=== hc138_ack_decoder_flat ===
Fig. 1: hc138_ack_decoder_flat, metal layers overlaid
Two of the layers only.
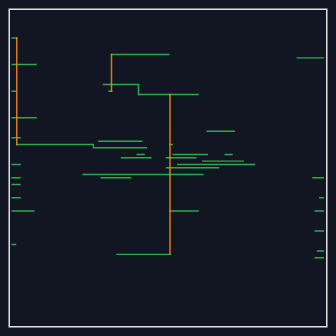

`src/rtl/hc138_ack_pkg.sv`:
```
// Shared types and helpers for the HC138-style acknowledge decoder.
//   state_t    : FSM state encoding (IDLE, QUAL, ACK, WAIT_REL)
//   DOUT_IDLE  : all acknowledge lines released (active-low)
//   onehot_n() : active-low 3-to-8 decode of a channel index
package hc138_ack_pkg;

  typedef enum logic [1:0] {
    IDLE     = 2'd0,
    QUAL     = 2'd1,
    ACK      = 2'd2,
    WAIT_REL = 2'd3
  } state_t;

  localparam logic [7:0] DOUT_IDLE = 8'hFF;

  function automatic logic [7:0] onehot_n(input logic [2:0] idx);
    return ~(8'd1 << idx);
  endfunction

endpackage

```
`src/rtl/hc138_ack_decoder_if.sv`:
```
// Request/acknowledge bundle between an HC148-style priority encoder and the
// acknowledge decoder.
//   EI, GS, din : encoder enable, group select and code (all active-low)
//   dout        : one-hot active-low acknowledge
//   busy        : acknowledge in progress or waiting for release
//   last_idx    : index of the most recent acknowledge
//   served      : wrapping acknowledge count
// master = encoder/request side, slave = decoder.
interface hc138_ack_decoder_if;
  logic       EI;
  logic       GS;
  logic [2:0] din;
  logic [7:0] dout;
  logic       busy;
  logic [2:0] last_idx;
  logic [7:0] served;

  modport master (
    output EI, GS, din,
    input  dout, busy, last_idx, served
  );

  modport slave (
    input  EI, GS, din,
    output dout, busy, last_idx, served
  );
endinterface

```
`src/rtl/hc_down_counter.sv`:
```
// Loadable 8-bit down-counter with zero flag; used to time the acknowledge pulse.
//   clk, rst : clock, asynchronous active-high reset
//   clr      : synchronous clear (highest priority)
//   load     : load load_val
//   dec      : decrement, saturating at zero
//   zero     : count is zero
module hc_down_counter (
  input  logic       clk,
  input  logic       rst,
  input  logic       clr,
  input  logic       load,
  input  logic [7:0] load_val,
  input  logic       dec,
  output logic       zero
);

  logic [7:0] cnt_q, cnt_d;

  always_comb begin
    cnt_d = cnt_q;
    if (clr) begin
      cnt_d = 8'd0;
    end else if (load) begin
      cnt_d = load_val;
    end else if (dec && (cnt_q != 8'd0)) begin
      cnt_d = cnt_q - 8'd1;
    end
  end

  always_ff @(posedge clk or posedge rst) begin
    if (rst) begin
      cnt_q <= 8'd0;
    end else begin
      cnt_q <= cnt_d;
    end
  end

  assign zero = (cnt_q == 8'd0);

endmodule

```
`src/rtl/hc138_ack_decoder.sv`:
```
// Receiving end of an HC148-style priority-encoder request. The active-low code
// must be seen unchanged with GS=0 for STABLE_CYCLES clocks, then one active-low
// acknowledge line is pulsed for ACK_CYCLES clocks, after which the request must
// be released (GS=1) before another acknowledge can be issued. EI=1 aborts.
//   clk, rst : clock, asynchronous active-high reset
//   bus      : slave side of hc138_ack_decoder_if (EI/GS/din in;
//              dout/busy/last_idx/served out, all registered)
module hc138_ack_decoder
  import hc138_ack_pkg::*;
#(
  parameter int unsigned STABLE_CYCLES = 2,  // 1..15
  parameter int unsigned ACK_CYCLES    = 4   // 1..255
) (
  input  logic                 clk,
  input  logic                 rst,
  hc138_ack_decoder_if.slave   bus
);

  localparam logic [3:0] STABLE_LIM = 4'(STABLE_CYCLES);
  localparam logic [7:0] ACK_LOAD   = 8'(ACK_CYCLES - 1);

  state_t     state_q, state_d;
  logic [2:0] cand_q, cand_d;
  logic [3:0] qcnt_q, qcnt_d;
  logic [7:0] dout_q, dout_d;
  logic       busy_q, busy_d;
  logic [2:0] last_idx_q, last_idx_d;
  logic [7:0] served_q, served_d;

  logic       acnt_clr, acnt_load, acnt_dec, acnt_zero;
  logic       ack_go;
  logic [2:0] ack_code;
  logic [3:0] qcnt_inc;

  hc_down_counter u_ack_cnt (
    .clk      (clk),
    .rst      (rst),
    .clr      (acnt_clr),
    .load     (acnt_load),
    .load_val (ACK_LOAD),
    .dec      (acnt_dec),
    .zero     (acnt_zero)
  );

  always_comb begin
    state_d    = state_q;
    cand_d     = cand_q;
    qcnt_d     = qcnt_q;
    dout_d     = dout_q;
    busy_d     = busy_q;
    last_idx_d = last_idx_q;
    served_d   = served_q;
    acnt_clr   = 1'b0;
    acnt_load  = 1'b0;
    acnt_dec   = 1'b0;
    ack_go     = 1'b0;
    ack_code   = cand_q;
    qcnt_inc   = qcnt_q + 4'd1;

    if (bus.EI) begin
      // Abort overrides every state, including an acknowledge in progress.
      state_d  = IDLE;
      dout_d   = DOUT_IDLE;
      busy_d   = 1'b0;
      qcnt_d   = 4'd0;
      acnt_clr = 1'b1;
    end else begin
      unique case (state_q)
        IDLE: begin
          if (!bus.GS) begin
            cand_d = bus.din;
            qcnt_d = 4'd1;
            if (STABLE_LIM == 4'd1) begin
              ack_go   = 1'b1;
              ack_code = bus.din;
            end else begin
              state_d = QUAL;
            end
          end
        end
        QUAL: begin
          if (bus.GS) begin
            state_d = IDLE;
            qcnt_d  = 4'd0;
          end else if (bus.din == cand_q) begin
            qcnt_d = qcnt_inc;
            if (qcnt_inc == STABLE_LIM) begin
              ack_go = 1'b1;
            end
          end else begin
            // Code moved: restart qualification on the new value.
            cand_d = bus.din;
            qcnt_d = 4'd1;
          end
        end
        ACK: begin
          if (acnt_zero) begin
            state_d = WAIT_REL;
            dout_d  = DOUT_IDLE;
          end else begin
            acnt_dec = 1'b1;
          end
        end
        WAIT_REL: begin
          if (bus.GS) begin
            state_d = IDLE;
            busy_d  = 1'b0;
          end
        end
        default: state_d = IDLE;
      endcase
    end

    if (ack_go) begin
      state_d    = ACK;
      dout_d     = onehot_n(~ack_code);
      last_idx_d = ~ack_code;
      served_d   = served_q + 8'd1;
      busy_d     = 1'b1;
      qcnt_d     = 4'd0;
      acnt_load  = 1'b1;
    end
  end

  always_ff @(posedge clk or posedge rst) begin
    if (rst) begin
      state_q    <= IDLE;
      cand_q     <= 3'd0;
      qcnt_q     <= 4'd0;
      dout_q     <= DOUT_IDLE;
      busy_q     <= 1'b0;
      last_idx_q <= 3'd0;
      served_q   <= 8'd0;
    end else begin
      state_q    <= state_d;
      cand_q     <= cand_d;
      qcnt_q     <= qcnt_d;
      dout_q     <= dout_d;
      busy_q     <= busy_d;
      last_idx_q <= last_idx_d;
      served_q   <= served_d;
    end
  end

  assign bus.dout     = dout_q;
  assign bus.busy     = busy_q;
  assign bus.last_idx = last_idx_q;
  assign bus.served   = served_q;

endmodule
```
`src/flat_wrapper.sv`:
```
// flat-port wrapper written by rule: the top's interface ports become plain ports
module hc138_ack_decoder_flat import hc138_ack_pkg::*;
#(
  parameter int unsigned STABLE_CYCLES = 2,          
  parameter int unsigned ACK_CYCLES    = 4            
)
  (clk, rst, bus_EI, bus_GS, bus_din, bus_dout, bus_busy, bus_last_idx, bus_served);
  hc138_ack_decoder_if bus_i ();
  input  logic clk;
  input  logic rst;
  input wire logic [$bits(bus_i.EI)-1:0] bus_EI;
  input wire logic [$bits(bus_i.GS)-1:0] bus_GS;
  input wire logic [$bits(bus_i.din)-1:0] bus_din;
  output wire logic [$bits(bus_i.dout)-1:0] bus_dout;
  output wire logic [$bits(bus_i.busy)-1:0] bus_busy;
  output wire logic [$bits(bus_i.last_idx)-1:0] bus_last_idx;
  output wire logic [$bits(bus_i.served)-1:0] bus_served;
  assign bus_i.EI = bus_EI;
  assign bus_i.GS = bus_GS;
  assign bus_i.din = bus_din;
  assign bus_dout = bus_i.dout;
  assign bus_busy = bus_i.busy;
  assign bus_last_idx = bus_i.last_idx;
  assign bus_served = bus_i.served;
  hc138_ack_decoder #(.STABLE_CYCLES(STABLE_CYCLES), .ACK_CYCLES(ACK_CYCLES)) u_core (.clk(clk), .rst(rst), .bus(bus_i));
endmodule
```
`config.mk`:
```
export PLATFORM = sky130hd
export DESIGN_NAME = hc138_ack_decoder_flat
export DESIGN_NICKNAME = d
export VERILOG_FILES = /design/src/rtl/hc138_ack_pkg.sv /design/src/rtl/hc138_ack_decoder_if.sv /design/src/rtl/hc_down_counter.sv /design/src/rtl/hc138_ack_decoder.sv /design/src/flat_wrapper.sv
export SDC_FILE = /design/constraint.sdc
export NUM_CORES = 1
export LEC_CHECK = 0
export ABC_AREA = 1
export CORE_MARGIN = 1
export CORE_UTILIZATION = 55
export CTS_CLUSTER_DIAMETER = 150
export DETAILED_ROUTE_END_ITERATION = 8
export PLACE_DENSITY_LB_ADDON = 0.3
export SLEW_MARGIN = 20
export SYNTH_ARGS = -nofsm -noshare
export SYNTH_HDL_FRONTEND = slang
export SYNTH_SLANG_ARGS = --single-unit
```
`constraint.sdc`:
```
create_clock -name clk -period 2.53 [get_ports clk]
set_input_delay 0.3795 -clock clk [delete_from_list [all_inputs] [get_ports clk]]
set_output_delay 0.3795 -clock clk [all_outputs]
set_load 0.05 [all_outputs]
```
=== exception_reporter_flat ===
## src/rtl/exception_reporter_pkg.sv

```systemverilog
// Shared types for the exception reporter: CPU configuration, exception causes,
// instruction IDs, reporter states and the modular ID age helper.
package exception_reporter_pkg;

  localparam int LOG2_MAX_IDS = 6;

  typedef logic [LOG2_MAX_IDS-1:0] id_t;

  typedef struct packed {
    logic INCLUDE_M_MODE;
  } cpu_config_t;

  localparam cpu_config_t EXAMPLE_CONFIG = '{INCLUDE_M_MODE: 1'b1};

  typedef enum logic [4:0] {
    INST_ADDR_MISALIGNED       = 5'd0,
    INST_ACCESS_FAULT          = 5'd1,
    ILLEGAL_INST               = 5'd2,
    BREAKPOINT                 = 5'd3,
    LOAD_ADDR_MISALIGNED       = 5'd4,
    LOAD_FAULT                 = 5'd5,
    STORE_AMO_ADDR_MISALIGNED  = 5'd6,
    STORE_AMO_FAULT            = 5'd7,
    ECALL_U                    = 5'd8,
    ECALL_S                    = 5'd9,
    ECALL_M                    = 5'd11,
    INST_PAGE_FAULT            = 5'd12,
    LOAD_PAGE_FAULT            = 5'd13,
    STORE_OR_AMO_PAGE_FAULT    = 5'd15
  } exception_code_t;

  typedef enum logic [1:0] {
    IDLE,
    PENDING,
    DISCARD
  } reporter_state_t;

  // Distance from the next retiring ID; wraps naturally in LOG2_MAX_IDS bits.
  function automatic id_t id_age(input id_t id, input id_t oldest);
    return id - oldest;
  endfunction

endpackage

```

## src/rtl/exception_reporter_if.sv

```systemverilog
// Exception link between one execution unit's reporter and the global controller.
interface exception_interface;
  import exception_reporter_pkg::*;

  logic            valid;
  exception_code_t code;
  id_t             id;
  logic [31:0]     tval;
  logic            ack;

  modport unit (
    output valid,
    output code,
    output id,
    output tval,
    input  ack
  );

  modport controller (
    input  valid,
    input  code,
    input  id,
    input  tval,
    output ack
  );

endinterface

```

## src/rtl/exception_reporter.sv

```systemverilog
// Holds the oldest exception raised by one unit, presents it until acknowledged,
// then swallows reports until the controller's post-exception suppress window ends.
module exception_reporter
  import exception_reporter_pkg::*;
#(
  parameter cpu_config_t CONFIG = EXAMPLE_CONFIG
) (
  input  logic                 clk,
  input  logic                 rst,
  input  logic                 report_valid,
  input  exception_code_t      report_code,
  input  id_t                  report_id,
  input  logic [31:0]          report_tval,
  input  id_t                  oldest_id,
  input  logic                 writeback_suppress,
  input  logic                 init_clear,
  exception_interface.unit     exception,
  output logic                 report_dropped,
  output logic                 discarding
);

  localparam logic MModeEn = CONFIG.INCLUDE_M_MODE;

  reporter_state_t state_q, state_d;
  logic            seen_suppress_q, seen_suppress_d;
  exception_code_t code_q;
  id_t             id_q;
  logic [31:0]     tval_q;

  logic capture;
  logic drop;
  id_t  newAge;
  id_t  pendAge;

  // Ack beats a simultaneous report, and equal ages keep the entry already held.
  always_comb begin
    state_d         = state_q;
    seen_suppress_d = seen_suppress_q;
    capture         = 1'b0;
    drop            = 1'b0;
    newAge          = id_age(report_id, oldest_id);
    pendAge         = id_age(id_q, oldest_id);

    if (init_clear) begin
      state_d         = IDLE;
      seen_suppress_d = 1'b0;
      drop            = report_valid;
    end else begin
      case (state_q)
        IDLE: begin
          if (report_valid) begin
            capture = 1'b1;
            state_d = PENDING;
          end
        end
        PENDING: begin
          if (exception.ack) begin
            state_d         = DISCARD;
            seen_suppress_d = 1'b0;
            drop            = report_valid;
          end else if (report_valid) begin
            if (newAge < pendAge) capture = 1'b1;
            else drop = 1'b1;
          end
        end
        DISCARD: begin
          drop = report_valid;
          if (writeback_suppress) begin
            seen_suppress_d = 1'b1;
          end else if (seen_suppress_q) begin
            state_d         = IDLE;
            seen_suppress_d = 1'b0;
          end
        end
        default: begin
          state_d         = IDLE;
          seen_suppress_d = 1'b0;
        end
      endcase
    end
  end

  always_ff @(posedge clk) begin
    if (rst) begin
      state_q         <= IDLE;
      seen_suppress_q <= 1'b0;
      code_q          <= INST_ADDR_MISALIGNED;
      id_q            <= '0;
      tval_q          <= '0;
    end else begin
      state_q         <= state_d;
      seen_suppress_q <= seen_suppress_d;
      if (init_clear) begin
        code_q <= INST_ADDR_MISALIGNED;
        id_q   <= '0;
        tval_q <= '0;
      end else if (capture) begin
        code_q <= report_code;
        id_q   <= report_id;
        tval_q <= report_tval;
      end
    end
  end

  // Without M-mode support the whole endpoint is inert.
  assign exception.valid = MModeEn & (state_q == PENDING);
  assign exception.code  = MModeEn ? code_q : INST_ADDR_MISALIGNED;
  assign exception.id    = MModeEn ? id_q : '0;
  assign exception.tval  = MModeEn ? tval_q : '0;
  assign discarding      = MModeEn & (state_q == DISCARD);
  assign report_dropped  = MModeEn & drop;

endmodule

```

## src/flat_wrapper.sv

```systemverilog
// flat-port wrapper written by rule: the top's interface ports become plain ports
module exception_reporter_flat import exception_reporter_pkg::*;
#(
  parameter cpu_config_t CONFIG = EXAMPLE_CONFIG
)
  (clk, rst, report_valid, report_code, report_id, report_tval, oldest_id, writeback_suppress, init_clear, report_dropped, discarding, exception_valid, exception_code, exception_id, exception_tval, exception_ack);
  exception_interface exception_i ();
  input  logic clk;
  input  logic rst;
  input  logic report_valid;
  input  exception_code_t report_code;
  input  id_t report_id;
  input  logic [31:0] report_tval;
  input  id_t oldest_id;
  input  logic writeback_suppress;
  input  logic init_clear;
  output logic report_dropped;
  output logic discarding;
  output wire logic [$bits(exception_i.valid)-1:0] exception_valid;
  output wire logic [$bits(exception_i.code)-1:0] exception_code;
  output wire logic [$bits(exception_i.id)-1:0] exception_id;
  output wire logic [$bits(exception_i.tval)-1:0] exception_tval;
  input wire logic [$bits(exception_i.ack)-1:0] exception_ack;
  assign exception_valid = exception_i.valid;
  assign exception_code = exception_i.code;
  assign exception_id = exception_i.id;
  assign exception_tval = exception_i.tval;
  assign exception_i.ack = exception_ack;
  exception_reporter #(.CONFIG(CONFIG)) u_core (.clk(clk), .rst(rst), .report_valid(report_valid), .report_code(report_code), .report_id(report_id), .report_tval(report_tval), .oldest_id(oldest_id), .writeback_suppress(writeback_suppress), .init_clear(init_clear), .exception(exception_i), .report_dropped(report_dropped), .discarding(discarding));
endmodule
```

## config.mk

```make
export PLATFORM = sky130hd
export DESIGN_NAME = exception_reporter_flat
export DESIGN_NICKNAME = d
export VERILOG_FILES = /design/src/rtl/exception_reporter_pkg.sv /design/src/rtl/exception_reporter_if.sv /design/src/rtl/exception_reporter.sv /design/src/flat_wrapper.sv
export SDC_FILE = /design/constraint.sdc
export NUM_CORES = 1
export LEC_CHECK = 0
export CORE_MARGIN = 1
export CORE_UTILIZATION = 43
export DETAILED_ROUTE_END_ITERATION = 12
export PLACE_DENSITY_LB_ADDON = 0.25
export SLEW_MARGIN = 30
export SYNTH_ARGS = -nofsm -noshare
export SYNTH_HDL_FRONTEND = slang
export SYNTH_SLANG_ARGS = --single-unit
```

## constraint.sdc

```tcl
create_clock -name clk -period 4.4 [get_ports clk]
set_input_delay 0.88 -clock clk [delete_from_list [all_inputs] [get_ports clk]]
set_output_delay 0.88 -clock clk [all_outputs]
set_load 0.02 [all_outputs]
```

=== rpm_pid_controller_flat ===
$ cat config.mk
export PLATFORM = sky130hd
export DESIGN_NAME = rpm_pid_controller_flat
export DESIGN_NICKNAME = d
export VERILOG_FILES = /design/src/rtl/rpm_pid_pkg.sv /design/src/rtl/rpm_pid_if.sv /design/src/rtl/rpm_pid_controller_pwm.sv /design/src/rtl/rpm_pid_controller.sv /design/src/flat_wrapper.sv
export SDC_FILE = /design/constraint.sdc
export NUM_CORES = 1
export LEC_CHECK = 0
export CELL_PAD_IN_SITES_DETAIL_PLACEMENT = 0
export CELL_PAD_IN_SITES_GLOBAL_PLACEMENT = 1
export CORE_UTILIZATION = 43
export DETAILED_ROUTE_END_ITERATION = 10
export GPL_TIMING_DRIVEN = 0
export PLACE_DENSITY_LB_ADDON = 0.2
export SYNTH_ARGS = -nofsm -noshare
export SYNTH_HDL_FRONTEND = slang
export SYNTH_SLANG_ARGS = --single-unit
$ cat constraint.sdc
create_clock -name clk_in -period 7.25 [get_ports clk_in]
set_clock_uncertainty 0.2 [all_clocks]
set_input_delay 2.175 -clock clk_in [delete_from_list [all_inputs] [get_ports clk_in]]
set_output_delay 2.175 -clock clk_in [all_outputs]
set_load 0.02 [all_outputs]
$ cat src/rtl/rpm_pid_pkg.sv
// Shared types, widths and helpers for the RPM PID speed controller.
package rpm_pid_pkg;

  typedef enum logic [2:0] {
    IDLE,
    CALC_ERR,
    MUL_P,
    MUL_I,
    MUL_D,
    SATURATE
  } pid_state_e;

  localparam int ERR_W     = 11;
  localparam int DERIV_W   = 12;
  localparam int ACC_W     = 32;
  localparam int INTEG_W   = 16;
  localparam int FRAC_BITS = 8;
  localparam int DUTY_MAX  = 255;
  localparam int GAIN_W    = 16;
  localparam int RPM_W     = 10;
  localparam int DUTY_W    = 8;

  // Drop the Q8.8 fraction (floor) and clip the result into the duty range.
  function automatic logic [DUTY_W-1:0] sat_duty(input logic signed [ACC_W-1:0] acc);
    logic signed [ACC_W-1:0] u;
    u = acc >>> FRAC_BITS;
    if (u < 0)             return '0;
    else if (u > DUTY_MAX) return DUTY_W'(DUTY_MAX);
    else                   return u[DUTY_W-1:0];
  endfunction

endpackage

$ cat src/rtl/rpm_pid_if.sv
// Control-side signal bundle of the speed controller: setpoint/measurement in, duty/PWM out.
interface rpm_pid_if;
  import rpm_pid_pkg::*;

  logic              enable_in;
  logic [RPM_W-1:0]  target_rpm_in;
  logic [RPM_W-1:0]  actual_rpm_in;
  logic [DUTY_W-1:0] duty_out;
  logic              duty_valid_out;
  logic              pwm_out;

  modport master (
    output enable_in, target_rpm_in, actual_rpm_in,
    input  duty_out, duty_valid_out, pwm_out
  );

  modport slave (
    input  enable_in, target_rpm_in, actual_rpm_in,
    output duty_out, duty_valid_out, pwm_out
  );

endinterface

$ cat src/rtl/rpm_pid_controller_pwm.sv
// 8-bit PWM generator: prescaled counter, duty shadowed at wrap, registered compare output.
module pwm_generator #(
  parameter int PWM_DIV = 20
) (
  input  logic       clk_in,
  input  logic       reset_n_in,
  input  logic       enable_in,
  input  logic [7:0] duty_in,
  output logic       pwm_out
);

  localparam int PRE_W = (PWM_DIV > 1) ? $clog2(PWM_DIV) : 1;
  localparam logic [PRE_W-1:0] PRE_LAST = PRE_W'(PWM_DIV - 1);

  logic [PRE_W-1:0] pre_q, pre_d;
  logic [7:0]       cnt_q, cnt_d;
  logic [7:0]       shadow_q, shadow_d;
  logic             pwm_q, pwm_d;
  logic             step;

  always_comb begin
    // NOTE: every signal gets a default before any branch so no path leaves it unassigned (no latch).
    step     = (pre_q == PRE_LAST);
    pre_d    = step ? '0 : pre_q + 1'b1;
    cnt_d    = cnt_q;
    shadow_d = shadow_q;
    pwm_d    = (cnt_q < shadow_q);

    if (step) begin
      cnt_d = cnt_q + 8'd1;
      // New duty only takes effect at the start of a period, so no runt pulses.
      if (cnt_q == 8'hFF) shadow_d = duty_in;
    end

    if (!enable_in) begin
      pre_d    = '0;
      cnt_d    = '0;
      shadow_d = '0;
      pwm_d    = 1'b0;
    end
  end

  // NOTE: sequential state is updated with non-blocking assignments so all flops see pre-edge values.
  always_ff @(posedge clk_in or negedge reset_n_in) begin
    if (!reset_n_in) begin
      pre_q    <= '0;
      cnt_q    <= '0;
      shadow_q <= '0;
      pwm_q    <= 1'b0;
    end else begin
      pre_q    <= pre_d;
      cnt_q    <= cnt_d;
      shadow_q <= shadow_d;
      pwm_q    <= pwm_d;
    end
  end

  assign pwm_out = pwm_q;

endmodule

$ cat src/rtl/rpm_pid_controller.sv
// Sampled PID speed loop: period counter, one-multiplier PID FSM, duty saturation and PWM drive.
module rpm_pid_controller
  import rpm_pid_pkg::*;
#(
  parameter int unsigned              SAMPLE_CYCLES = 1250000,
  parameter logic signed [GAIN_W-1:0] KP            = 16'sh0100,
  parameter logic signed [GAIN_W-1:0] KI            = 16'sh0010,
  parameter logic signed [GAIN_W-1:0] KD            = 16'sh0000,
  parameter int                       INTEG_LIMIT   = 4096,
  parameter int                       PWM_DIV       = 20
) (
  input  logic     clk_in,
  input  logic     reset_n_in,
  rpm_pid_if.slave bus
);

  localparam int                      CNT_W    = $clog2(SAMPLE_CYCLES);
  localparam logic [CNT_W-1:0]        CNT_LAST = CNT_W'(SAMPLE_CYCLES - 1);
  localparam logic signed [INTEG_W:0] LIM_POS  = (INTEG_W+1)'(INTEG_LIMIT);
  localparam logic signed [INTEG_W:0] LIM_NEG  = -LIM_POS;

  pid_state_e                 state_q, state_d;
  logic [CNT_W-1:0]           cnt_q, cnt_d;
  logic signed [ERR_W-1:0]    err_q, err_d;
  logic signed [ERR_W-1:0]    prev_err_q, prev_err_d;
  logic signed [DERIV_W-1:0]  deriv_q, deriv_d;
  logic signed [INTEG_W-1:0]  integ_q, integ_d;
  logic signed [ACC_W-1:0]    acc_q, acc_d;
  logic [DUTY_W-1:0]          duty_q, duty_d;
  logic                       duty_valid_q, duty_valid_d;

  logic                       tick;
  logic signed [ERR_W-1:0]    err_now;
  logic signed [INTEG_W:0]    integ_sum;
  logic signed [INTEG_W-1:0]  integ_sat;
  logic signed [GAIN_W-1:0]   mul_a, mul_b;
  logic signed [ACC_W-1:0]    product;

  assign tick    = (cnt_q == CNT_LAST);
  assign err_now = $signed({1'b0, bus.target_rpm_in} - {1'b0, bus.actual_rpm_in});

  // One extra bit of headroom lets the clamp see the true sum before it is narrowed.
  always_comb begin
    integ_sum = (INTEG_W+1)'(integ_q) + (INTEG_W+1)'(err_q);
    if (integ_sum > LIM_POS)      integ_sat = LIM_POS[INTEG_W-1:0];
    else if (integ_sum < LIM_NEG) integ_sat = LIM_NEG[INTEG_W-1:0];
    else                          integ_sat = integ_sum[INTEG_W-1:0];
  end

  // Operand select for the single shared multiplier.
  always_comb begin
    mul_a = '0;
    mul_b = '0;
    case (state_q)
      MUL_P: begin mul_a = GAIN_W'(err_q);   mul_b = KP; end
      MUL_I: begin mul_a = integ_sat;        mul_b = KI; end
      MUL_D: begin mul_a = GAIN_W'(deriv_q); mul_b = KD; end
      default: ;
    endcase
  end

  assign product = ACC_W'(mul_a) * ACC_W'(mul_b);

  always_comb begin
    state_d      = state_q;
    cnt_d        = tick ? '0 : cnt_q + 1'b1;
    err_d        = err_q;
    prev_err_d   = prev_err_q;
    deriv_d      = deriv_q;
    integ_d      = integ_q;
    acc_d        = acc_q;
    duty_d       = duty_q;
    duty_valid_d = 1'b0;

    case (state_q)
      IDLE:     if (tick) state_d = CALC_ERR;
      CALC_ERR: begin
        err_d      = err_now;
        deriv_d    = DERIV_W'(err_now) - DERIV_W'(prev_err_q);
        prev_err_d = err_now;
        state_d    = MUL_P;
      end
      MUL_P: begin
        acc_d   = product;
        state_d = MUL_I;
      end
      MUL_I: begin
        integ_d = integ_sat;
        acc_d   = acc_q + product;
        state_d = MUL_D;
      end
      MUL_D: begin
        acc_d   = acc_q + product;
        state_d = SATURATE;
      end
      SATURATE: begin
        duty_d       = sat_duty(acc_q);
        duty_valid_d = 1'b1;
        state_d      = IDLE;
      end
      default: state_d = IDLE;
    endcase

    // Disable wins over everything, including a computation in flight.
    if (!bus.enable_in) begin
      state_d      = IDLE;
      cnt_d        = '0;
      err_d        = '0;
      prev_err_d   = '0;
      deriv_d      = '0;
      integ_d      = '0;
      acc_d        = '0;
      duty_d       = '0;
      duty_valid_d = 1'b0;
    end
  end

  always_ff @(posedge clk_in or negedge reset_n_in) begin
    if (!reset_n_in) begin
      state_q      <= IDLE;
      cnt_q        <= '0;
      err_q        <= '0;
      prev_err_q   <= '0;
      deriv_q      <= '0;
      integ_q      <= '0;
      acc_q        <= '0;
      duty_q       <= '0;
      duty_valid_q <= 1'b0;
    end else begin
      state_q      <= state_d;
      cnt_q        <= cnt_d;
      err_q        <= err_d;
      prev_err_q   <= prev_err_d;
      deriv_q      <= deriv_d;
      integ_q      <= integ_d;
      acc_q        <= acc_d;
      duty_q       <= duty_d;
      duty_valid_q <= duty_valid_d;
    end
  end

  assign bus.duty_out       = duty_q;
  assign bus.duty_valid_out = duty_valid_q;

  pwm_generator #(
    .PWM_DIV (PWM_DIV)
  ) u_pwm (
    .clk_in     (clk_in),
    .reset_n_in (reset_n_in),
    .enable_in  (bus.enable_in),
    .duty_in    (duty_q),
    .pwm_out    (bus.pwm_out)
  );

endmodule

$ cat src/flat_wrapper.sv
// flat-port wrapper written by rule: the top's interface ports become plain ports
module rpm_pid_controller_flat import rpm_pid_pkg::*;
#(
  parameter int unsigned              SAMPLE_CYCLES = 1250000,
  parameter logic signed [GAIN_W-1:0] KP            = 16'sh0100,
  parameter logic signed [GAIN_W-1:0] KI            = 16'sh0010,
  parameter logic signed [GAIN_W-1:0] KD            = 16'sh0000,
  parameter int                       INTEG_LIMIT   = 4096,
  parameter int                       PWM_DIV       = 20
)
  (clk_in, reset_n_in, bus_enable_in, bus_target_rpm_in, bus_actual_rpm_in, bus_duty_out, bus_duty_valid_out, bus_pwm_out);
  rpm_pid_if bus_i ();
  input  logic clk_in;
  input  logic reset_n_in;
  input wire logic [$bits(bus_i.enable_in)-1:0] bus_enable_in;
  input wire logic [$bits(bus_i.target_rpm_in)-1:0] bus_target_rpm_in;
  input wire logic [$bits(bus_i.actual_rpm_in)-1:0] bus_actual_rpm_in;
  output wire logic [$bits(bus_i.duty_out)-1:0] bus_duty_out;
  output wire logic [$bits(bus_i.duty_valid_out)-1:0] bus_duty_valid_out;
  output wire logic [$bits(bus_i.pwm_out)-1:0] bus_pwm_out;
  assign bus_i.enable_in = bus_enable_in;
  assign bus_i.target_rpm_in = bus_target_rpm_in;
  assign bus_i.actual_rpm_in = bus_actual_rpm_in;
  assign bus_duty_out = bus_i.duty_out;
  assign bus_duty_valid_out = bus_i.duty_valid_out;
  assign bus_pwm_out = bus_i.pwm_out;
  rpm_pid_controller #(.SAMPLE_CYCLES(SAMPLE_CYCLES), .KP(KP), .KI(KI), .KD(KD), .INTEG_LIMIT(INTEG_LIMIT), .PWM_DIV(PWM_DIV)) u_core (.clk_in(clk_in), .reset_n_in(reset_n_in), .bus(bus_i));
endmodule
Fig. 2: rpm_pid_controller_flat, metal layers overlaid
Two of the layers only.
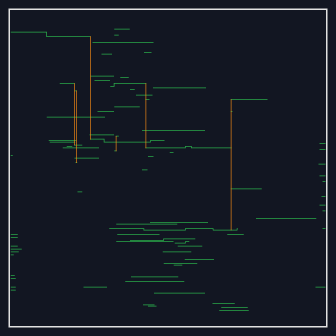
- orange: met4 (wire length 207 µm)
- green: met3 (wire length 893 µm)

==> ci_impl_report.md, rpm_pid_controller_flat <==
### Yosys + OpenROAD results

| Metric | Value |
|---|---|
| Highest clock rate | `0.134 GHz` |
| Post-Syn Area | `8990 µm²` |
| Top Layout Cells | `sky130_fd_sc_hd__dfrtp_1 (109), sky130_fd_sc_hd__ha_1 (103), sky130_fd_sc_hd__nor2_1 (102)` |
| Sequential logic power | `a little over 600 µW` |
| Share of the final layout cell area in multi-input gates | `0.594` |
| Iteration tally of the first detailed-router pass | `5` |
| Failing checks | `setup timing` |
| Final setup viols | `6` |
| Yosys stat area | `8990 µm²` |
| Met3 routed WL | `892 µm` |
| Register name with the most flops | `u_core.acc_q` |
| Final setup slack of the worst path | `-0.185 ns` |
| Largest delay contributor family on the critical path | `AND-OR/OR-AND gates` |
| Leading cell type by number of instances after synthesis | `sky130_fd_sc_hd__ha_1` |
| Outcome | `finished, violations left` |
| Busiest metal layer after global routing | `met2` |
| # rows | `52` |
| Worst setup path category | `reg -> reg` |
-- rpm_pid_controller_flat: logic make-up (layout without fill, tap and decap cells) --
logic type	after synthesis	count (layout)	share of synthesized area
adders and majority gates	123	123	0.175
buffers and inverters	101	178	0.0435
and+or+nand+nor	359	359	0.195
muxes	14	14	0.0157
AOI/OAI and AO/OA	259	259	0.199
other	1	8	0.000417
DFF	110	110	0.306
xor gates and xnor gates	67	67	0.0652
-- rpm_pid_controller_flat: stage by stage --
stage          total power, µW  worst slack, ns
6_report                  1250           -0.185
5_1_grt                   1300           -0.463
4_1_cts                   1260           -0.167
3_5_place_dp               733            -1.11
3_3_place_gp               731            -1.08
2_1_floorplan              688          0.00684
-- rpm_pid_controller_flat: final timing paths --
check                                start  depth (start not counted)                  to
setup / recovery           u_core.err_q[0]                         36    u_core.acc_q[26]
hold / removal             u_core.cnt_q[0]                          1     u_core.cnt_q[0]
setup reg to reg           u_core.err_q[0]                         36    u_core.acc_q[26]
hold reg to reg            u_core.cnt_q[0]                          1     u_core.cnt_q[0]
max in group asynchronous       reset_n_in                          2    u_core.err_q[10]
min in group asynchronous       reset_n_in                          1  u_core.integ_q[15]
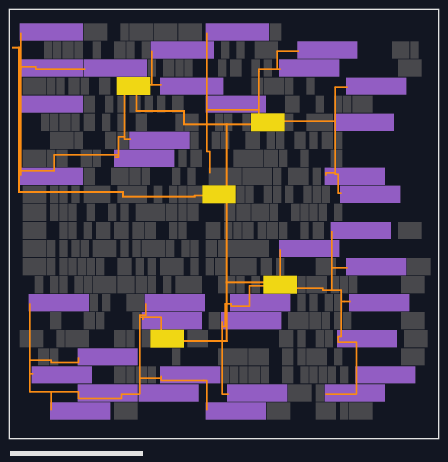
Fig. 3. Clock wires, drivers and flops (hc138_ack_decoder_flat).
The bar under the picture is 20 µm long.
- purple: flip-flops (count 37)
- orange: clock wires (length 444 µm)
- yellow: cells driving clock nets (count 5)
- flops lie: widely spread

## Picture notes: Fig. 1
- orange: met4 (wire length 61.9 µm)
- green: met3 (wire length 216 µm)
sum of routed wire length over all layers: 4.24 mm
routed wirelength normalized by instance count: 11.6 µm
GRT Util Overall: 0.237

==> ci_impl_report.md, hc138_ack_decoder_flat <==
### Yosys + OpenROAD results

| Metric | Value |
|---|---|
| GR met1 Demand/Resource | `0.316` |
| CP Buf/Inv Count | `1` |
| Number of nets in the final layout | `330` |
| Area share of and-or/or-and cells after synthesis | `0.0477` |
| Gates resized, CTS repair | `0` |
| Post-route cell area | `2540 µm²` |
| Cell depth of the worst hold path | `2` |
| Total instance count after detailed placement | `between 300 and 400` |
| Start point of the critical path | `u_core.bus.dout[1]` |
| Number of signal-net inverters in the final layout | `49` |
| Core ar. | `roughly 3700 µm²` |
| Arrival time of the worst setup path | `around 1.6 ns` |
| Number of tapcells | `48` |
| Min-delay worst type | `reg -> reg` |
| GR Util met2 | `0.384` |
| Switching power | `390 µW` |
| Ratio of total power to cell area | `511 nW/µm²` |
| Area share of and/or/nand/nor cells after synthesis | `0.349` |
| Final hold violation count | `0` |
| # IOs | `27` |
| Reg2reg start | `u_core.qcnt_q[0]` |
| Number of enable-type register cells in the synthesized netlist | `0` |
| Quantity of I/O buffers inserted on ports | `26` |
| RSZ-0062 raised after global routing | `no` |
| Sequential cells | `37` |
| Area of the chip | `4160 µm²` |
| TritonCTS clock tree | `yes` |
| Outcome | `finished, final reports clean` |
| Leading cell type by number of instances after synthesis | `sky130_fd_sc_hd__nand2_1` |
| Half-perimeter wire length of the detailed placement result | `~3.2 mm` |
| Yosys stat area | `between 2000 and 2500 µm²` |
| Die extent in y | `64.5 µm` |
| Post-synth top flop | `sky130_fd_sc_hd__dfrtp_1` |
| Transition time of the tightest slew-check pin | `around 0.5 ns` |
| Final standard cell utilization of the core | `0.685` |
| Fillcell total | `approximately 340` |
| Worst setup path category | `reg -> out` |
## hc138_ack_decoder_flat: placed cells by master, fill, tap and decap left out, types with 2 or more instances in the layout
cell	n
sky130_fd_sc_hd__nand2_1	87
sky130_fd_sc_hd__nor2_2	4
sky130_fd_sc_hd__o21ai_1	3
sky130_fd_sc_hd__clkdlybuf4s50_1	26
sky130_fd_sc_hd__inv_2	7
sky130_fd_sc_hd__clkbuf_8	6
sky130_fd_sc_hd__dfrtp_1	29
sky130_fd_sc_hd__nor2_4	4
sky130_fd_sc_hd__xor2_1	4
sky130_fd_sc_hd__ha_1	5
sky130_fd_sc_hd__o21ai_0	9
sky130_fd_sc_hd__nand3_2	4
sky130_fd_sc_hd__xnor2_1	6
sky130_fd_sc_hd__nand3_1	28
sky130_fd_sc_hd__dfstp_2	8
sky130_fd_sc_hd__inv_1	41
sky130_fd_sc_hd__nor3_1	2
sky130_fd_sc_hd__a21oi_1	4
sky130_fd_sc_hd__nor2_1	26
sky130_fd_sc_hd__nand4_1	5
sky130_fd_sc_hd__buf_4	2
Fig. 4: exception_reporter_flat, cell placement
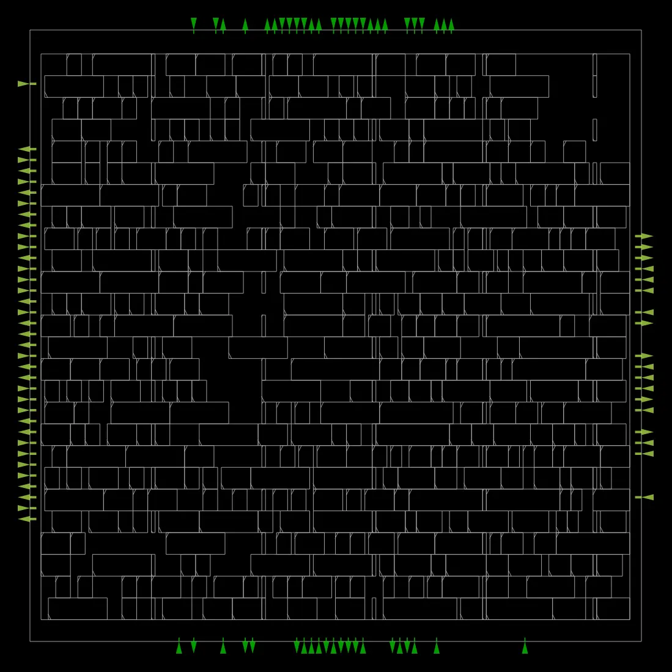
register fraction of the total cell area: 0.226
# rows: 26
sequential cells: 46
post-route insts no fill: 491

==> ci_impl_report.md, exception_reporter_flat <==
### Yosys + OpenROAD results

| Metric | Value |
|---|---|
| Outcome | `finished, final reports clean` |
| Switching Share | `0.272` |
| Maximum buffer depth of the clock tree | `2` |
| Synthesized Nets | `about 370` |
| Main logic family | `AND-OR/OR-AND gates` |
| Combinational share of power | `0.288` |
| Layout Skew | `0.00529 ns` |
| Count of pins over their slew limit | `0` |
| Clk pin slew, worst setup/hold paths | `0.08 ns` |
| Core ar. | `5200 µm²` |
| Area share of and/or/nand/nor cells after synthesis | `0.156` |
| Int Power | `770 µW` |
| Worst setup path category | `in -> out` |
| Area grow syn2layout | `70.8%` |
| Dominant kind of cell by area | `logic gates` |
| Post-route cell area | `4070 µm²` |
| Number of antenna cells inserted | `0` |
| Switching power | `288 µW` |
| Register share of total power | `0.409` |
| Area share of and-or/or-and cells after synthesis | `0.256` |
| Tally of nets with antenna violations remaining after routing | `0` |
| Post-synthesis mux area share | `0` |
| Worst Min Path Start | `u_core.exception.code[0]` |
| Total clock sinks | `46` |
| Number of tapcells | `70` |
| TritonCTS clock tree | `yes` |
| Per-cell via count in the routed design | `5.46` |
| Post-CTS setup buffers | `3` |
| Top contributor to total power | `registers` |
| Capturing element of the worst setup path | `report_dropped` |
| Share of the final layout cell area in multi-input gates | `0.379` |
| Time the final worst path needs with I/O delays and setup | `about 4.4 ns` |
| Total number of vias | `2,680` |
-- exception_reporter_flat: state kept, by name (all words and copies together) (netlist names) --
name                    flops
u_core.exception.id         6
u_core.seen_suppress_q      1
u_core.exception.tval      32
u_core.exception.code       5
u_core.state_q              2
-- exception_reporter_flat: cell usage after synthesis (4+ instances only) --
master | instances | area share
sky130_fd_sc_hd__o21ai_1 | 41 | 0.086
sky130_fd_sc_hd__nor2_1 | 10 | 0.016
sky130_fd_sc_hd__a21oi_1 | 50 | 0.11
sky130_fd_sc_hd__o21ai_0 | 10 | 0.021
sky130_fd_sc_hd__nand3_1 | 45 | 0.095
sky130_fd_sc_hd__dfxtp_1 | 46 | 0.39
sky130_fd_sc_hd__ha_1 | 19 | 0.10
sky130_fd_sc_hd__buf_4 | 4 | 0.013
sky130_fd_sc_hd__xor2_1 | 4 | 0.015
sky130_fd_sc_hd__inv_1 | 15 | 0.024
sky130_fd_sc_hd__clkbuf_1 | 16 | 0.025
-- exception_reporter_flat: metal layers --
metal,up-vias,track usage,part of all wire
li1,1305,-,-
met1,1267,0.321,0.41
met2,96,0.406,0.51
met3,12,0.0647,0.063
met4,0,0.0596,0.017
met5,-,0,0

=== popcount_unary_tx ===
`src/rtl/popcount_pkg.sv`:
```
// Shared types and constants for the 22-input popcount family and its
// unary (thermometer) transmitter.
package popcount_pkg;

  localparam int N_POP  = 22;
  localparam int CW_POP = 5;

  typedef logic [CW_POP-1:0] pop_cnt_t;
  typedef logic [N_POP-1:0]  pop_vec_t;

  typedef enum logic {
    IDLE   = 1'b0,
    STREAM = 1'b1
  } tx_state_e;

endpackage

```
`src/rtl/popcount_thermo_enc.sv`:
```
// Combinational count -> thermometer encoder with clamp to N and saturation
// flag. Bit 0 fills first.
module popcount_thermo_enc
  import popcount_pkg::*;
#(
  parameter int N  = N_POP,
  parameter int CW = CW_POP
) (
  input  logic [CW-1:0] count,
  output logic [N-1:0]  vec,
  output logic [CW-1:0] cnt_clamped,
  output logic          sat
);

  localparam logic [CW-1:0] N_C = CW'(N);

  always_comb begin
    sat         = (count > N_C);
    cnt_clamped = sat ? N_C : count;
    vec         = '0;
    for (int i = 0; i < N; i++) begin
      vec[i] = (i < int'(cnt_clamped));
    end
  end

endmodule

```
`src/rtl/popcount_unary_tx.sv`:
```
// Binary count in, serial unary stream plus thermometer vector out.
// Optional self-check (sticky err) is built when POPCOUNT_TX_CHECK_EN is defined.
//
//   state  | meaning
//   IDLE   | waiting for a count, in_ready=1, no beats
//   STREAM | emitting beats 0..N-1 of the latched count
module popcount_unary_tx
  import popcount_pkg::*;
#(
  parameter int N  = N_POP,
  parameter int CW = CW_POP
) (
  input  logic          clk,
  input  logic          rst_n,
  input  logic          in_valid,
  output logic          in_ready,
  input  logic [CW-1:0] in_count,
  output logic          out_valid,
  input  logic          out_ready,
  output logic          out_bit,
  output logic          out_last,
  output logic [N-1:0]  out_vec,
  output logic          sat,
  output logic          err
);

  localparam logic [CW-1:0] LAST = CW'(N - 1);

  tx_state_e     state_q, state_d;
  logic [CW-1:0] beat_q, beat_d;
  logic [CW-1:0] cnt_q, cnt_d;
  logic [N-1:0]  vec_q, vec_d;
  logic          sat_q, sat_d;

  logic [N-1:0]  enc_vec;
  logic [CW-1:0] enc_cnt;
  logic          enc_sat;
  logic          accept;
  logic          beat_hs;
  logic          at_last;

  popcount_thermo_enc #(.N(N), .CW(CW)) u_enc (
    .count       (in_count),
    .vec         (enc_vec),
    .cnt_clamped (enc_cnt),
    .sat         (enc_sat)
  );

  always_comb begin
    state_d   = state_q;
    beat_d    = beat_q;
    cnt_d     = cnt_q;
    vec_d     = vec_q;
    sat_d     = sat_q;
    at_last   = (beat_q == LAST);
    out_valid = (state_q == STREAM);
    out_bit   = out_valid && (beat_q < cnt_q);
    out_last  = out_valid && at_last;
    // Accepting on the final handshake gives zero-bubble back-to-back streams.
    in_ready  = (state_q == IDLE) || (out_ready && at_last);
    accept    = in_valid && in_ready;
    beat_hs   = out_valid && out_ready;

    if (beat_hs) begin
      if (!at_last) beat_d = beat_q + 1'b1;
      else          state_d = IDLE;
    end
    if (accept) begin
      state_d = STREAM;
      beat_d  = '0;
      cnt_d   = enc_cnt;
      vec_d   = enc_vec;
      sat_d   = enc_sat;
    end
  end

  always_ff @(posedge clk or negedge rst_n) begin
    if (!rst_n) begin
      state_q <= IDLE;
      beat_q  <= '0;
      cnt_q   <= '0;
      vec_q   <= '0;
      sat_q   <= 1'b0;
    end else begin
      state_q <= state_d;
      beat_q  <= beat_d;
      cnt_q   <= cnt_d;
      vec_q   <= vec_d;
      sat_q   <= sat_d;
    end
  end

  assign out_vec = vec_q;
  assign sat     = sat_q;

`ifdef POPCOUNT_TX_CHECK_EN
  logic [CW-1:0] ones_q, ones_d;
  logic [CW-1:0] vec_ones;
  logic          err_q, err_d;
  logic          chk_q, chk_d;

  always_comb begin
    vec_ones = '0;
    for (int i = 0; i < N; i++) begin
      vec_ones = vec_ones + CW'(vec_q[i]);
    end
    ones_d = ones_q;
    err_d  = err_q;
    chk_d  = accept;
    if (beat_hs && out_bit) ones_d = ones_q + 1'b1;
    if (beat_hs && out_last && ((ones_q + CW'(out_bit)) != cnt_q)) err_d = 1'b1;
    // Vector is checked the cycle after it is latched.
    if (chk_q && (vec_ones != cnt_q)) err_d = 1'b1;
    if (accept) ones_d = '0;
  end

  always_ff @(posedge clk or negedge rst_n) begin
    if (!rst_n) begin
      ones_q <= '0;
      err_q  <= 1'b0;
      chk_q  <= 1'b0;
    end else begin
      ones_q <= ones_d;
      err_q  <= err_d;
      chk_q  <= chk_d;
    end
  end

  assign err = err_q;
`else
  assign err = 1'b0;
`endif

endmodule
```
`config.mk`:
```
export PLATFORM = sky130hd
export DESIGN_NAME = popcount_unary_tx
export DESIGN_NICKNAME = d
export VERILOG_FILES = /design/src/rtl/popcount_pkg.sv /design/src/rtl/popcount_thermo_enc.sv /design/src/rtl/popcount_unary_tx.sv
export SDC_FILE = /design/constraint.sdc
export NUM_CORES = 1
export LEC_CHECK = 0
export CAP_MARGIN = 20
export CORE_UTILIZATION = 32
export DETAILED_ROUTE_END_ITERATION = 8
export GPL_ROUTABILITY_DRIVEN = 1
export PLACE_DENSITY = 0.56
export SYNTH_ARGS = -nofsm -noshare
export SYNTH_HDL_FRONTEND = slang
export SYNTH_SLANG_ARGS = --single-unit
```
`constraint.sdc`:
```
create_clock -name clk -period 1.75 [get_ports clk]
set_input_delay 0.35 -clock clk [delete_from_list [all_inputs] [get_ports clk]]
set_output_delay 0.35 -clock clk [all_outputs]
set_load 0.05 [all_outputs]
```
=== serial_deser ===
### config.mk
export PLATFORM = sky130hd
export DESIGN_NAME = serial_deser
export DESIGN_NICKNAME = d
export VERILOG_FILES = /design/src/rtl/serial_deser.sv
export SDC_FILE = /design/constraint.sdc
export NUM_CORES = 1
export LEC_CHECK = 0
export CORE_ASPECT_RATIO = 1.4
export CORE_MARGIN = 3
export CORE_UTILIZATION = 51
export DETAILED_ROUTE_END_ITERATION = 6
export GPL_TIMING_DRIVEN = 1
export PLACE_DENSITY = 0.77
export SLEW_MARGIN = 20
export SYNTH_ARGS = -nofsm -noshare
export SYNTH_HDL_FRONTEND = slang
export SYNTH_SLANG_ARGS = --single-unit
### constraint.sdc
create_clock -name clk -period 4 [get_ports clk]
set_clock_uncertainty 0.05 [all_clocks]
set_input_delay 1.2 -clock clk [delete_from_list [all_inputs] [get_ports clk]]
set_output_delay 1.2 -clock clk [all_outputs]
set_load 0.1 [all_outputs]
### src/rtl/serial_deser.sv
// Serial-to-parallel deserializer with a valid/ready output stage.
// Detects framing errors and overruns of unread words.
module serial_deser #(
  parameter int WIDTH     = 16,
  parameter bit MSB_FIRST = 1'b1
) (
  input  logic             clk,
  input  logic             rst_n,
  input  logic             start,
  input  logic             str,
  input  logic             din,
  output logic [WIDTH-1:0] dout,
  output logic             valid,
  input  logic             ready,
  output logic             busy,
  output logic             frame_err,
  output logic             overrun,
  input  logic             ovr_clr
);

  localparam int CW = (WIDTH > 2) ? $clog2(WIDTH) : 1;

  typedef enum logic {
    IDLE,
    SHIFT
  } state_e;

  state_e           state_q, state_d;
  logic [CW-1:0]    bitcnt_q, bitcnt_d;
  logic [WIDTH-1:0] shreg_q, shreg_d;
  logic [WIDTH-1:0] dout_q, dout_d;
  logic             valid_q, valid_d;
  logic             ferr_q, ferr_d;
  logic             ovr_q, ovr_d;
  logic [WIDTH-1:0] shifted;
  logic             last;
  logic             word_vld;

  // Shift register with the current din folded in
  always_comb begin
    shifted = '0;
    if (MSB_FIRST) begin
      shifted = {shreg_q[WIDTH-2:0], din};
    end else begin
      shifted = {din, shreg_q[WIDTH-1:1]};
    end
  end

  assign last = (bitcnt_q == CW'(WIDTH - 1));

  // Frame FSM: next state, counter, shifter and error detection
  always_comb begin
    state_d  = state_q;
    bitcnt_d = bitcnt_q;
    shreg_d  = shreg_q;
    ferr_d   = 1'b0;
    word_vld = 1'b0;
    unique case (state_q)
      IDLE: begin
        if (start) begin
          state_d  = SHIFT;
          bitcnt_d = '0;
          shreg_d  = '0;
        end
      end
      SHIFT: begin
        if (start) begin
          ferr_d   = 1'b1;
          bitcnt_d = '0;
          shreg_d  = '0;
        end else begin
          shreg_d  = shifted;
          bitcnt_d = bitcnt_q + CW'(1);
          if (str && last) begin
            word_vld = 1'b1;
            state_d  = IDLE;
          end else if (str || last) begin
            ferr_d  = 1'b1;
            state_d = IDLE;
          end
        end
      end
      default: state_d = IDLE;
    endcase
  end

  // Output handshake and sticky overrun
  always_comb begin
    dout_d  = dout_q;
    valid_d = valid_q;
    ovr_d   = ovr_q;
    if (word_vld && (!valid_q || ready)) begin
      dout_d  = shifted;
      valid_d = 1'b1;
    end else if (valid_q && ready) begin
      valid_d = 1'b0;
    end
    if (word_vld && valid_q && !ready) begin
      ovr_d = 1'b1;
    end else if (ovr_clr) begin
      ovr_d = 1'b0;
    end
  end

  // State and datapath registers
  always_ff @(posedge clk or negedge rst_n) begin
    if (!rst_n) begin
      state_q  <= IDLE;
      bitcnt_q <= '0;
      shreg_q  <= '0;
      dout_q   <= '0;
      valid_q  <= 1'b0;
      ferr_q   <= 1'b0;
      ovr_q    <= 1'b0;
    end else begin
      state_q  <= state_d;
      bitcnt_q <= bitcnt_d;
      shreg_q  <= shreg_d;
      dout_q   <= dout_d;
      valid_q  <= valid_d;
      ferr_q   <= ferr_d;
      ovr_q    <= ovr_d;
    end
  end

  assign dout      = dout_q;
  assign valid     = valid_q;
  assign busy      = (state_q == SHIFT);
  assign frame_err = ferr_q;
  assign overrun   = ovr_q;

endmodule

=== mul_arbiter ===
===== src/rtl/mul_arbiter.sv =====
// mul_arbiter
//   Round-robin arbiter and sequencer for the shared repeated-addition
//   multiplier datapath (A register, P accumulator, B down-counter, adder,
//   zero comparator). It grants one of two requesters, latches that
//   requester's operands and steps the datapath through load, clear and
//   accumulate. It then captures P as the product and returns it with a
//   one-cycle done pulse.
//
// Build option
//   MUL_ARB_SWAP_EN  when defined, the larger operand is loaded into A and
//                    the smaller one into B. This keeps the accumulate loop
//                    as short as possible. The product is the same either way.
//
// Ports
//   clk, rst          clock and synchronous active-high reset
//   req0/req1         requests, held until the matching done pulse
//   a0,b0 / a1,b1     operands, sampled in the grant cycle only
//   gnt0/gnt1         grant, high from the grant edge through the DONE cycle
//   done0/done1       one-cycle completion pulse, result valid alongside
//   result            last product, held until the next completion
//   busy              high whenever the sequencer is not idle
//   dp_bus            operand value driven onto the datapath input bus
//   LdA,LdB,LdP,clrP,decB  registered datapath strobes
//   eqz, p_in         datapath B==0 flag and P register value
module mul_arbiter #(
  parameter int WIDTH = 16
) (
  input  logic             clk,
  input  logic             rst,
  input  logic             req0,
  input  logic             req1,
  input  logic [WIDTH-1:0] a0,
  input  logic [WIDTH-1:0] b0,
  input  logic [WIDTH-1:0] a1,
  input  logic [WIDTH-1:0] b1,
  output logic             gnt0,
  output logic             gnt1,
  output logic             done0,
  output logic             done1,
  output logic [WIDTH-1:0] result,
  output logic             busy,
  output logic [WIDTH-1:0] dp_bus,
  output logic             LdA,
  output logic             LdB,
  output logic             LdP,
  output logic             clrP,
  output logic             decB,
  input  logic             eqz,
  input  logic [WIDTH-1:0] p_in
);

  typedef enum logic [2:0] {
    S_IDLE = 3'd0,
    S_LDA  = 3'd1,
    S_LDB  = 3'd2,
    S_ACC  = 3'd3,
    S_DONE = 3'd4
  } state_t;

  state_t           state_q, state_d;
  logic             sel_q, sel_d;       // port that owns the current operation
  logic             last_q, last_d;     // port granted most recently
  logic             gnt0_q, gnt0_d, gnt1_q, gnt1_d;
  logic             done0_q, done0_d, done1_q, done1_d;
  logic             busy_q, busy_d;
  logic             lda_q, lda_d, ldb_q, ldb_d, ldp_q, ldp_d;
  logic             clrp_q, clrp_d, decb_q, decb_d;
  logic [WIDTH-1:0] bus_q, bus_d;
  logic [WIDTH-1:0] result_q, result_d;
  logic [WIDTH-1:0] cnt_q, cnt_d;       // shadow of the datapath B counter
  logic [WIDTH-1:0] opa_q, opa_d, opb_q, opb_d;

  logic             any_req;
  logic             win;
  logic [WIDTH-1:0] cand_a, cand_b;

  // On a tie the port that was not granted last wins; otherwise the lone
  // requester wins.
  assign any_req = req0 | req1;
  assign win     = (req0 && req1) ? ~last_q : req1;

  always_comb begin
    cand_a = win ? a1 : a0;
    cand_b = win ? b1 : b0;
`ifdef MUL_ARB_SWAP_EN
    if (cand_b > cand_a) begin
      cand_a = win ? b1 : b0;
      cand_b = win ? a1 : a0;
    end
`endif
  end

  // State register and registered outputs
  always_ff @(posedge clk) begin
    if (rst) begin
      state_q  <= S_IDLE;
      sel_q    <= 1'b0;
      last_q   <= 1'b1;
      gnt0_q   <= 1'b0;
      gnt1_q   <= 1'b0;
      done0_q  <= 1'b0;
      done1_q  <= 1'b0;
      busy_q   <= 1'b0;
      lda_q    <= 1'b0;
      ldb_q    <= 1'b0;
      ldp_q    <= 1'b0;
      clrp_q   <= 1'b0;
      decb_q   <= 1'b0;
      bus_q    <= '0;
      result_q <= '0;
      cnt_q    <= '0;
    end else begin
      state_q  <= state_d;
      sel_q    <= sel_d;
      last_q   <= last_d;
      gnt0_q   <= gnt0_d;
      gnt1_q   <= gnt1_d;
      done0_q  <= done0_d;
      done1_q  <= done1_d;
      busy_q   <= busy_d;
      lda_q    <= lda_d;
      ldb_q    <= ldb_d;
      ldp_q    <= ldp_d;
      clrp_q   <= clrp_d;
      decb_q   <= decb_d;
      bus_q    <= bus_d;
      result_q <= result_d;
      cnt_q    <= cnt_d;
    end
  end

  // Latched operands carry no reset; they are only read after a grant.
  always_ff @(posedge clk) begin
    opa_q <= opa_d;
    opb_q <= opb_d;
  end

  // Next-state logic
  always_comb begin
    state_d = state_q;
    case (state_q)
      S_IDLE: if (any_req) state_d = S_LDA;
      S_LDA:  state_d = S_LDB;
      S_LDB:  state_d = S_ACC;
      S_ACC:  if (eqz) state_d = S_DONE;
      S_DONE: state_d = S_IDLE;
      default: state_d = S_IDLE;
    endcase
  end

  // Output logic: next values of every registered output
  always_comb begin
    sel_d    = sel_q;
    last_d   = last_q;
    gnt0_d   = gnt0_q;
    gnt1_d   = gnt1_q;
    opa_d    = opa_q;
    opb_d    = opb_q;
    cnt_d    = cnt_q;
    result_d = result_q;

    case (state_q)
      S_IDLE: begin
        if (any_req) begin
          sel_d  = win;
          gnt0_d = ~win;
          gnt1_d = win;
          opa_d  = cand_a;
          opb_d  = cand_b;
        end
      end
      // B is loaded from the bus at the end of LDB.
      S_LDB: cnt_d = opb_q;
      S_ACC: begin
        if (eqz) begin
          result_d = p_in;
        end else if (decb_q) begin
          cnt_d = cnt_q - WIDTH'(1);
        end
      end
      S_DONE: begin
        gnt0_d = 1'b0;
        gnt1_d = 1'b0;
        last_d = sel_q;
      end
      default: ;
    endcase

    // Strobes are decoded one edge early so they leave the block straight
    // from flops. The shadow counter predicts what B will hold when the
    // strobe is live, so no accumulate pulse is issued once B reaches zero.
    busy_d  = (state_d != S_IDLE);
    lda_d   = (state_d == S_LDA);
    ldb_d   = (state_d == S_LDB);
    clrp_d  = (state_d == S_LDB);
    ldp_d   = (state_d == S_ACC) && (cnt_d != '0);
    decb_d  = (state_d == S_ACC) && (cnt_d != '0);
    done0_d = (state_d == S_DONE) && ~sel_q;
    done1_d = (state_d == S_DONE) && sel_q;

    if (state_d == S_LDA)      bus_d = opa_d;
    else if (state_d == S_LDB) bus_d = opb_q;
    else                       bus_d = '0;
  end

  assign gnt0   = gnt0_q;
  assign gnt1   = gnt1_q;
  assign done0  = done0_q;
  assign done1  = done1_q;
  assign busy   = busy_q;
  assign result = result_q;
  assign dp_bus = bus_q;
  assign LdA    = lda_q;
  assign LdB    = ldb_q;
  assign LdP    = ldp_q;
  assign clrP   = clrp_q;
  assign decB   = decb_q;

endmodule


===== config.mk =====
export PLATFORM = sky130hd
export DESIGN_NAME = mul_arbiter
export DESIGN_NICKNAME = d
export VERILOG_FILES = /design/src/rtl/mul_arbiter.sv
export SDC_FILE = /design/constraint.sdc
export NUM_CORES = 1
export LEC_CHECK = 0
export ABC_AREA = 1
export ABC_CLOCK_PERIOD_IN_PS = 2200
export CAP_MARGIN = 25
export CORE_MARGIN = 1
export CORE_UTILIZATION = 47
export DETAILED_ROUTE_END_ITERATION = 6
export PLACE_DENSITY = 0.8
export SYNTH_ARGS = -nofsm -noshare
export SYNTH_HDL_FRONTEND = slang
export SYNTH_SLANG_ARGS = --single-unit

===== constraint.sdc =====
create_clock -name clk -period 2.2 [get_ports clk]
set_clock_uncertainty 0.2 [all_clocks]
set_input_delay 0.44 -clock clk [delete_from_list [all_inputs] [get_ports clk]]
set_output_delay 0.44 -clock clk [all_outputs]
set_load 0.02 [all_outputs]

Fig. 5: serial_deser, clock wires, drivers and flops
The bar under the picture is 20 µm long.
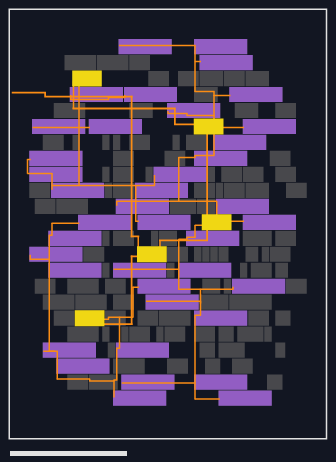
- orange: clock wires (length 467 µm)
- purple: flip-flops (count 39)
- yellow: cells driving clock nets (count 5)
- routed clock nets: 6

==> ci_impl_report.md, serial_deser <==
### Yosys + OpenROAD results

| Metric | Value |
|---|---|
| Series of cell instances along the critical path | `clkdlybuf4s50_1` |
| Number of register bits inferred by synthesis | `39` |
| Maximum buffer depth of the clock tree | `2` |
| CP Buf/Inv Count | `1` |
| Transition time of the tightest slew-check pin | `0.978 ns` |
| Area of the chip | `3920 µm²` |
| Cell depth of the worst hold path | `1` |
| Highest metal layer used by the detailed router | `met4` |
| Gate Count Post-Synth | `around 120` |
| Outcome | `finished, final reports clean` |
| # IOs | `27` |
| Most common cell after layout, fill and taps aside | `sky130_fd_sc_hd__dfrtp_1` |
| Fraction of final layout cells with drive strength greater than 1 | `0.159` |
| Dpl cell area | `1890 µm²` |
| Final standard cell utilization of the core | `0.673` |
| Startpoint types | `flop` |
| Total congestion overflow after global routing | `0` |
| Post-CTS setup buffers | `0` |
| Biggest area contributors in the synthesized netlist | `sky130_fd_sc_hd__dfrtp_1 (60%), sky130_fd_sc_hd__mux2i_1 (9.8%), sky130_fd_sc_hd__mux2_4 (9.2%), sky130_fd_sc_hd__nor2_1 (4.4%), sky130_fd_sc_hd__mux2_1 (4.1%)` |
[serial_deser: cell type report]
| class | instances | area (µm²) |
|---|---|---|
| Clock buffer | 8 | 100 |
| Fill cell | 217 | 970 |
| Inverter | 3 | 11.3 |
| Multi-Input combinational cell | 67 | 593 |
| Sequential cell | 39 | 976 |
| Tap cell | 37 | 46.3 |
| Timing Repair Buffer | 28 | 268 |
[serial_deser: power by group]
part           total [µW]  internal (µW)  switching (µW)
clock network         287            157             130
registers             406            401            4.98
logic                60.8           21.0            39.7
[serial_deser: state kept, by name, summed over array words and instances (netlist names)]
signal,cells
dout,16
frame_err,1
shreg_q,15
overrun,1
valid,1
bitcnt_q,4
busy,1
[serial_deser: stage by stage]
step	setup WS (ns)	hold slack [ns]
final	0.951	0.437
after global routing	0.904	0.479
after CTS	0.936	0.443
after detailed placement	0.894	0.427
after global placement	0.947	0.419
after floorplan	1.68	0.431
[serial_deser: final timing paths]
path	startpoint	end	slack [ns]
min in group asynchronous	rst_n	frame_err	0.96
max reg2reg	bitcnt_q[0]	dout[0]	1.89
max	dout[15]	dout[15]	0.95
min	dout[2]	dout[2]	0.44
min reg2reg	dout[2]	dout[2]	0.44
max in group asynchronous	rst_n	dout[5]	2.41
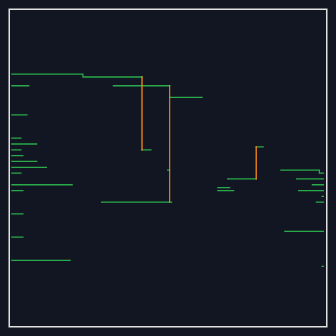
Fig. 6. Metal layers overlaid (popcount_unary_tx).
Two of the layers only.
- green: met3 (wire length 192 µm)
- orange: met4 (wire length 51.7 µm)
GRT Util Overall: 0.159
routed wirelength normalized by instance count: 13.3 µm

==> ci_impl_report.md, popcount_unary_tx <==
### Yosys + OpenROAD results

| Metric | Value |
|---|---|
| Final setup viols | `6` |
| Outcome | `finished, violations left` |
| Largest vdd supply drop | `1040 µV` |
| Dpl cell area | `2220 µm²` |
| Number of hold buffers added after CTS | `0` |
| Initial standard-cell utilization of the core | `0.340` |
| Time the final worst path needs with I/O delays and setup | `approximately 2.0 ns` |
| Global placer's final weighted congestion | `0.757` |
| Worst-case reg-to-reg path depth | `8` |
| Sum of routed wire length over all layers | `4.09 mm` |
| Endpoint of the most critical register-to-register path | `out_vec[17]` |
| Setup slack of the most critical reg-to-reg path | `-0.05 ns` |
| Setup WS pre-CTS | `-0.114 ns` |
| Startpoint types | `flop` |
| Reg2reg start | `beat_q[1]` |
| Final setup slack of the worst path | `-0.211 ns` |
| Capturing element of the worst setup path | `out_bit` |
| Area share of and-or/or-and cells after synthesis | `0.213` |
| Post-synth top flop | `sky130_fd_sc_hd__dfrtp_1` |
| Failing checks | `setup timing` |
| Pin count of the biggest net entering global routing | `34` |
| Insertion delay of the later-clocked pin in the worst-skew pair | `0.28 ns` |
| Post-route cell area | `2450 µm²` |
| Initial antenna violation count | `0` |
| Top Layout Cells | `sky130_fd_sc_hd__buf_4 (44), sky130_fd_sc_hd__dfrtp_1 (32), sky130_fd_sc_hd__nand2_1 (25)` |
| Post-synthesis mux area share | `0.0182` |
-- popcount_unary_tx: flip-flops by register name, summed over array words and instances, names as in the netlist --
register   cells
out_vec       22
beat_q         5
cnt_q          4
out_valid      1
sat            1
-- popcount_unary_tx: final cells by class --
cell class	count	share of cell area
Inverter	8	0.0123
Clock buffer	7	0.0312
Tap cell	67	0.0342
Clock inverter	1	0.00306
Sequential cell	33	0.338
Multi-Input combinational cell	127	0.337
Timing Repair Buffer	65	0.245
-- popcount_unary_tx: worst max-delay path, stage by stage (launching register included) --
cell and delay, ns:
sky130_fd_sc_hd__dfrtp_1 0.39, sky130_fd_sc_hd__ha_1 0.27, sky130_fd_sc_hd__a21o_1 0.16, sky130_fd_sc_hd__a21o_1 0.19
sky130_fd_sc_hd__a31oi_4 0.16, sky130_fd_sc_hd__buf_12 0.16
-- popcount_unary_tx: power groups by stage --
stage	sequential (µW)	clock, µW	combinational, µW
floorplan	2150	0	899
detailed placement	1340	0	2610
CTS	1340	581	2670
finish	1340	565	2690
global route	1390	612	2870
global placement	1340	0	2590
-- popcount_unary_tx: repair_timing --
action,4_1_cts,5_1_grt
cloned,0,2
setup buffers,2,2
pin swaps,7,5
endpoints found under the setup margin,15,32
resized,10,13
Fig. 7: mul_arbiter, cell classes on the final placement
The bar under the picture is 20 µm long.
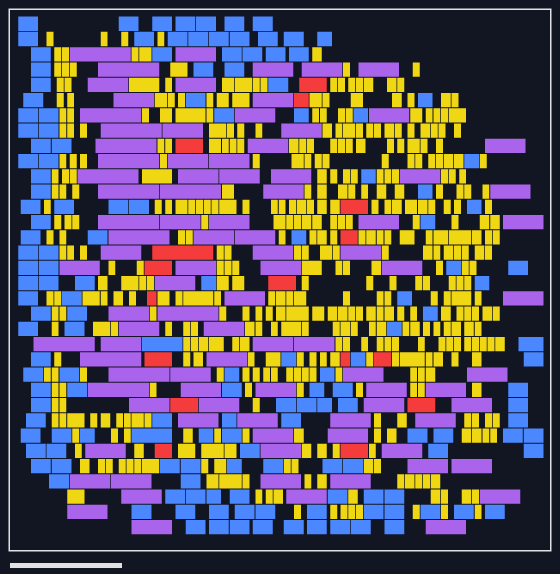
- yellow: all other logic (cells 460)
- blue: other buffers and delay cells (cells 155)
- red: clock drivers and dummy loads (cells 16)
- purple: flip-flops (cells 93)
register fraction of the total cell area: 0.341
# rows: 34
post-route cell area: 5930 µm²
Core ar.: 8680 µm²

Fig. 8: mul_arbiter, PDN straps and rails
The bar under the picture is 20 µm long. Pins as bars on the die edge.
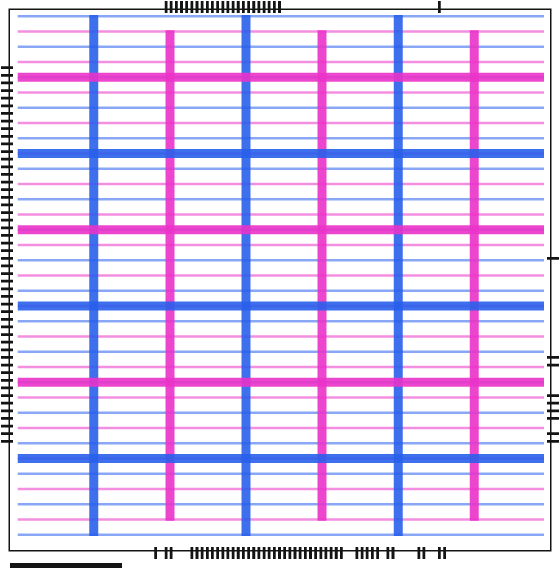
- blue: VSS
- magenta: VDD
- met1 rails: 35
- signal pins: 127
- met5 straps: 6
- rows: 34
- met4 straps: 6
die extent in y: 96.3 µm
die x size: 96.3 µm
largest vdd supply drop: 470 µV

==> ci_impl_report.md, mul_arbiter <==
### Yosys + OpenROAD results

| Metric | Value |
|---|---|
| Post-CTS setup buffers | `0` |
| Dominant cell area share | `0.369` |
| Proportion of synthesized flip-flops having asynchronous set or reset | `0` |
| Time the final worst path needs with I/O delays and setup | `2.12 ns` |
| Switching Share | `0.334` |
| Clk pin slew, worst setup/hold paths | `0.09 ns` |
| Number of logged tool warnings | `26` |
| Synthesized Nets | `about 660` |
| Sequential cells | `93` |
| Gates resized, CTS repair | `1` |
| Routed wirelength normalized by instance count | `roughly 14 µm` |
| Number of enable-type register cells in the synthesized netlist | `16` |
| RSZ-0062 raised after global routing | `no` |
| Post-route fraction of the period consumed by the critical path | `0.963` |
| Outcome | `finished, final reports clean` |
| Setup WS pre-CTS | `-0.381 ns` |
| Global-route wire length before repair | `roughly 19 mm` |
| Total instance count after detailed placement | `815` |
| Root Buffer | `sky130_fd_sc_hd__clkbuf_8` |
| Yosys Instances | `around 570` |
| Cell types with the highest counts after synthesis | `sky130_fd_sc_hd__nand2_1 (154), sky130_fd_sc_hd__inv_1 (86), sky130_fd_sc_hd__nor2_1 (81)` |
| Ratio of total power to cell area | `808 nW/µm²` |
| Multi-In Gates | `367` |
| Gate Count Post-Synth | `between 500 and 600` |
| Combinational power | `about 1500 µW` |
| Insertion delay of the later-clocked pin in the worst-skew pair | `0.36 ns` |
| CP Buf/Inv Count | `1` |
| Leading cell type by number of instances after synthesis | `sky130_fd_sc_hd__nand2_1` |
| Global placer's final weighted congestion | `between 0.8 and 0.9` |
==> mul_arbiter: kinds of logic after synthesis <==
family | Yosys count | share of synthesized area
compound gates | 85 | 0.129
simple gates | 281 | 0.277
fa+ha+maj | 1 | 0.00299
flops | 93 | 0.484
buf+inv | 110 | 0.108
==> mul_arbiter: worst max path at each step <==
stage | cells past startpoint | startpoint | end | slack (ns)
3_3_place_gp | 6 | req0 | dp_bus[1] | -0.25
2_1_floorplan | 7 | req0 | gnt0 | 0.35
5_1_grt | 1 | decB | LdP | 0.01
3_5_place_dp | 6 | req1 | dp_bus[2] | -0.38
4_1_cts | 13 | cnt_q[0] | decB | 0.05
6_report | 1 | decB | LdP | 0.08
==> mul_arbiter: through the flow <==
step / utilization / total power, µW
5_1_grt: 0.684 / 5050
2_1_floorplan: - / 3010
3_3_place_gp: 0.658 / 3590
6_report: 0.684 / 4790
4_1_cts: 0.681 / 4790
3_5_place_dp: 0.658 / 3640
==> mul_arbiter: layer usage <==
layer / GRT usage / part of all wire / vias up
met5: 0 / 0 / -
met4: 0.0956 / 0.019 / 0
met2: 0.463 / 0.50 / 152
met1: 0.335 / 0.43 / 1931
li1: - / - / 2110
met3: 0.0434 / 0.056 / 15

=== song_player_flat ===
Fig. 9: song_player_flat, metal layers overlaid
Two of the layers only.
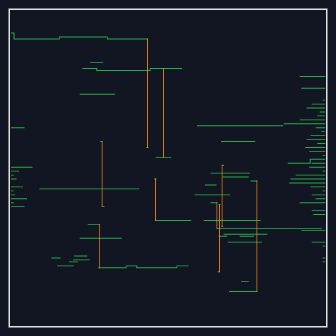

**config.mk**
```make
export PLATFORM = sky130hd
export DESIGN_NAME = song_player_flat
export DESIGN_NICKNAME = d
export VERILOG_FILES = /design/src/rtl/song_player_pkg.sv /design/src/rtl/song_player_if.sv /design/src/rtl/song_player_note_timer.sv /design/src/rtl/song_player.sv /design/src/flat_wrapper.sv
export SDC_FILE = /design/constraint.sdc
export NUM_CORES = 1
export LEC_CHECK = 0
export CAP_MARGIN = 20
export CORE_MARGIN = 1
export CORE_UTILIZATION = 40
export DETAILED_ROUTE_END_ITERATION = 10
export GPL_ROUTABILITY_DRIVEN = 0
export PLACE_DENSITY = 0.65
export SYNTH_ARGS = -nofsm -noshare
export SYNTH_HDL_FRONTEND = slang
export SYNTH_SLANG_ARGS = --single-unit
```
**constraint.sdc**
```tcl
create_clock -name clk -period 3.1 [get_ports clk]
set_input_delay 0.465 -clock clk [delete_from_list [all_inputs] [get_ports clk]]
set_output_delay 0.465 -clock clk [all_outputs]
set_load 0.02 [all_outputs]
```
**src/rtl/song_player_pkg.sv**
```systemverilog
// Shared widths, FSM state encoding and the note-length rule for the song player.
package song_pkg;

  localparam int IDX_W  = 21;
  localparam int OCT_W  = 3;
  localparam int NOTE_W = 3;
  localparam int LEN_W  = 4;
  localparam int FN_W   = 3;
  localparam int MAX_FN = 4;
  localparam int SONG_W = 3;
  localparam int DUR_W  = 9;

  typedef enum logic [2:0] {
    IDLE,
    FETCH,
    PLAY,
    PAUSED,
    DONE
  } state_t;

  // Ticks = (length+1) << (4-fn), with fn saturated at MAX_FN: 1..256.
  function automatic logic [DUR_W-1:0] note_ticks(input logic [LEN_W-1:0] len,
                                                  input logic [FN_W-1:0]  fn);
    int                 fn_c;
    logic [DUR_W-1:0]   base;
    fn_c = (int'(fn) > MAX_FN) ? MAX_FN : int'(fn);
    base = DUR_W'(len) + DUR_W'(1);
    return base << (MAX_FN - fn_c);
  endfunction

endpackage

```
**src/rtl/song_player_if.sv**
```systemverilog
// Song ROM lookup bus: the player drives selection and index, the ROM answers combinationally.
interface song_player_if;
  import song_pkg::*;

  logic [SONG_W-1:0] rom_song;
  logic [IDX_W-1:0]  rom_cnt;
  logic [IDX_W-1:0]  rom_track;
  logic [OCT_W-1:0]  rom_octave;
  logic [NOTE_W-1:0] rom_note;
  logic [LEN_W-1:0]  rom_length;
  logic [FN_W-1:0]   rom_full_note;

  modport master (
    output rom_song, rom_cnt,
    input  rom_track, rom_octave, rom_note, rom_length, rom_full_note
  );

  modport slave (
    input  rom_song, rom_cnt,
    output rom_track, rom_octave, rom_note, rom_length, rom_full_note
  );

endinterface

```
**src/rtl/song_player_note_timer.sv**
```systemverilog
// Tick divider plus note-duration countdown; flags the final cycle and the articulation gap.
module note_timer
  import song_pkg::*;
#(
  parameter int TICK_CYCLES = 6_250_000,
  parameter int GAP_CYCLES  = 500_000
) (
  input  logic             clk,
  input  logic             rst,
  input  logic             clear,
  input  logic             load,
  input  logic [DUR_W-1:0] load_ticks,
  input  logic             run,
  output logic             ending,
  output logic             gap
);

  localparam int             TW        = (TICK_CYCLES > 1) ? $clog2(TICK_CYCLES) : 1;
  localparam logic [TW-1:0]  TICK_LAST = TW'(TICK_CYCLES - 1);
  localparam logic [TW-1:0]  GAP_START = TW'(TICK_CYCLES - GAP_CYCLES);

  logic [TW-1:0]    tick_reg, tick_next;
  logic [DUR_W-1:0] dur_reg, dur_next;
  logic             tick_wrap;
  logic             last_tick;

  assign tick_wrap = (tick_reg == TICK_LAST);
  assign last_tick = (dur_reg == DUR_W'(1));
  assign ending    = last_tick && tick_wrap;
  // The gap always falls inside the last tick because GAP_CYCLES < TICK_CYCLES.
  assign gap       = (GAP_CYCLES > 0) && last_tick && (tick_reg >= GAP_START);

  always_comb begin
    tick_next = tick_reg;
    dur_next  = dur_reg;
    if (clear) begin
      tick_next = '0;
      dur_next  = '0;
    end else if (load) begin
      tick_next = '0;
      dur_next  = load_ticks;
    end else if (run) begin
      if (tick_wrap) begin
        tick_next = '0;
        if (dur_reg != '0) dur_next = dur_reg - DUR_W'(1);
      end else begin
        tick_next = tick_reg + TW'(1);
      end
    end
  end

  always_ff @(posedge clk) begin
    if (rst) begin
      tick_reg <= '0;
      dur_reg  <= '0;
    end else begin
      tick_reg <= tick_next;
      dur_reg  <= dur_next;
    end
  end

endmodule

```
**src/rtl/song_player.sv**
```systemverilog
// Steps through a song ROM note by note, driving a buzzer tone with per-note articulation gaps.
module song_player
  import song_pkg::*;
#(
  parameter int TICK_CYCLES = 6_250_000,
  parameter int GAP_CYCLES  = 500_000
) (
  input  logic              clk,
  input  logic              rst,
  input  logic              start,
  input  logic              stop,
  input  logic              pause,
  input  logic              loop,
  input  logic [SONG_W-1:0] song_sel,
  song_player_if.master     rom,
  output logic              tone_valid,
  output logic [OCT_W-1:0]  tone_octave,
  output logic [NOTE_W-1:0] tone_note,
  output logic              playing,
  output logic              done,
  output logic [IDX_W-1:0]  note_idx
);

  state_t            state_reg, state_next;
  logic [SONG_W-1:0] song_reg, song_next;
  logic [IDX_W-1:0]  idx_reg, idx_next;
  logic [OCT_W-1:0]  oct_reg, oct_next;
  logic [NOTE_W-1:0] note_reg, note_next;

  logic tmr_clear, tmr_load, tmr_run, tmr_ending, tmr_gap;
  logic last_note;

  // One extra bit so an index at the top of the range cannot wrap into a false match.
  assign last_note = ({1'b0, idx_reg} + (IDX_W+1)'(1)) == {1'b0, rom.rom_track};

  note_timer #(
    .TICK_CYCLES (TICK_CYCLES),
    .GAP_CYCLES  (GAP_CYCLES)
  ) u_timer (
    .clk        (clk),
    .rst        (rst),
    .clear      (tmr_clear),
    .load       (tmr_load),
    .load_ticks (note_ticks(rom.rom_length, rom.rom_full_note)),
    .run        (tmr_run),
    .ending     (tmr_ending),
    .gap        (tmr_gap)
  );

  always_comb begin
    state_next = state_reg;
    song_next  = song_reg;
    idx_next   = idx_reg;
    oct_next   = oct_reg;
    note_next  = note_reg;
    tmr_clear  = 1'b0;
    tmr_load   = 1'b0;
    tmr_run    = 1'b0;
    if (stop) begin
      state_next = IDLE;
      idx_next   = '0;
      tmr_clear  = 1'b1;
    end else if (start) begin
      state_next = FETCH;
      song_next  = song_sel;
      idx_next   = '0;
      tmr_clear  = 1'b1;
    end else begin
      case (state_reg)
        FETCH: begin
          if (rom.rom_track == '0) begin
            state_next = DONE;
          end else begin
            oct_next   = rom.rom_octave;
            note_next  = rom.rom_note;
            tmr_load   = 1'b1;
            state_next = PLAY;
          end
        end
        PLAY: begin
          // The cycle that sees pause still advances; only PAUSED freezes the counters.
          tmr_run = 1'b1;
          if (tmr_ending) begin
            if (!last_note) begin
              idx_next   = idx_reg + IDX_W'(1);
              state_next = FETCH;
            end else if (loop) begin
              idx_next   = '0;
              state_next = FETCH;
            end else begin
              state_next = DONE;
            end
          end else if (pause) begin
            state_next = PAUSED;
          end
        end
        PAUSED: if (!pause) state_next = PLAY;
        DONE:   state_next = IDLE;
        default: state_next = IDLE;
      endcase
    end
  end

  always_ff @(posedge clk) begin
    if (rst) begin
      state_reg <= IDLE;
      song_reg  <= '0;
      idx_reg   <= '0;
      oct_reg   <= '0;
      note_reg  <= '0;
    end else begin
      state_reg <= state_next;
      song_reg  <= song_next;
      idx_reg   <= idx_next;
      oct_reg   <= oct_next;
      note_reg  <= note_next;
    end
  end

  assign rom.rom_song = song_reg;
  assign rom.rom_cnt  = idx_reg;
  assign tone_valid   = (state_reg == PLAY) && !tmr_gap;
  assign tone_octave  = oct_reg;
  assign tone_note    = note_reg;
  assign playing      = (state_reg == FETCH) || (state_reg == PLAY) || (state_reg == PAUSED);
  assign done         = (state_reg == DONE);
  assign note_idx     = idx_reg;

endmodule

```
**src/flat_wrapper.sv**
```systemverilog
// flat-port wrapper written by rule: the top's interface ports become plain ports
module song_player_flat import song_pkg::*;
#(
  parameter int TICK_CYCLES = 6_250_000,
  parameter int GAP_CYCLES  = 500_000
)
  (clk, rst, start, stop, pause, loop, song_sel, tone_valid, tone_octave, tone_note, playing, done, note_idx, rom_rom_song, rom_rom_cnt, rom_rom_track, rom_rom_octave, rom_rom_note, rom_rom_length, rom_rom_full_note);
  song_player_if rom_i ();
  input  logic clk;
  input  logic rst;
  input  logic start;
  input  logic stop;
  input  logic pause;
  input  logic loop;
  input  logic [SONG_W-1:0] song_sel;
  output logic tone_valid;
  output logic [OCT_W-1:0] tone_octave;
  output logic [NOTE_W-1:0] tone_note;
  output logic playing;
  output logic done;
  output logic [IDX_W-1:0] note_idx;
  output wire logic [$bits(rom_i.rom_song)-1:0] rom_rom_song;
  output wire logic [$bits(rom_i.rom_cnt)-1:0] rom_rom_cnt;
  input wire logic [$bits(rom_i.rom_track)-1:0] rom_rom_track;
  input wire logic [$bits(rom_i.rom_octave)-1:0] rom_rom_octave;
  input wire logic [$bits(rom_i.rom_note)-1:0] rom_rom_note;
  input wire logic [$bits(rom_i.rom_length)-1:0] rom_rom_length;
  input wire logic [$bits(rom_i.rom_full_note)-1:0] rom_rom_full_note;
  assign rom_rom_song = rom_i.rom_song;
  assign rom_rom_cnt = rom_i.rom_cnt;
  assign rom_i.rom_track = rom_rom_track;
  assign rom_i.rom_octave = rom_rom_octave;
  assign rom_i.rom_note = rom_rom_note;
  assign rom_i.rom_length = rom_rom_length;
  assign rom_i.rom_full_note = rom_rom_full_note;
  song_player #(.TICK_CYCLES(TICK_CYCLES), .GAP_CYCLES(GAP_CYCLES)) u_core (.clk(clk), .rst(rst), .start(start), .stop(stop), .pause(pause), .loop(loop), .song_sel(song_sel), .rom(rom_i), .tone_valid(tone_valid), .tone_octave(tone_octave), .tone_note(tone_note), .playing(playing), .done(done), .note_idx(note_idx));
endmodule
```
=== pipe_hazard_ctrl ===
<file path="config.mk">
export PLATFORM = sky130hd
export DESIGN_NAME = pipe_hazard_ctrl
export DESIGN_NICKNAME = d
export VERILOG_FILES = /design/src/rtl/pipe_hazard_ctrl.sv
export SDC_FILE = /design/constraint.sdc
export NUM_CORES = 1
export LEC_CHECK = 0
export CORE_ASPECT_RATIO = 1.2
export CORE_MARGIN = 4
export CORE_UTILIZATION = 29
export DETAILED_ROUTE_END_ITERATION = 8
export GPL_ROUTABILITY_DRIVEN = 0
export PLACE_DENSITY = 0.8
export SLEW_MARGIN = 10
export SYNTH_ARGS = -nofsm -noshare
export SYNTH_HDL_FRONTEND = slang
export SYNTH_SLANG_ARGS = --single-unit
export TNS_END_PERCENT = 20
</file>
<file path="constraint.sdc">
create_clock -name clk -period 1.3 [get_ports clk]
set_clock_uncertainty 0.1 [all_clocks]
set_input_delay 0.13 -clock clk [delete_from_list [all_inputs] [get_ports clk]]
set_output_delay 0.13 -clock clk [all_outputs]
set_load 0.01 [all_outputs]
</file>
<file path="src/rtl/pipe_hazard_ctrl.sv">
// Hazard/sequencing control for the 5-stage RV32I pipe: stalls, flushes, EX forwarding selects, MD-op freeze.
// Latency: all controls combinational from state/cnt/inputs; MD op holds EX for MD_LATENCY cycles.
// Backpressure: stalls IF/ID/EX during load-use and MD ops. Optional perf counters under HAZ_PERF_CNT_EN.
module pipe_hazard_ctrl #(
    parameter int MD_LATENCY = 4,
    parameter int REG_W      = 5
) (
    input  logic             clk,
    input  logic             rst_n,
    input  logic [REG_W-1:0] rs1D,
    input  logic [REG_W-1:0] rs2D,
    input  logic [REG_W-1:0] rs1E,
    input  logic [REG_W-1:0] rs2E,
    input  logic [REG_W-1:0] rdE,
    input  logic             LoadE,
    input  logic             MdStartE,
    input  logic             PCSrcE,
    input  logic             RegWriteM,
    input  logic [REG_W-1:0] rdM,
    input  logic             RegWriteW,
    input  logic [REG_W-1:0] rdW,
    output logic             StallF,
    output logic             StallD,
    output logic             StallE,
    output logic             FlushD,
    output logic             FlushE,
    output logic             FlushM,
    output logic [1:0]       ForwardAE,
    output logic [1:0]       ForwardBE,
    output logic             MdBusy,
    output logic             MdDone
`ifdef HAZ_PERF_CNT_EN
    ,
    output logic [31:0]      StallCycles,
    output logic [31:0]      FlushEvents
`endif
);

    localparam int CW = (MD_LATENCY > 2) ? $clog2(MD_LATENCY) : 1;
    localparam bit MD_MULTI = (MD_LATENCY > 1);
    localparam logic [CW-1:0] CNT_INIT = MD_MULTI ? CW'(MD_LATENCY - 2) : '0;

    typedef enum logic {IDLE, RUN} state_t;

    state_t          state, state_nxt;
    logic [CW-1:0]   cnt, cnt_nxt;
    logic            lw_stall;

    // MEM result is younger than WB, so it wins; x0 is hardwired and never forwarded.
    function automatic logic [1:0] fwd_sel(
        input logic [REG_W-1:0] rs,
        input logic             wr_m,
        input logic [REG_W-1:0] rd_m,
        input logic             wr_w,
        input logic [REG_W-1:0] rd_w
    );
        if (wr_m && (rd_m != '0) && (rd_m == rs))
            return 2'b10;
        else if (wr_w && (rd_w != '0) && (rd_w == rs))
            return 2'b01;
        else
            return 2'b00;
    endfunction

    assign lw_stall = LoadE && (rdE != '0) && ((rdE == rs1D) || (rdE == rs2D));

    always_ff @(posedge clk) begin
        if (!rst_n) begin
            state <= IDLE;
            cnt   <= '0;
        end else begin
            state <= state_nxt;
            cnt   <= cnt_nxt;
        end
    end

    always_comb begin
        state_nxt = state;
        cnt_nxt   = cnt;
        StallF    = 1'b0;
        StallD    = 1'b0;
        StallE    = 1'b0;
        FlushD    = 1'b0;
        FlushE    = 1'b0;
        FlushM    = 1'b0;
        ForwardAE = 2'b00;
        ForwardBE = 2'b00;
        MdBusy    = 1'b0;
        MdDone    = 1'b0;

        if (!rst_n) begin
            FlushD = 1'b1;
            FlushE = 1'b1;
            FlushM = 1'b1;
        end else begin
            ForwardAE = fwd_sel(rs1E, RegWriteM, rdM, RegWriteW, rdW);
            ForwardBE = fwd_sel(rs2E, RegWriteM, rdM, RegWriteW, rdW);
            case (state)
                IDLE: begin
                    if (PCSrcE) begin
                        FlushD = 1'b1;
                        FlushE = 1'b1;
                    end else if (lw_stall) begin
                        StallF = 1'b1;
                        StallD = 1'b1;
                        FlushE = 1'b1;
                    end else if (MdStartE) begin
                        if (MD_MULTI) begin
                            StallF    = 1'b1;
                            StallD    = 1'b1;
                            StallE    = 1'b1;
                            FlushM    = 1'b1;
                            state_nxt = RUN;
                            cnt_nxt   = CNT_INIT;
                        end else begin
                            MdDone = 1'b1;
                        end
                    end
                end
                RUN: begin
                    // EX holds the MD op, so branch/load/start inputs are meaningless here.
                    MdBusy = 1'b1;
                    if (cnt != '0) begin
                        StallF  = 1'b1;
                        StallD  = 1'b1;
                        StallE  = 1'b1;
                        FlushM  = 1'b1;
                        cnt_nxt = cnt - CW'(1);
                    end else begin
                        MdDone    = 1'b1;
                        state_nxt = IDLE;
                    end
                end
            endcase
        end
    end

`ifdef HAZ_PERF_CNT_EN
    always_ff @(posedge clk) begin
        if (!rst_n) begin
            StallCycles <= '0;
            FlushEvents <= '0;
        end else begin
            if (StallF && (StallCycles != '1))
                StallCycles <= StallCycles + 32'd1;
            if ((FlushD || FlushE) && (FlushEvents != '1))
                FlushEvents <= FlushEvents + 32'd1;
        end
    end
`endif

endmodule
</file>
=== dmem_access_ctrl_flat ===
File: config.mk
export PLATFORM = sky130hd
export DESIGN_NAME = dmem_access_ctrl_flat
export DESIGN_NICKNAME = d
export VERILOG_FILES = /design/src/rtl/dmem_if.sv /design/src/rtl/dmem_access_ctrl.sv /design/src/flat_wrapper.sv
export SDC_FILE = /design/constraint.sdc
export NUM_CORES = 1
export LEC_CHECK = 0
export ABC_AREA = 1
export ABC_CLOCK_PERIOD_IN_PS = 1600
export CAP_MARGIN = 25
export CORE_MARGIN = 5
export CORE_UTILIZATION = 30
export CTS_CLUSTER_DIAMETER = 200
export DETAILED_ROUTE_END_ITERATION = 8
export GPL_ROUTABILITY_DRIVEN = 1
export PLACE_DENSITY = 0.73
export SETUP_SLACK_MARGIN = 0.3
export SYNTH_ARGS = -nofsm -noshare
export SYNTH_HDL_FRONTEND = slang
export SYNTH_SLANG_ARGS = --single-unit
export TNS_END_PERCENT = 100
File: constraint.sdc
create_clock -name clk -period 1.6 [get_ports clk]
set_clock_uncertainty 0.2 [all_clocks]
set_input_delay 0.32 -clock clk [delete_from_list [all_inputs] [get_ports clk]]
set_output_delay 0.32 -clock clk [all_outputs]
set_load 0.01 [all_outputs]
File: src/rtl/dmem_if.sv
// Data-memory port bundle: chip/write enables, address and write data from the
// access controller, read data and completion back from the memory.
interface dmem_if #(
  parameter int AW = 32,
  parameter int DW = 32
);
  logic          mem_ceb;
  logic          mem_web;
  logic [AW-1:0] mem_addr;
  logic [DW-1:0] mem_wdata;
  logic [DW-1:0] mem_rdata;
  logic          mem_ready;

  modport master (
    output mem_ceb, mem_web, mem_addr, mem_wdata,
    input  mem_rdata, mem_ready
  );

  modport slave (
    input  mem_ceb, mem_web, mem_addr, mem_wdata,
    output mem_rdata, mem_ready
  );
endinterface

File: src/rtl/dmem_access_ctrl.sv
// Data-memory access controller: turns EX-stage load/store strobes into a single
// variable-latency memory transaction, stalls the pipeline while it is in
// flight, returns load data and reports misaligned, conflicting or timed-out
// accesses as one-cycle exception pulses.
module dmem_access_ctrl #(
  parameter int AW      = 32,
  parameter int DW      = 32,
  parameter int TIMEOUT = 16
) (
  input  logic          clk,
  input  logic          rst_n,
  input  logic          DmemREB,
  input  logic          DmemWEB,
  input  logic [AW-1:0] Addr,
  input  logic [DW-1:0] WData,
  input  logic          flush,
  dmem_if.master        mem,
  output logic          stall,
  output logic [DW-1:0] LoadData,
  output logic          load_valid,
  output logic          exc,
  output logic [1:0]    exc_code
);

  localparam int            CW       = $clog2(TIMEOUT);
  localparam logic [CW-1:0] CNT_LAST = CW'(TIMEOUT - 1);

  typedef enum logic [1:0] {
    ST_IDLE   = 2'd0,
    ST_ACCESS = 2'd1,
    ST_DONE   = 2'd2,
    ST_ERR    = 2'd3
  } state_t;

  state_t          state_r,      state_s;
  logic            mem_ceb_r,    mem_ceb_s;
  logic            mem_web_r,    mem_web_s;
  logic [AW-1:0]   mem_addr_r,   mem_addr_s;
  logic [DW-1:0]   mem_wdata_r,  mem_wdata_s;
  logic [DW-1:0]   load_data_r,  load_data_s;
  logic            load_valid_r, load_valid_s;
  logic            exc_r,        exc_s;
  logic [1:0]      exc_code_r,   exc_code_s;
  logic [CW-1:0]   cnt_r,        cnt_s;
  logic            req_s;
  logic            stall_s;

  // A request only exists while idle and not squashed by flush.
  assign req_s = (~DmemREB | ~DmemWEB) & ~flush;

  // Next-state, next-register and combinational stall decode.
  always_comb begin
    state_s      = state_r;
    mem_ceb_s    = mem_ceb_r;
    mem_web_s    = mem_web_r;
    mem_addr_s   = mem_addr_r;
    mem_wdata_s  = mem_wdata_r;
    load_data_s  = load_data_r;
    load_valid_s = 1'b0;
    exc_s        = 1'b0;
    exc_code_s   = exc_code_r;
    cnt_s        = cnt_r;
    stall_s      = 1'b0;
    case (state_r)
      ST_IDLE: begin
        stall_s = req_s;
        if (req_s && !DmemREB && !DmemWEB) begin
          state_s    = ST_ERR;
          exc_s      = 1'b1;
          exc_code_s = 2'b10;
        end else if (req_s && (Addr[1:0] != 2'b00)) begin
          state_s    = ST_ERR;
          exc_s      = 1'b1;
          exc_code_s = 2'b01;
        end else if (req_s) begin
          state_s     = ST_ACCESS;
          mem_ceb_s   = 1'b0;
          mem_web_s   = DmemWEB;
          mem_addr_s  = Addr;
          mem_wdata_s = WData;
          cnt_s       = {CW{1'b0}};
        end else begin
          state_s = ST_IDLE;
        end
      end
      ST_ACCESS: begin
        // Pipeline inputs are deliberately ignored: the transaction runs to
        // completion or timeout once started.
        stall_s = 1'b1;
        if (mem.mem_ready) begin
          state_s      = ST_DONE;
          mem_ceb_s    = 1'b1;
          mem_web_s    = 1'b1;
          // mem_web_r still holds the direction of the finishing access.
          load_valid_s = mem_web_r;
          if (mem_web_r) begin
            load_data_s = mem.mem_rdata;
          end else begin
            load_data_s = load_data_r;
          end
        end else if (cnt_r == CNT_LAST) begin
          state_s    = ST_ERR;
          mem_ceb_s  = 1'b1;
          mem_web_s  = 1'b1;
          exc_s      = 1'b1;
          exc_code_s = 2'b11;
        end else begin
          cnt_s = cnt_r + CW'(1'b1);
        end
      end
      ST_DONE: begin
        state_s = ST_IDLE;
      end
      ST_ERR: begin
        state_s = ST_IDLE;
      end
      default: begin
        state_s   = ST_IDLE;
        mem_ceb_s = 1'b1;
        mem_web_s = 1'b1;
      end
    endcase
  end

  // State and registered outputs; reset drops the memory enables immediately.
  always_ff @(posedge clk or negedge rst_n) begin
    if (!rst_n) begin
      state_r      <= ST_IDLE;
      mem_ceb_r    <= 1'b1;
      mem_web_r    <= 1'b1;
      mem_addr_r   <= {AW{1'b0}};
      mem_wdata_r  <= {DW{1'b0}};
      load_data_r  <= {DW{1'b0}};
      load_valid_r <= 1'b0;
      exc_r        <= 1'b0;
      exc_code_r   <= 2'b00;
      cnt_r        <= {CW{1'b0}};
    end else begin
      state_r      <= state_s;
      mem_ceb_r    <= mem_ceb_s;
      mem_web_r    <= mem_web_s;
      mem_addr_r   <= mem_addr_s;
      mem_wdata_r  <= mem_wdata_s;
      load_data_r  <= load_data_s;
      load_valid_r <= load_valid_s;
      exc_r        <= exc_s;
      exc_code_r   <= exc_code_s;
      cnt_r        <= cnt_s;
    end
  end

  assign mem.mem_ceb   = mem_ceb_r;
  assign mem.mem_web   = mem_web_r;
  assign mem.mem_addr  = mem_addr_r;
  assign mem.mem_wdata = mem_wdata_r;
  assign stall         = stall_s;
  assign LoadData      = load_data_r;
  assign load_valid    = load_valid_r;
  assign exc           = exc_r;
  assign exc_code      = exc_code_r;

endmodule

File: src/flat_wrapper.sv
// flat-port wrapper written by rule: the top's interface ports become plain ports
module dmem_access_ctrl_flat 
#(
  parameter int AW      = 32,
  parameter int DW      = 32,
  parameter int TIMEOUT = 16
)
  (clk, rst_n, DmemREB, DmemWEB, Addr, WData, flush, stall, LoadData, load_valid, exc, exc_code, mem_mem_ceb, mem_mem_web, mem_mem_addr, mem_mem_wdata, mem_mem_rdata, mem_mem_ready);
  dmem_if #(.AW(AW), .DW(DW)) mem_i ();
  input  logic clk;
  input  logic rst_n;
  input  logic DmemREB;
  input  logic DmemWEB;
  input  logic [AW-1:0] Addr;
  input  logic [DW-1:0] WData;
  input  logic flush;
  output logic stall;
  output logic [DW-1:0] LoadData;
  output logic load_valid;
  output logic exc;
  output logic [1:0] exc_code;
  output wire logic [$bits(mem_i.mem_ceb)-1:0] mem_mem_ceb;
  output wire logic [$bits(mem_i.mem_web)-1:0] mem_mem_web;
  output wire logic [$bits(mem_i.mem_addr)-1:0] mem_mem_addr;
  output wire logic [$bits(mem_i.mem_wdata)-1:0] mem_mem_wdata;
  input wire logic [$bits(mem_i.mem_rdata)-1:0] mem_mem_rdata;
  input wire logic [$bits(mem_i.mem_ready)-1:0] mem_mem_ready;
  assign mem_mem_ceb = mem_i.mem_ceb;
  assign mem_mem_web = mem_i.mem_web;
  assign mem_mem_addr = mem_i.mem_addr;
  assign mem_mem_wdata = mem_i.mem_wdata;
  assign mem_i.mem_rdata = mem_mem_rdata;
  assign mem_i.mem_ready = mem_mem_ready;
  dmem_access_ctrl #(.AW(AW), .DW(DW), .TIMEOUT(TIMEOUT)) u_core (.clk(clk), .rst_n(rst_n), .DmemREB(DmemREB), .DmemWEB(DmemWEB), .Addr(Addr), .WData(WData), .flush(flush), .mem(mem_i), .stall(stall), .LoadData(LoadData), .load_valid(load_valid), .exc(exc), .exc_code(exc_code));
endmodule
=== rom_player ===
--- config.mk ---
export PLATFORM = sky130hd
export DESIGN_NAME = rom_player
export DESIGN_NICKNAME = d
export VERILOG_FILES = /design/src/rtl/rom_player.sv
export SDC_FILE = /design/constraint.sdc
export NUM_CORES = 1
export LEC_CHECK = 0
export CAP_MARGIN = 20
export CORE_UTILIZATION = 41
export DETAILED_ROUTE_END_ITERATION = 16
export GPL_ROUTABILITY_DRIVEN = 0
export PLACE_DENSITY = 0.77
export SLEW_MARGIN = 20
export SYNTH_ARGS = -nofsm -noshare
export SYNTH_HDL_FRONTEND = slang
export SYNTH_SLANG_ARGS = --single-unit
export TNS_END_PERCENT = 20
--- constraint.sdc ---
create_clock -name clock -period 1.5 [get_ports clock]
set_input_delay 0.3 -clock clock [delete_from_list [all_inputs] [get_ports clock]]
set_output_delay 0.3 -clock clock [all_outputs]
set_load 0.02 [all_outputs]
--- src/rtl/rom_player.sv ---
// rom_player: steps through an asynchronous-read ROM and presents each entry
// for at least TICKS cycles. The consumer handshakes each entry with ready.
// Playback can optionally loop back to address 0 and can be aborted with stop.
module rom_player #(
  parameter int unsigned Nloc  = 16,
  parameter int unsigned Dbits = 4,
  parameter int unsigned TICKS = 4,
  localparam int unsigned AW   = $clog2(Nloc)
) (
  input  logic             clock,
  input  logic             reset,
  input  logic             start,
  input  logic             stop,
  input  logic             loop,
  output logic [AW-1:0]    addr,
  input  logic [Dbits-1:0] rom_data,
  output logic [Dbits-1:0] data,
  output logic             valid,
  input  logic             ready,
  output logic             busy,
  output logic             done
);

  localparam int unsigned TW = (TICKS > 1) ? $clog2(TICKS) : 1;
  localparam logic [TW-1:0] TLAST = TW'(TICKS - 1);
  localparam logic [AW-1:0] ALAST = AW'(Nloc - 1);

  typedef enum logic [1:0] {
    S_IDLE,
    S_FETCH,
    S_SHOW,
    S_DONE
  } state_t;

  state_t            state_q, state_d;
  logic [AW-1:0]     addr_q, addr_d;
  logic [Dbits-1:0]  data_q, data_d;
  logic [TW-1:0]     cnt_q, cnt_d;
  logic              valid_q, busy_q, done_q;

  // State, address, data and tick counter registers; status flags follow the next state
  always_ff @(posedge clock) begin
    if (reset) begin
      state_q <= S_IDLE;
      addr_q  <= '0;
      data_q  <= '0;
      cnt_q   <= '0;
      valid_q <= 1'b0;
      busy_q  <= 1'b0;
      done_q  <= 1'b0;
    end else begin
      state_q <= state_d;
      addr_q  <= addr_d;
      data_q  <= data_d;
      cnt_q   <= cnt_d;
      valid_q <= (state_d == S_SHOW);
      busy_q  <= (state_d != S_IDLE);
      done_q  <= (state_d == S_DONE);
    end
  end

  // Next-state logic: fetch, show until consumed, advance/wrap/finish; stop overrides
  always_comb begin
    state_d = state_q;
    addr_d  = addr_q;
    data_d  = data_q;
    cnt_d   = cnt_q;

    case (state_q)
      S_IDLE: begin
        addr_d = '0;
        if (start && !stop) begin
          state_d = S_FETCH;
        end
      end
      S_FETCH: begin
        data_d  = rom_data;
        cnt_d   = '0;
        state_d = S_SHOW;
      end
      S_SHOW: begin
        if (cnt_q != TLAST) begin
          cnt_d = cnt_q + TW'(1);
        end
        if (ready && (cnt_q == TLAST)) begin
          if (addr_q != ALAST) begin
            addr_d  = addr_q + AW'(1);
            state_d = S_FETCH;
          end else if (loop) begin
            addr_d  = '0;
            state_d = S_FETCH;
          end else begin
            state_d = S_DONE;
          end
        end
      end
      S_DONE: begin
        addr_d  = '0;
        state_d = S_IDLE;
      end
      default: begin
        addr_d  = '0;
        state_d = S_IDLE;
      end
    endcase

    // Abort has priority over any consume or completion
    if (stop && (state_q != S_IDLE)) begin
      addr_d  = '0;
      state_d = S_IDLE;
    end
  end

  assign addr  = addr_q;
  assign data  = data_q;
  assign valid = valid_q;
  assign busy  = busy_q;
  assign done  = done_q;

endmodule

Fig. 10: song_player_flat, PDN straps and rails
The bar under the picture is 20 µm long. Pins as bars on the die edge.
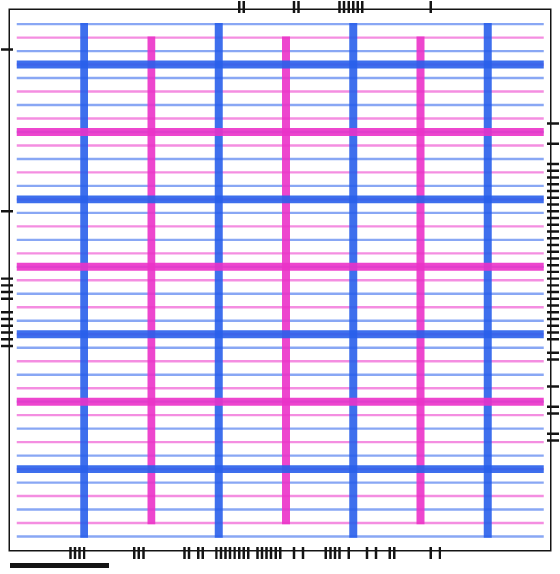
- magenta: VDD
- blue: VSS
- rows: 38
- signal pins: 97
- met1 rails: 39
- met4 straps: 7
- met5 straps: 7
die extent in y: 109 µm
die x size: 109 µm
largest vdd supply drop: 284 µV

## Picture notes: Fig. 9
- green: met3 (wire length 629 µm)
- orange: met4 (wire length 211 µm)
routed wirelength normalized by instance count: 15.0 µm
GRT Util Overall: 0.216
sum of routed wire length over all layers: 12.2 mm
total number of vias: 4,416

==> ci_impl_report.md, song_player_flat <==
### Yosys + OpenROAD results

| Metric | Value |
|---|---|
| Gate Count Post-Synth | `581` |
| Endpoint of the most critical register-to-register path | `u_core.note_idx[16]` |
| Transition time of the tightest slew-check pin | `0.956 ns` |
| Overall power | `between 2000 and 2500 µW` |
| Final hold violation count | `0` |
| Most common cell after layout, fill and taps aside | `sky130_fd_sc_hd__clkdlybuf4s50_1` |
| Global-route wire length before repair | `about 20 mm` |
| Setup WS pre-CTS | `-0.0754 ns` |
| Number of levels in the clock H-tree | `3` |
| Count of cell types in the netlist | `roughly 70` |
| Outcome | `finished, final reports clean` |
| Max FO, Critical Path | `13` |
| Final setup slack of the worst path | `0.190 ns` |
| Number of register bits inferred by synthesis | `~65` |
| Biggest area contributors in the synthesized netlist | `sky130_fd_sc_hd__dfxtp_1 (28%), sky130_fd_sc_hd__xnor2_1 (6.1%), sky130_fd_sc_hd__nor2_1 (4.9%), sky130_fd_sc_hd__xor2_1 (4.8%), sky130_fd_sc_hd__buf_4 (4.6%)` |
-- song_player_flat: synth_stat cells, drive strengths merged (17+ instances only) --
library cell and count:
nor4 17, nor3 20, nand3 24, o21ai 17, xor2 25, inv 17
buf 39, xnor2 32, nor2 61, nand2 56, nand4 23, a21oi 35
dfxtp 65
-- song_player_flat: what timing repair did --
item                       CTS  global route
setup endpoints to repair    0            20
hold buffers                 0             0
resized                      0             3
buffers inserted             0             0
-- song_player_flat: per-layer routing --
metal	vias to the layer above	track usage	routed length [µm]	part of all wire
met2	114	0.358	5850	0.48
met4	0	0.0849	210	0.017
li1	2214	-	-	-
met1	2070	0.272	5480	0.45
met5	-	0	0	0
met3	18	0.0436	628	0.052
-- song_player_flat: layout make-up --
class,instances,share of cell area
multi-input cells,446,0.484
flip-flops and latches,65,0.220
repair buffers,129,0.204
clock buffers,12,0.0416
well taps,140,0.0295
clock inverters,3,0.0110
inverters,17,0.0108
-- song_player_flat: worst max-delay path: cells and delay by family (launching register included) --
kind / cells / cell delay [ns]
AND-OR/OR-AND: 2 / 0.52
buffers and inverters: 2 / 0.40
flip-flops: 1 / 0.47
multiplexers: 2 / 0.34
AND/OR/NAND/NOR: 4 / 1.05
Fig. 11: rom_player, cell classes on the final placement
The bar under the picture is 10 µm long.
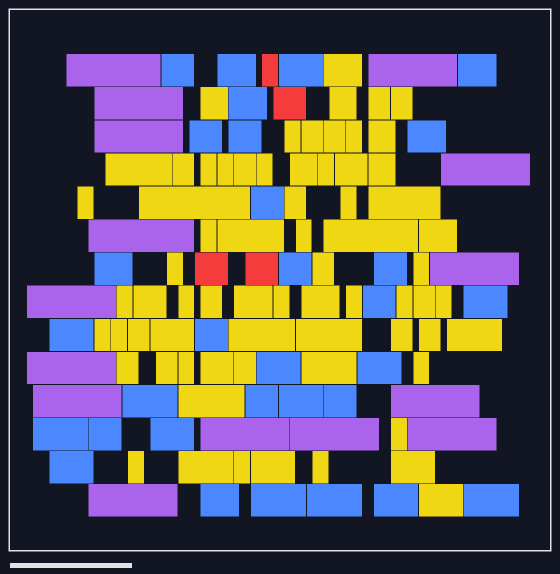
- blue: other buffers and delay cells (cells 31)
- red: clock drivers and dummy loads (cells 4)
- yellow: all other logic (cells 69)
- purple: flip-flops (cells 15)

==> ci_impl_report.md, rom_player <==
### Yosys + OpenROAD results

| Metric | Value |
|---|---|
| Quantity of I/O buffers inserted on ports | `20` |
| Failing checks | `setup timing` |
| Startpoint types | `flop` |
| Die extent in y | `44.4 µm` |
| Highest clock rate | `0.647 GHz` |
| Proportion of synthesized flip-flops having asynchronous set or reset | `0` |
| Sum of routed wire length over all layers | `1.77 mm` |
| Time the final worst path needs with I/O delays and setup | `1.55 ns` |
| Outcome | `finished, violations left` |
| Total clock sinks | `15` |
| Overall power | `807 µW` |
| Worst setup path category | `reg -> reg` |
| GR met1 Demand/Resource | `0.237` |
| Busiest metal layer after global routing | `met2` |
| Multi-In Gates | `60` |
| Synthesized Nets | `a little over 100` |
| Total number of vias | `732` |
| Yosys stat area | `around 740 µm²` |
| Reg2reg start | `state_q[1]` |
| CP Buf/Inv Count | `2` |
| Register fraction of the total cell area | `0.270` |
| Number of levels in the clock H-tree | `1` |
| Top Layout Cells | `sky130_fd_sc_hd__dfxtp_1 (13), sky130_fd_sc_hd__buf_4 (11), sky130_fd_sc_hd__nor2_1 (10)` |
| Post-Syn Area | `737 µm²` |
| Iteration tally of the first detailed-router pass | `4` |
| Delay of the slowest critical-path stage | `0.49 ns` |
| Cell types with the highest counts after synthesis | `sky130_fd_sc_hd__dfxtp_1 (15), sky130_fd_sc_hd__nor2_1 (10), sky130_fd_sc_hd__nand2_1 (8)` |
| Initial standard-cell utilization of the core | `0.462` |
| Number of enable-type register cells in the synthesized netlist | `0` |
| Worst-case reg-to-reg path depth | `5` |
| Largest delay contributor family on the critical path | `simple AND/OR/NAND/NOR gates` |
| Final setup viols | `1` |
| TritonCTS clock tree | `yes` |
| Sequential cells | `15` |
| Area grow syn2layout | `53.5%` |
| Final setup slack of the worst path | `-0.0463 ns` |
| Area share of and-or/or-and cells after synthesis | `0.187` |
| Number of tapcells | `24` |
| Number of signal-net inverters in the final layout | `9` |
| Wire length on met1 | `approximately 800 µm` |
| Post-CTS setup buffers | `0` |
-- rom_player: repair_timing --
action | CTS | global route
setup endpoints to repair | 13 | 12
hold buffers | 0 | 0
pin swaps | 1 | 3
gates cloned | 0 | 0
resized | 7 | 16
-- rom_player: power breakdown --
part | leakage, µW | internal, µW | switching [µW]
sequential | 0.000123 | 410 | 6.43
combinational | 0.000426 | 83.5 | 82.8
clock | 0.0000150 | 103 | 121
-- rom_player: per-stage QoR --
step | cell area, µm² | setup TNS (ns) | hold slack (ns) | util | instances
final | 1130 | -0.0463 | 0.502 | 0.710 | 143
after global routing | 1130 | -0.190 | 0.542 | 0.710 | 143
after CTS | 1070 | -0.146 | 0.507 | 0.672 | 143
after detailed placement | 1050 | -1.04 | 0.486 | 0.656 | 139
after global placement | 1050 | -0.954 | 0.473 | 0.656 | 139
after floorplan | 741 | 0 | 0.447 | - | 86
-- rom_player: registers in the layout, indices dropped and copies added (netlist names) --
signal,cells
done,1
data,4
valid,1
cnt_q,2
busy,1
addr,4
state_q,2
Fig. 12: dmem_access_ctrl_flat, metal layers overlaid
Two of the layers only.
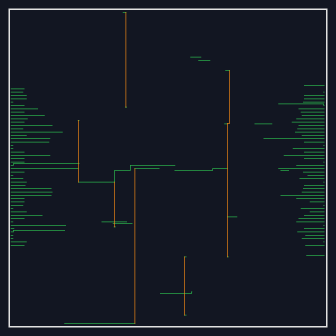
- orange: met4 (wire length 246 µm)
- green: met3 (wire length 1,020 µm)

Fig. 13: dmem_access_ctrl_flat, PDN straps and rails
The bar under the picture is 50 µm long. Pins as bars on the die edge.
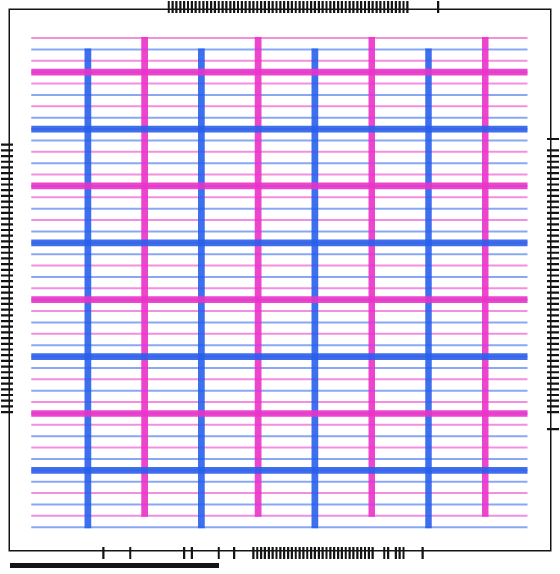
- blue: VSS
- magenta: VDD
- signal pins: 205
- rows: 43
- met4 straps: 8
- met5 straps: 8
- met1 rails: 44

==> ci_impl_report.md, dmem_access_ctrl_flat <==
### Yosys + OpenROAD results

| Metric | Value |
|---|---|
| Per-cell via count in the routed design | `4.26` |
| Share of the final layout cell area in multi-input gates | `0.195` |
| Final setup slack of the worst path | `-0.0932 ns` |
| Yosys stat area | `4260 µm²` |
| Final setup viols | `45` |
| Area grow syn2layout | `78.0%` |
| Outcome | `finished, violations left` |
| Delay of the slowest critical-path stage | `0.41 ns` |
| Clock-cell share of area | `0.0410` |
| Sequential cells | `108` |
| Time the final worst path needs with I/O delays and setup | `1.69 ns` |
| Worst setup path category | `reg -> out` |
| Logic area | `around 1500 µm²` |
| Number of levels in the clock H-tree | `3` |
| Ratio of total power to cell area | `~1700 nW/µm²` |
| Count of cell types in the netlist | `19` |
| Failing checks | `setup timing` |
| Multi-In Gates | `348` |
| Register area share after synthesis | `0.636` |
| Dominant cell area share | `0.623` |
| Initial standard-cell utilization of the core | `0.307` |
| Cell depth of the worst setup path | `4` |
| Routed wirelength normalized by instance count | `14.4 µm` |
| Area share of and-or/or-and cells after synthesis | `0.00353` |
dmem_access_ctrl_flat: worst min path at each step:
stage                                    end  slack, ns  depth (start not counted)  start
after global routing              u_core.exc       0.14                          2  rst_n
after detailed placement          u_core.exc      -0.04                          1  rst_n
after CTS                         u_core.exc       0.12                          2  rst_n
final                      u_core.state_r[1]       0.13                          2  rst_n
after global placement            u_core.exc      -0.05                          1  rst_n
after floorplan           u_core.LoadData[0]      -0.18                          0  rst_n
dmem_access_ctrl_flat: where the power goes:
group	switching, µW	internal, µW	total, µW
sequential	786	4050	4840
clock	994	1370	2360
combinational	2670	3230	5900
total	4450	8650	13100
dmem_access_ctrl_flat: through the flow:
| step | instances | worst slack (ns) |
|---|---|---|
| after floorplan | 491 | 0.245 |
| after global placement | 882 | -0.434 |
| after detailed placement | 882 | -0.458 |
| after CTS | 931 | -0.111 |
| after global routing | 962 | -0.181 |
| final | 962 | -0.0932 |
dmem_access_ctrl_flat: sequential cells by signal, indices dropped and copies added, names as in the netlist, 2 cells and up:
signal / flops
u_core.state_r: 2
u_core.exc_code: 2
u_core.mem.mem_wdata: 32
u_core.LoadData: 32
u_core.mem.mem_addr: 32
u_core.cnt_r: 4
Fig. 14: pipe_hazard_ctrl, metal layers overlaid
Two of the layers only.
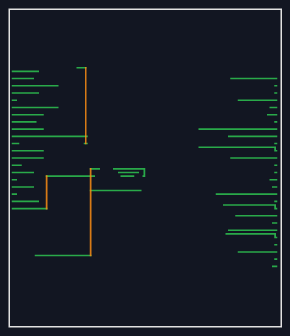
- green: met3 (wire length 268 µm)
- orange: met4 (wire length 36.7 µm)

Fig. 15: pipe_hazard_ctrl, clock wires, drivers and flops
The bar under the picture is 20 µm long.
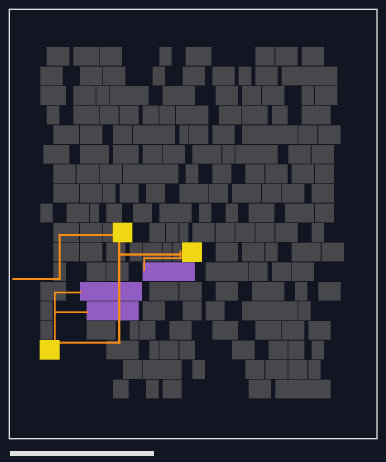
- purple: flip-flops (count 3)
- yellow: cells driving clock nets (count 3)
- orange: clock wires (length 88.1 µm)
- routed clock nets: 4
insertion delay of the later-clocked pin in the worst-skew pair: 0.24 ns
clock network power share: 0.238
total clock network power: 170 µW

==> ci_impl_report.md, pipe_hazard_ctrl <==
### Yosys + OpenROAD results

| Metric | Value |
|---|---|
| Outcome | `finished, violations left` |
| Failing checks | `setup timing` |
| Top cell by count, worst path | `sky130_fd_sc_hd__nor4_4` |
| Repair and plain buffers | `approximately 84` |
| Iteration tally of the first detailed-router pass | `4` |
| Start point of the critical path | `rdM[2]` |
| Final setup viols | `12` |
| Largest vdd supply drop | `378 µV` |
| Count of clock buffers in the final design | `4` |
| Mean Syn Cell Area | `7.72 µm²` |
| Count of cell types in the netlist | `30` |
| Area of the chip | `3030 µm²` |
| Dominant kind of cell by area | `logic gates` |
| Number of signal-net inverters in the final layout | `4` |
| Buffering overhead | `0.439` |
| Final setup slack of the worst path | `-0.427 ns` |
| Delay of the slowest critical-path stage | `around 0.53 ns` |
| Arrival time of the worst setup path | `about 1.5 ns` |
| Root Buffer | `sky130_fd_sc_hd__clkbuf_4` |
| GRT Util Overall | `0.202` |
| Initial standard-cell utilization of the core | `0.309` |
| Dominant cell area share | `0.219` |
| Number of levels in the clock H-tree | `1` |
==> pipe_hazard_ctrl: stage by stage <==
stage | cell area, µm² | hold WS [ns] | power, µW
global route | 1510 | 0.312 | 767
global placement | 1460 | 0.372 | 530
detailed placement | 1460 | 0.384 | 540
CTS | 1490 | 0.286 | 708
floorplan | 712 | 0.319 | 272
finish | 1510 | 0.295 | 712
==> pipe_hazard_ctrl: power by group through the flow <==
| stage | combinational [µW] | sequential [µW] | clock, µW |
|---|---|---|---|
| floorplan | 170 | 102 | 0 |
| global placement | 427 | 103 | 0 |
| detailed placement | 437 | 103 | 0 |
| CTS | 431 | 101 | 176 |
| global route | 480 | 102 | 185 |
| finish | 441 | 102 | 170 |
==> pipe_hazard_ctrl: repair_timing <==
item                       CTS  global route
resized                    104            17
setup endpoints to repair   15            14
buffers inserted             2             3
pin swaps                   19             6
==> pipe_hazard_ctrl: metal layers <==
layer,global-route usage,vias to the layer above,wire length (µm)
li1,-,469,-
met1,0.201,425,950
met2,0.390,58,1490
met3,0.0680,7,267
met4,0.0577,0,36
met5,0,-,0
==> pipe_hazard_ctrl: state kept, by name (all words and copies together) (netlist names) <==
| signal | flops |
|---|---|
| cnt | 2 |
| state | 1 |

## Gallery

Cell placement.
(a)
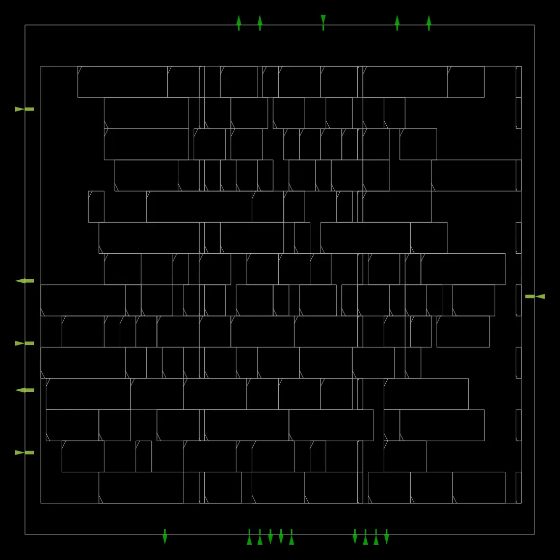
(b)
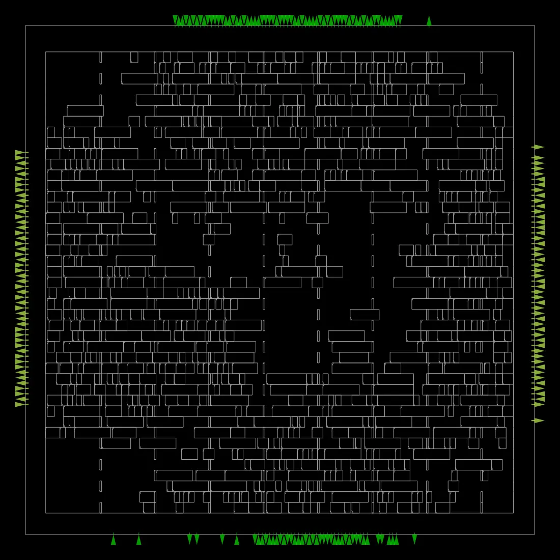
(c)
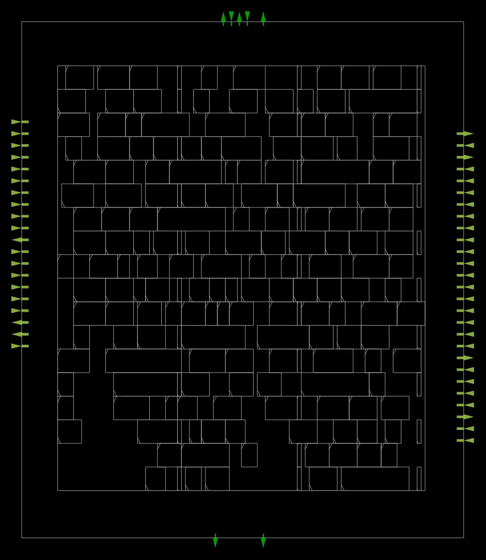
(d)
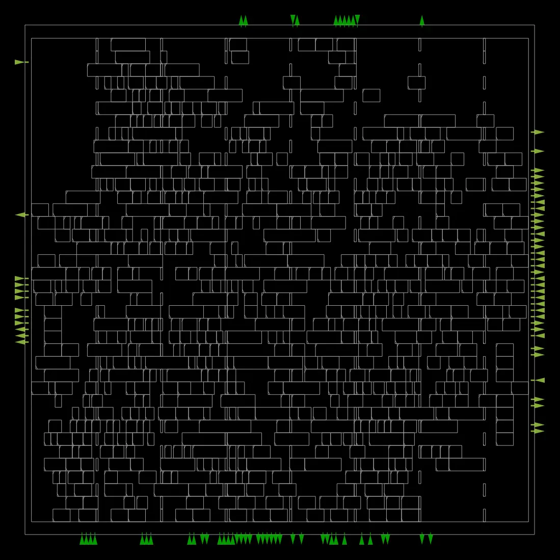
- (c) = pipe_hazard_ctrl
- (d) = song_player_flat
- (a) = rom_player
- (b) = dmem_access_ctrl_flat
The one with the fewest cells is (a).



==> notes/layouts.md <==
Pictures saved along the way, in no particular order.

PDN straps and rails.
picture 1
The bar under the picture is 10 µm long. Pins as bars on the die edge.
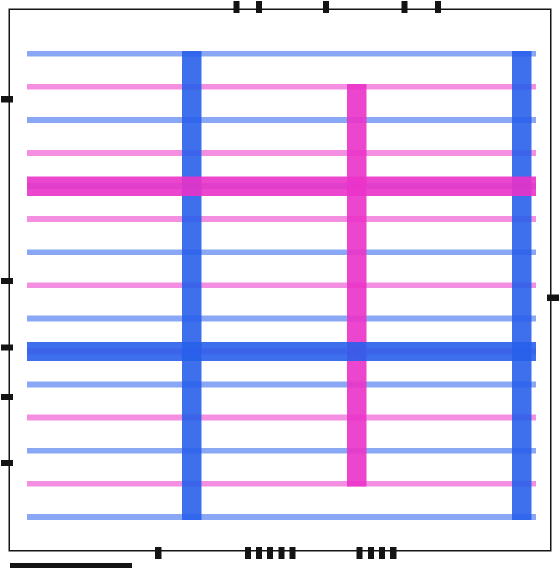
picture 2
The bar under the picture is 20 µm long. Pins as bars on the die edge.
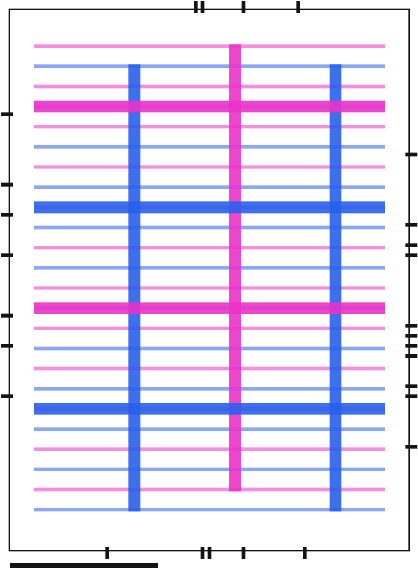
picture 3
The bar under the picture is 50 µm long. Pins as bars on the die edge.
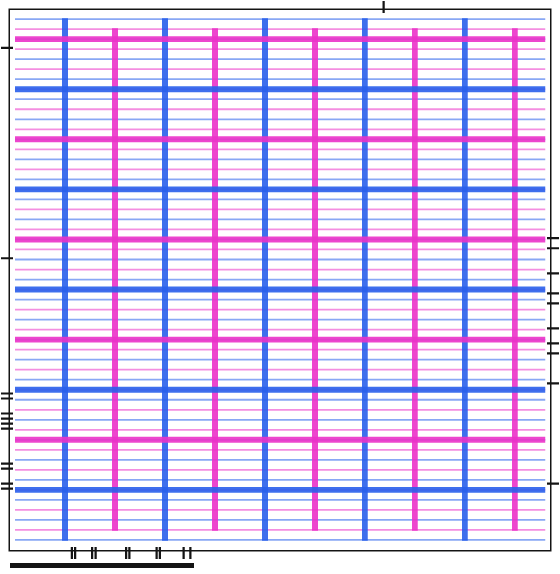
picture 4
The bar under the picture is 20 µm long. Pins as bars on the die edge.
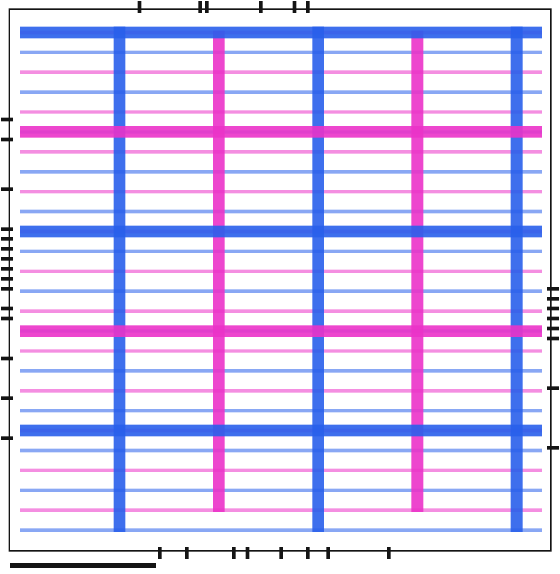
picture 5
The bar under the picture is 20 µm long. Pins as bars on the die edge.
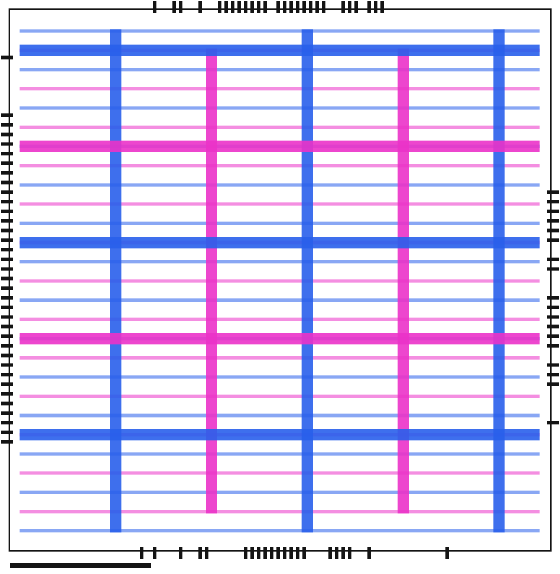
picture 6
The bar under the picture is 20 µm long. Pins as bars on the die edge.
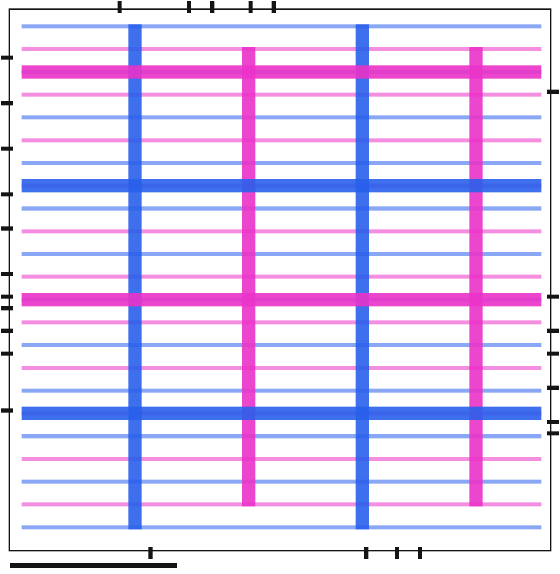
Picture 4 is popcount_unary_tx.
Picture 2 is serial_deser.
Picture 3 is rpm_pid_controller_flat.
Picture 6 is hc138_ack_decoder_flat.
Picture 5 is exception_reporter_flat.
Picture 1 is rom_player.


==> layout pictures side by side <==
Cell classes on the final placement.
panel A
The bar under the picture is 20 µm long.
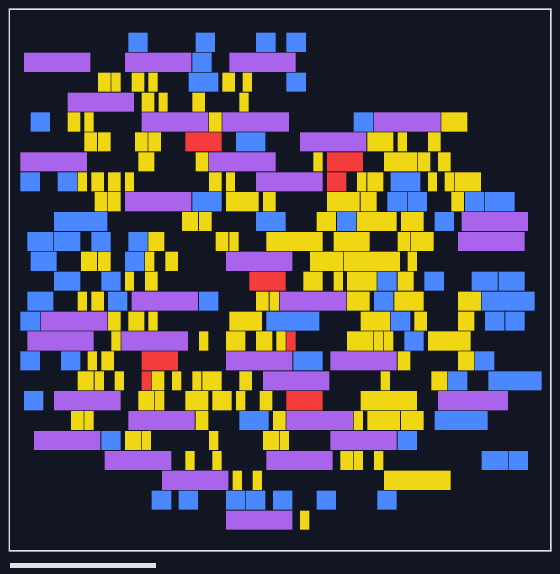
panel B
The bar under the picture is 50 µm long.
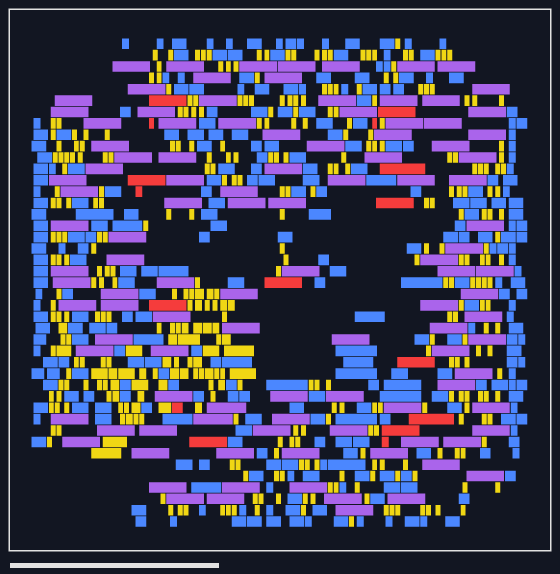
panel C
The bar under the picture is 20 µm long.
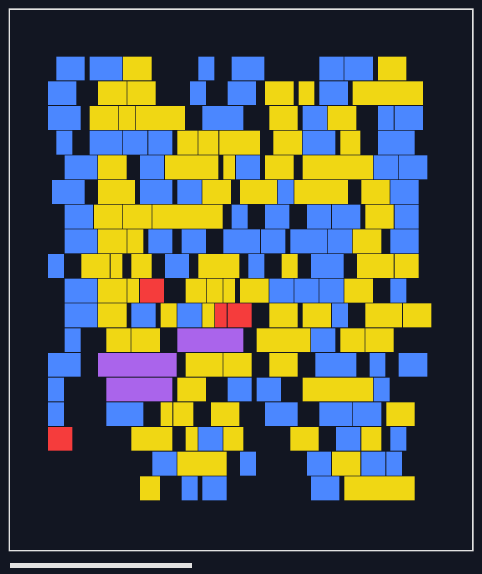
panel D
The bar under the picture is 50 µm long.
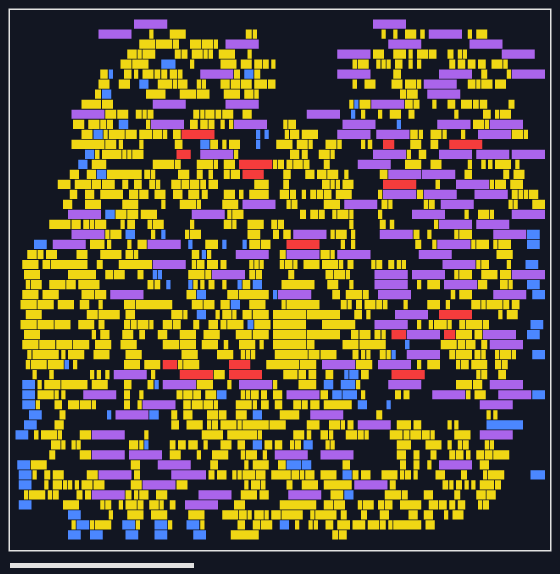
panel E
The bar under the picture is 20 µm long.
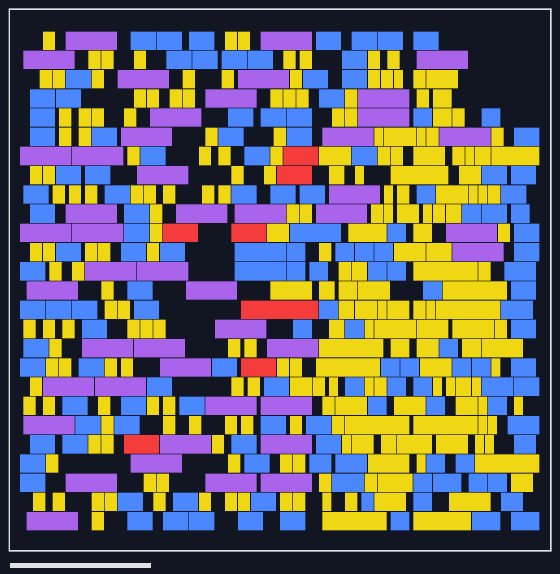
panel F
The bar under the picture is 20 µm long.
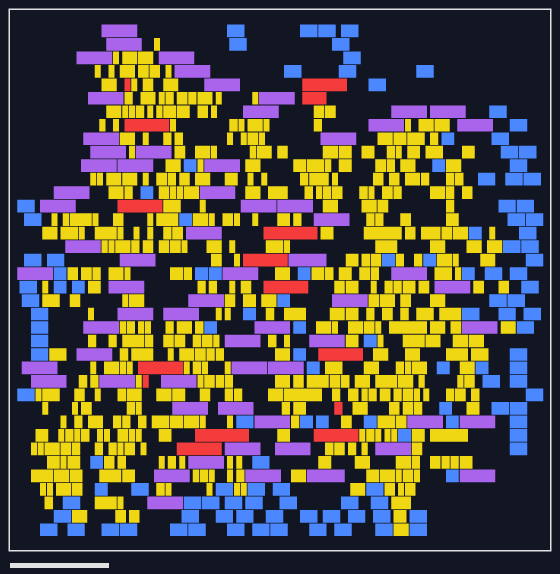
Of these, smallest die: panel C
For pipe_hazard_ctrl, see panel C.
For rpm_pid_controller_flat, see panel D.
For popcount_unary_tx, see panel A.
For song_player_flat, see panel F.
For exception_reporter_flat, see panel E.
For dmem_access_ctrl_flat, see panel B.

No activity file was given, so power comes from the tool's default toggle rates.
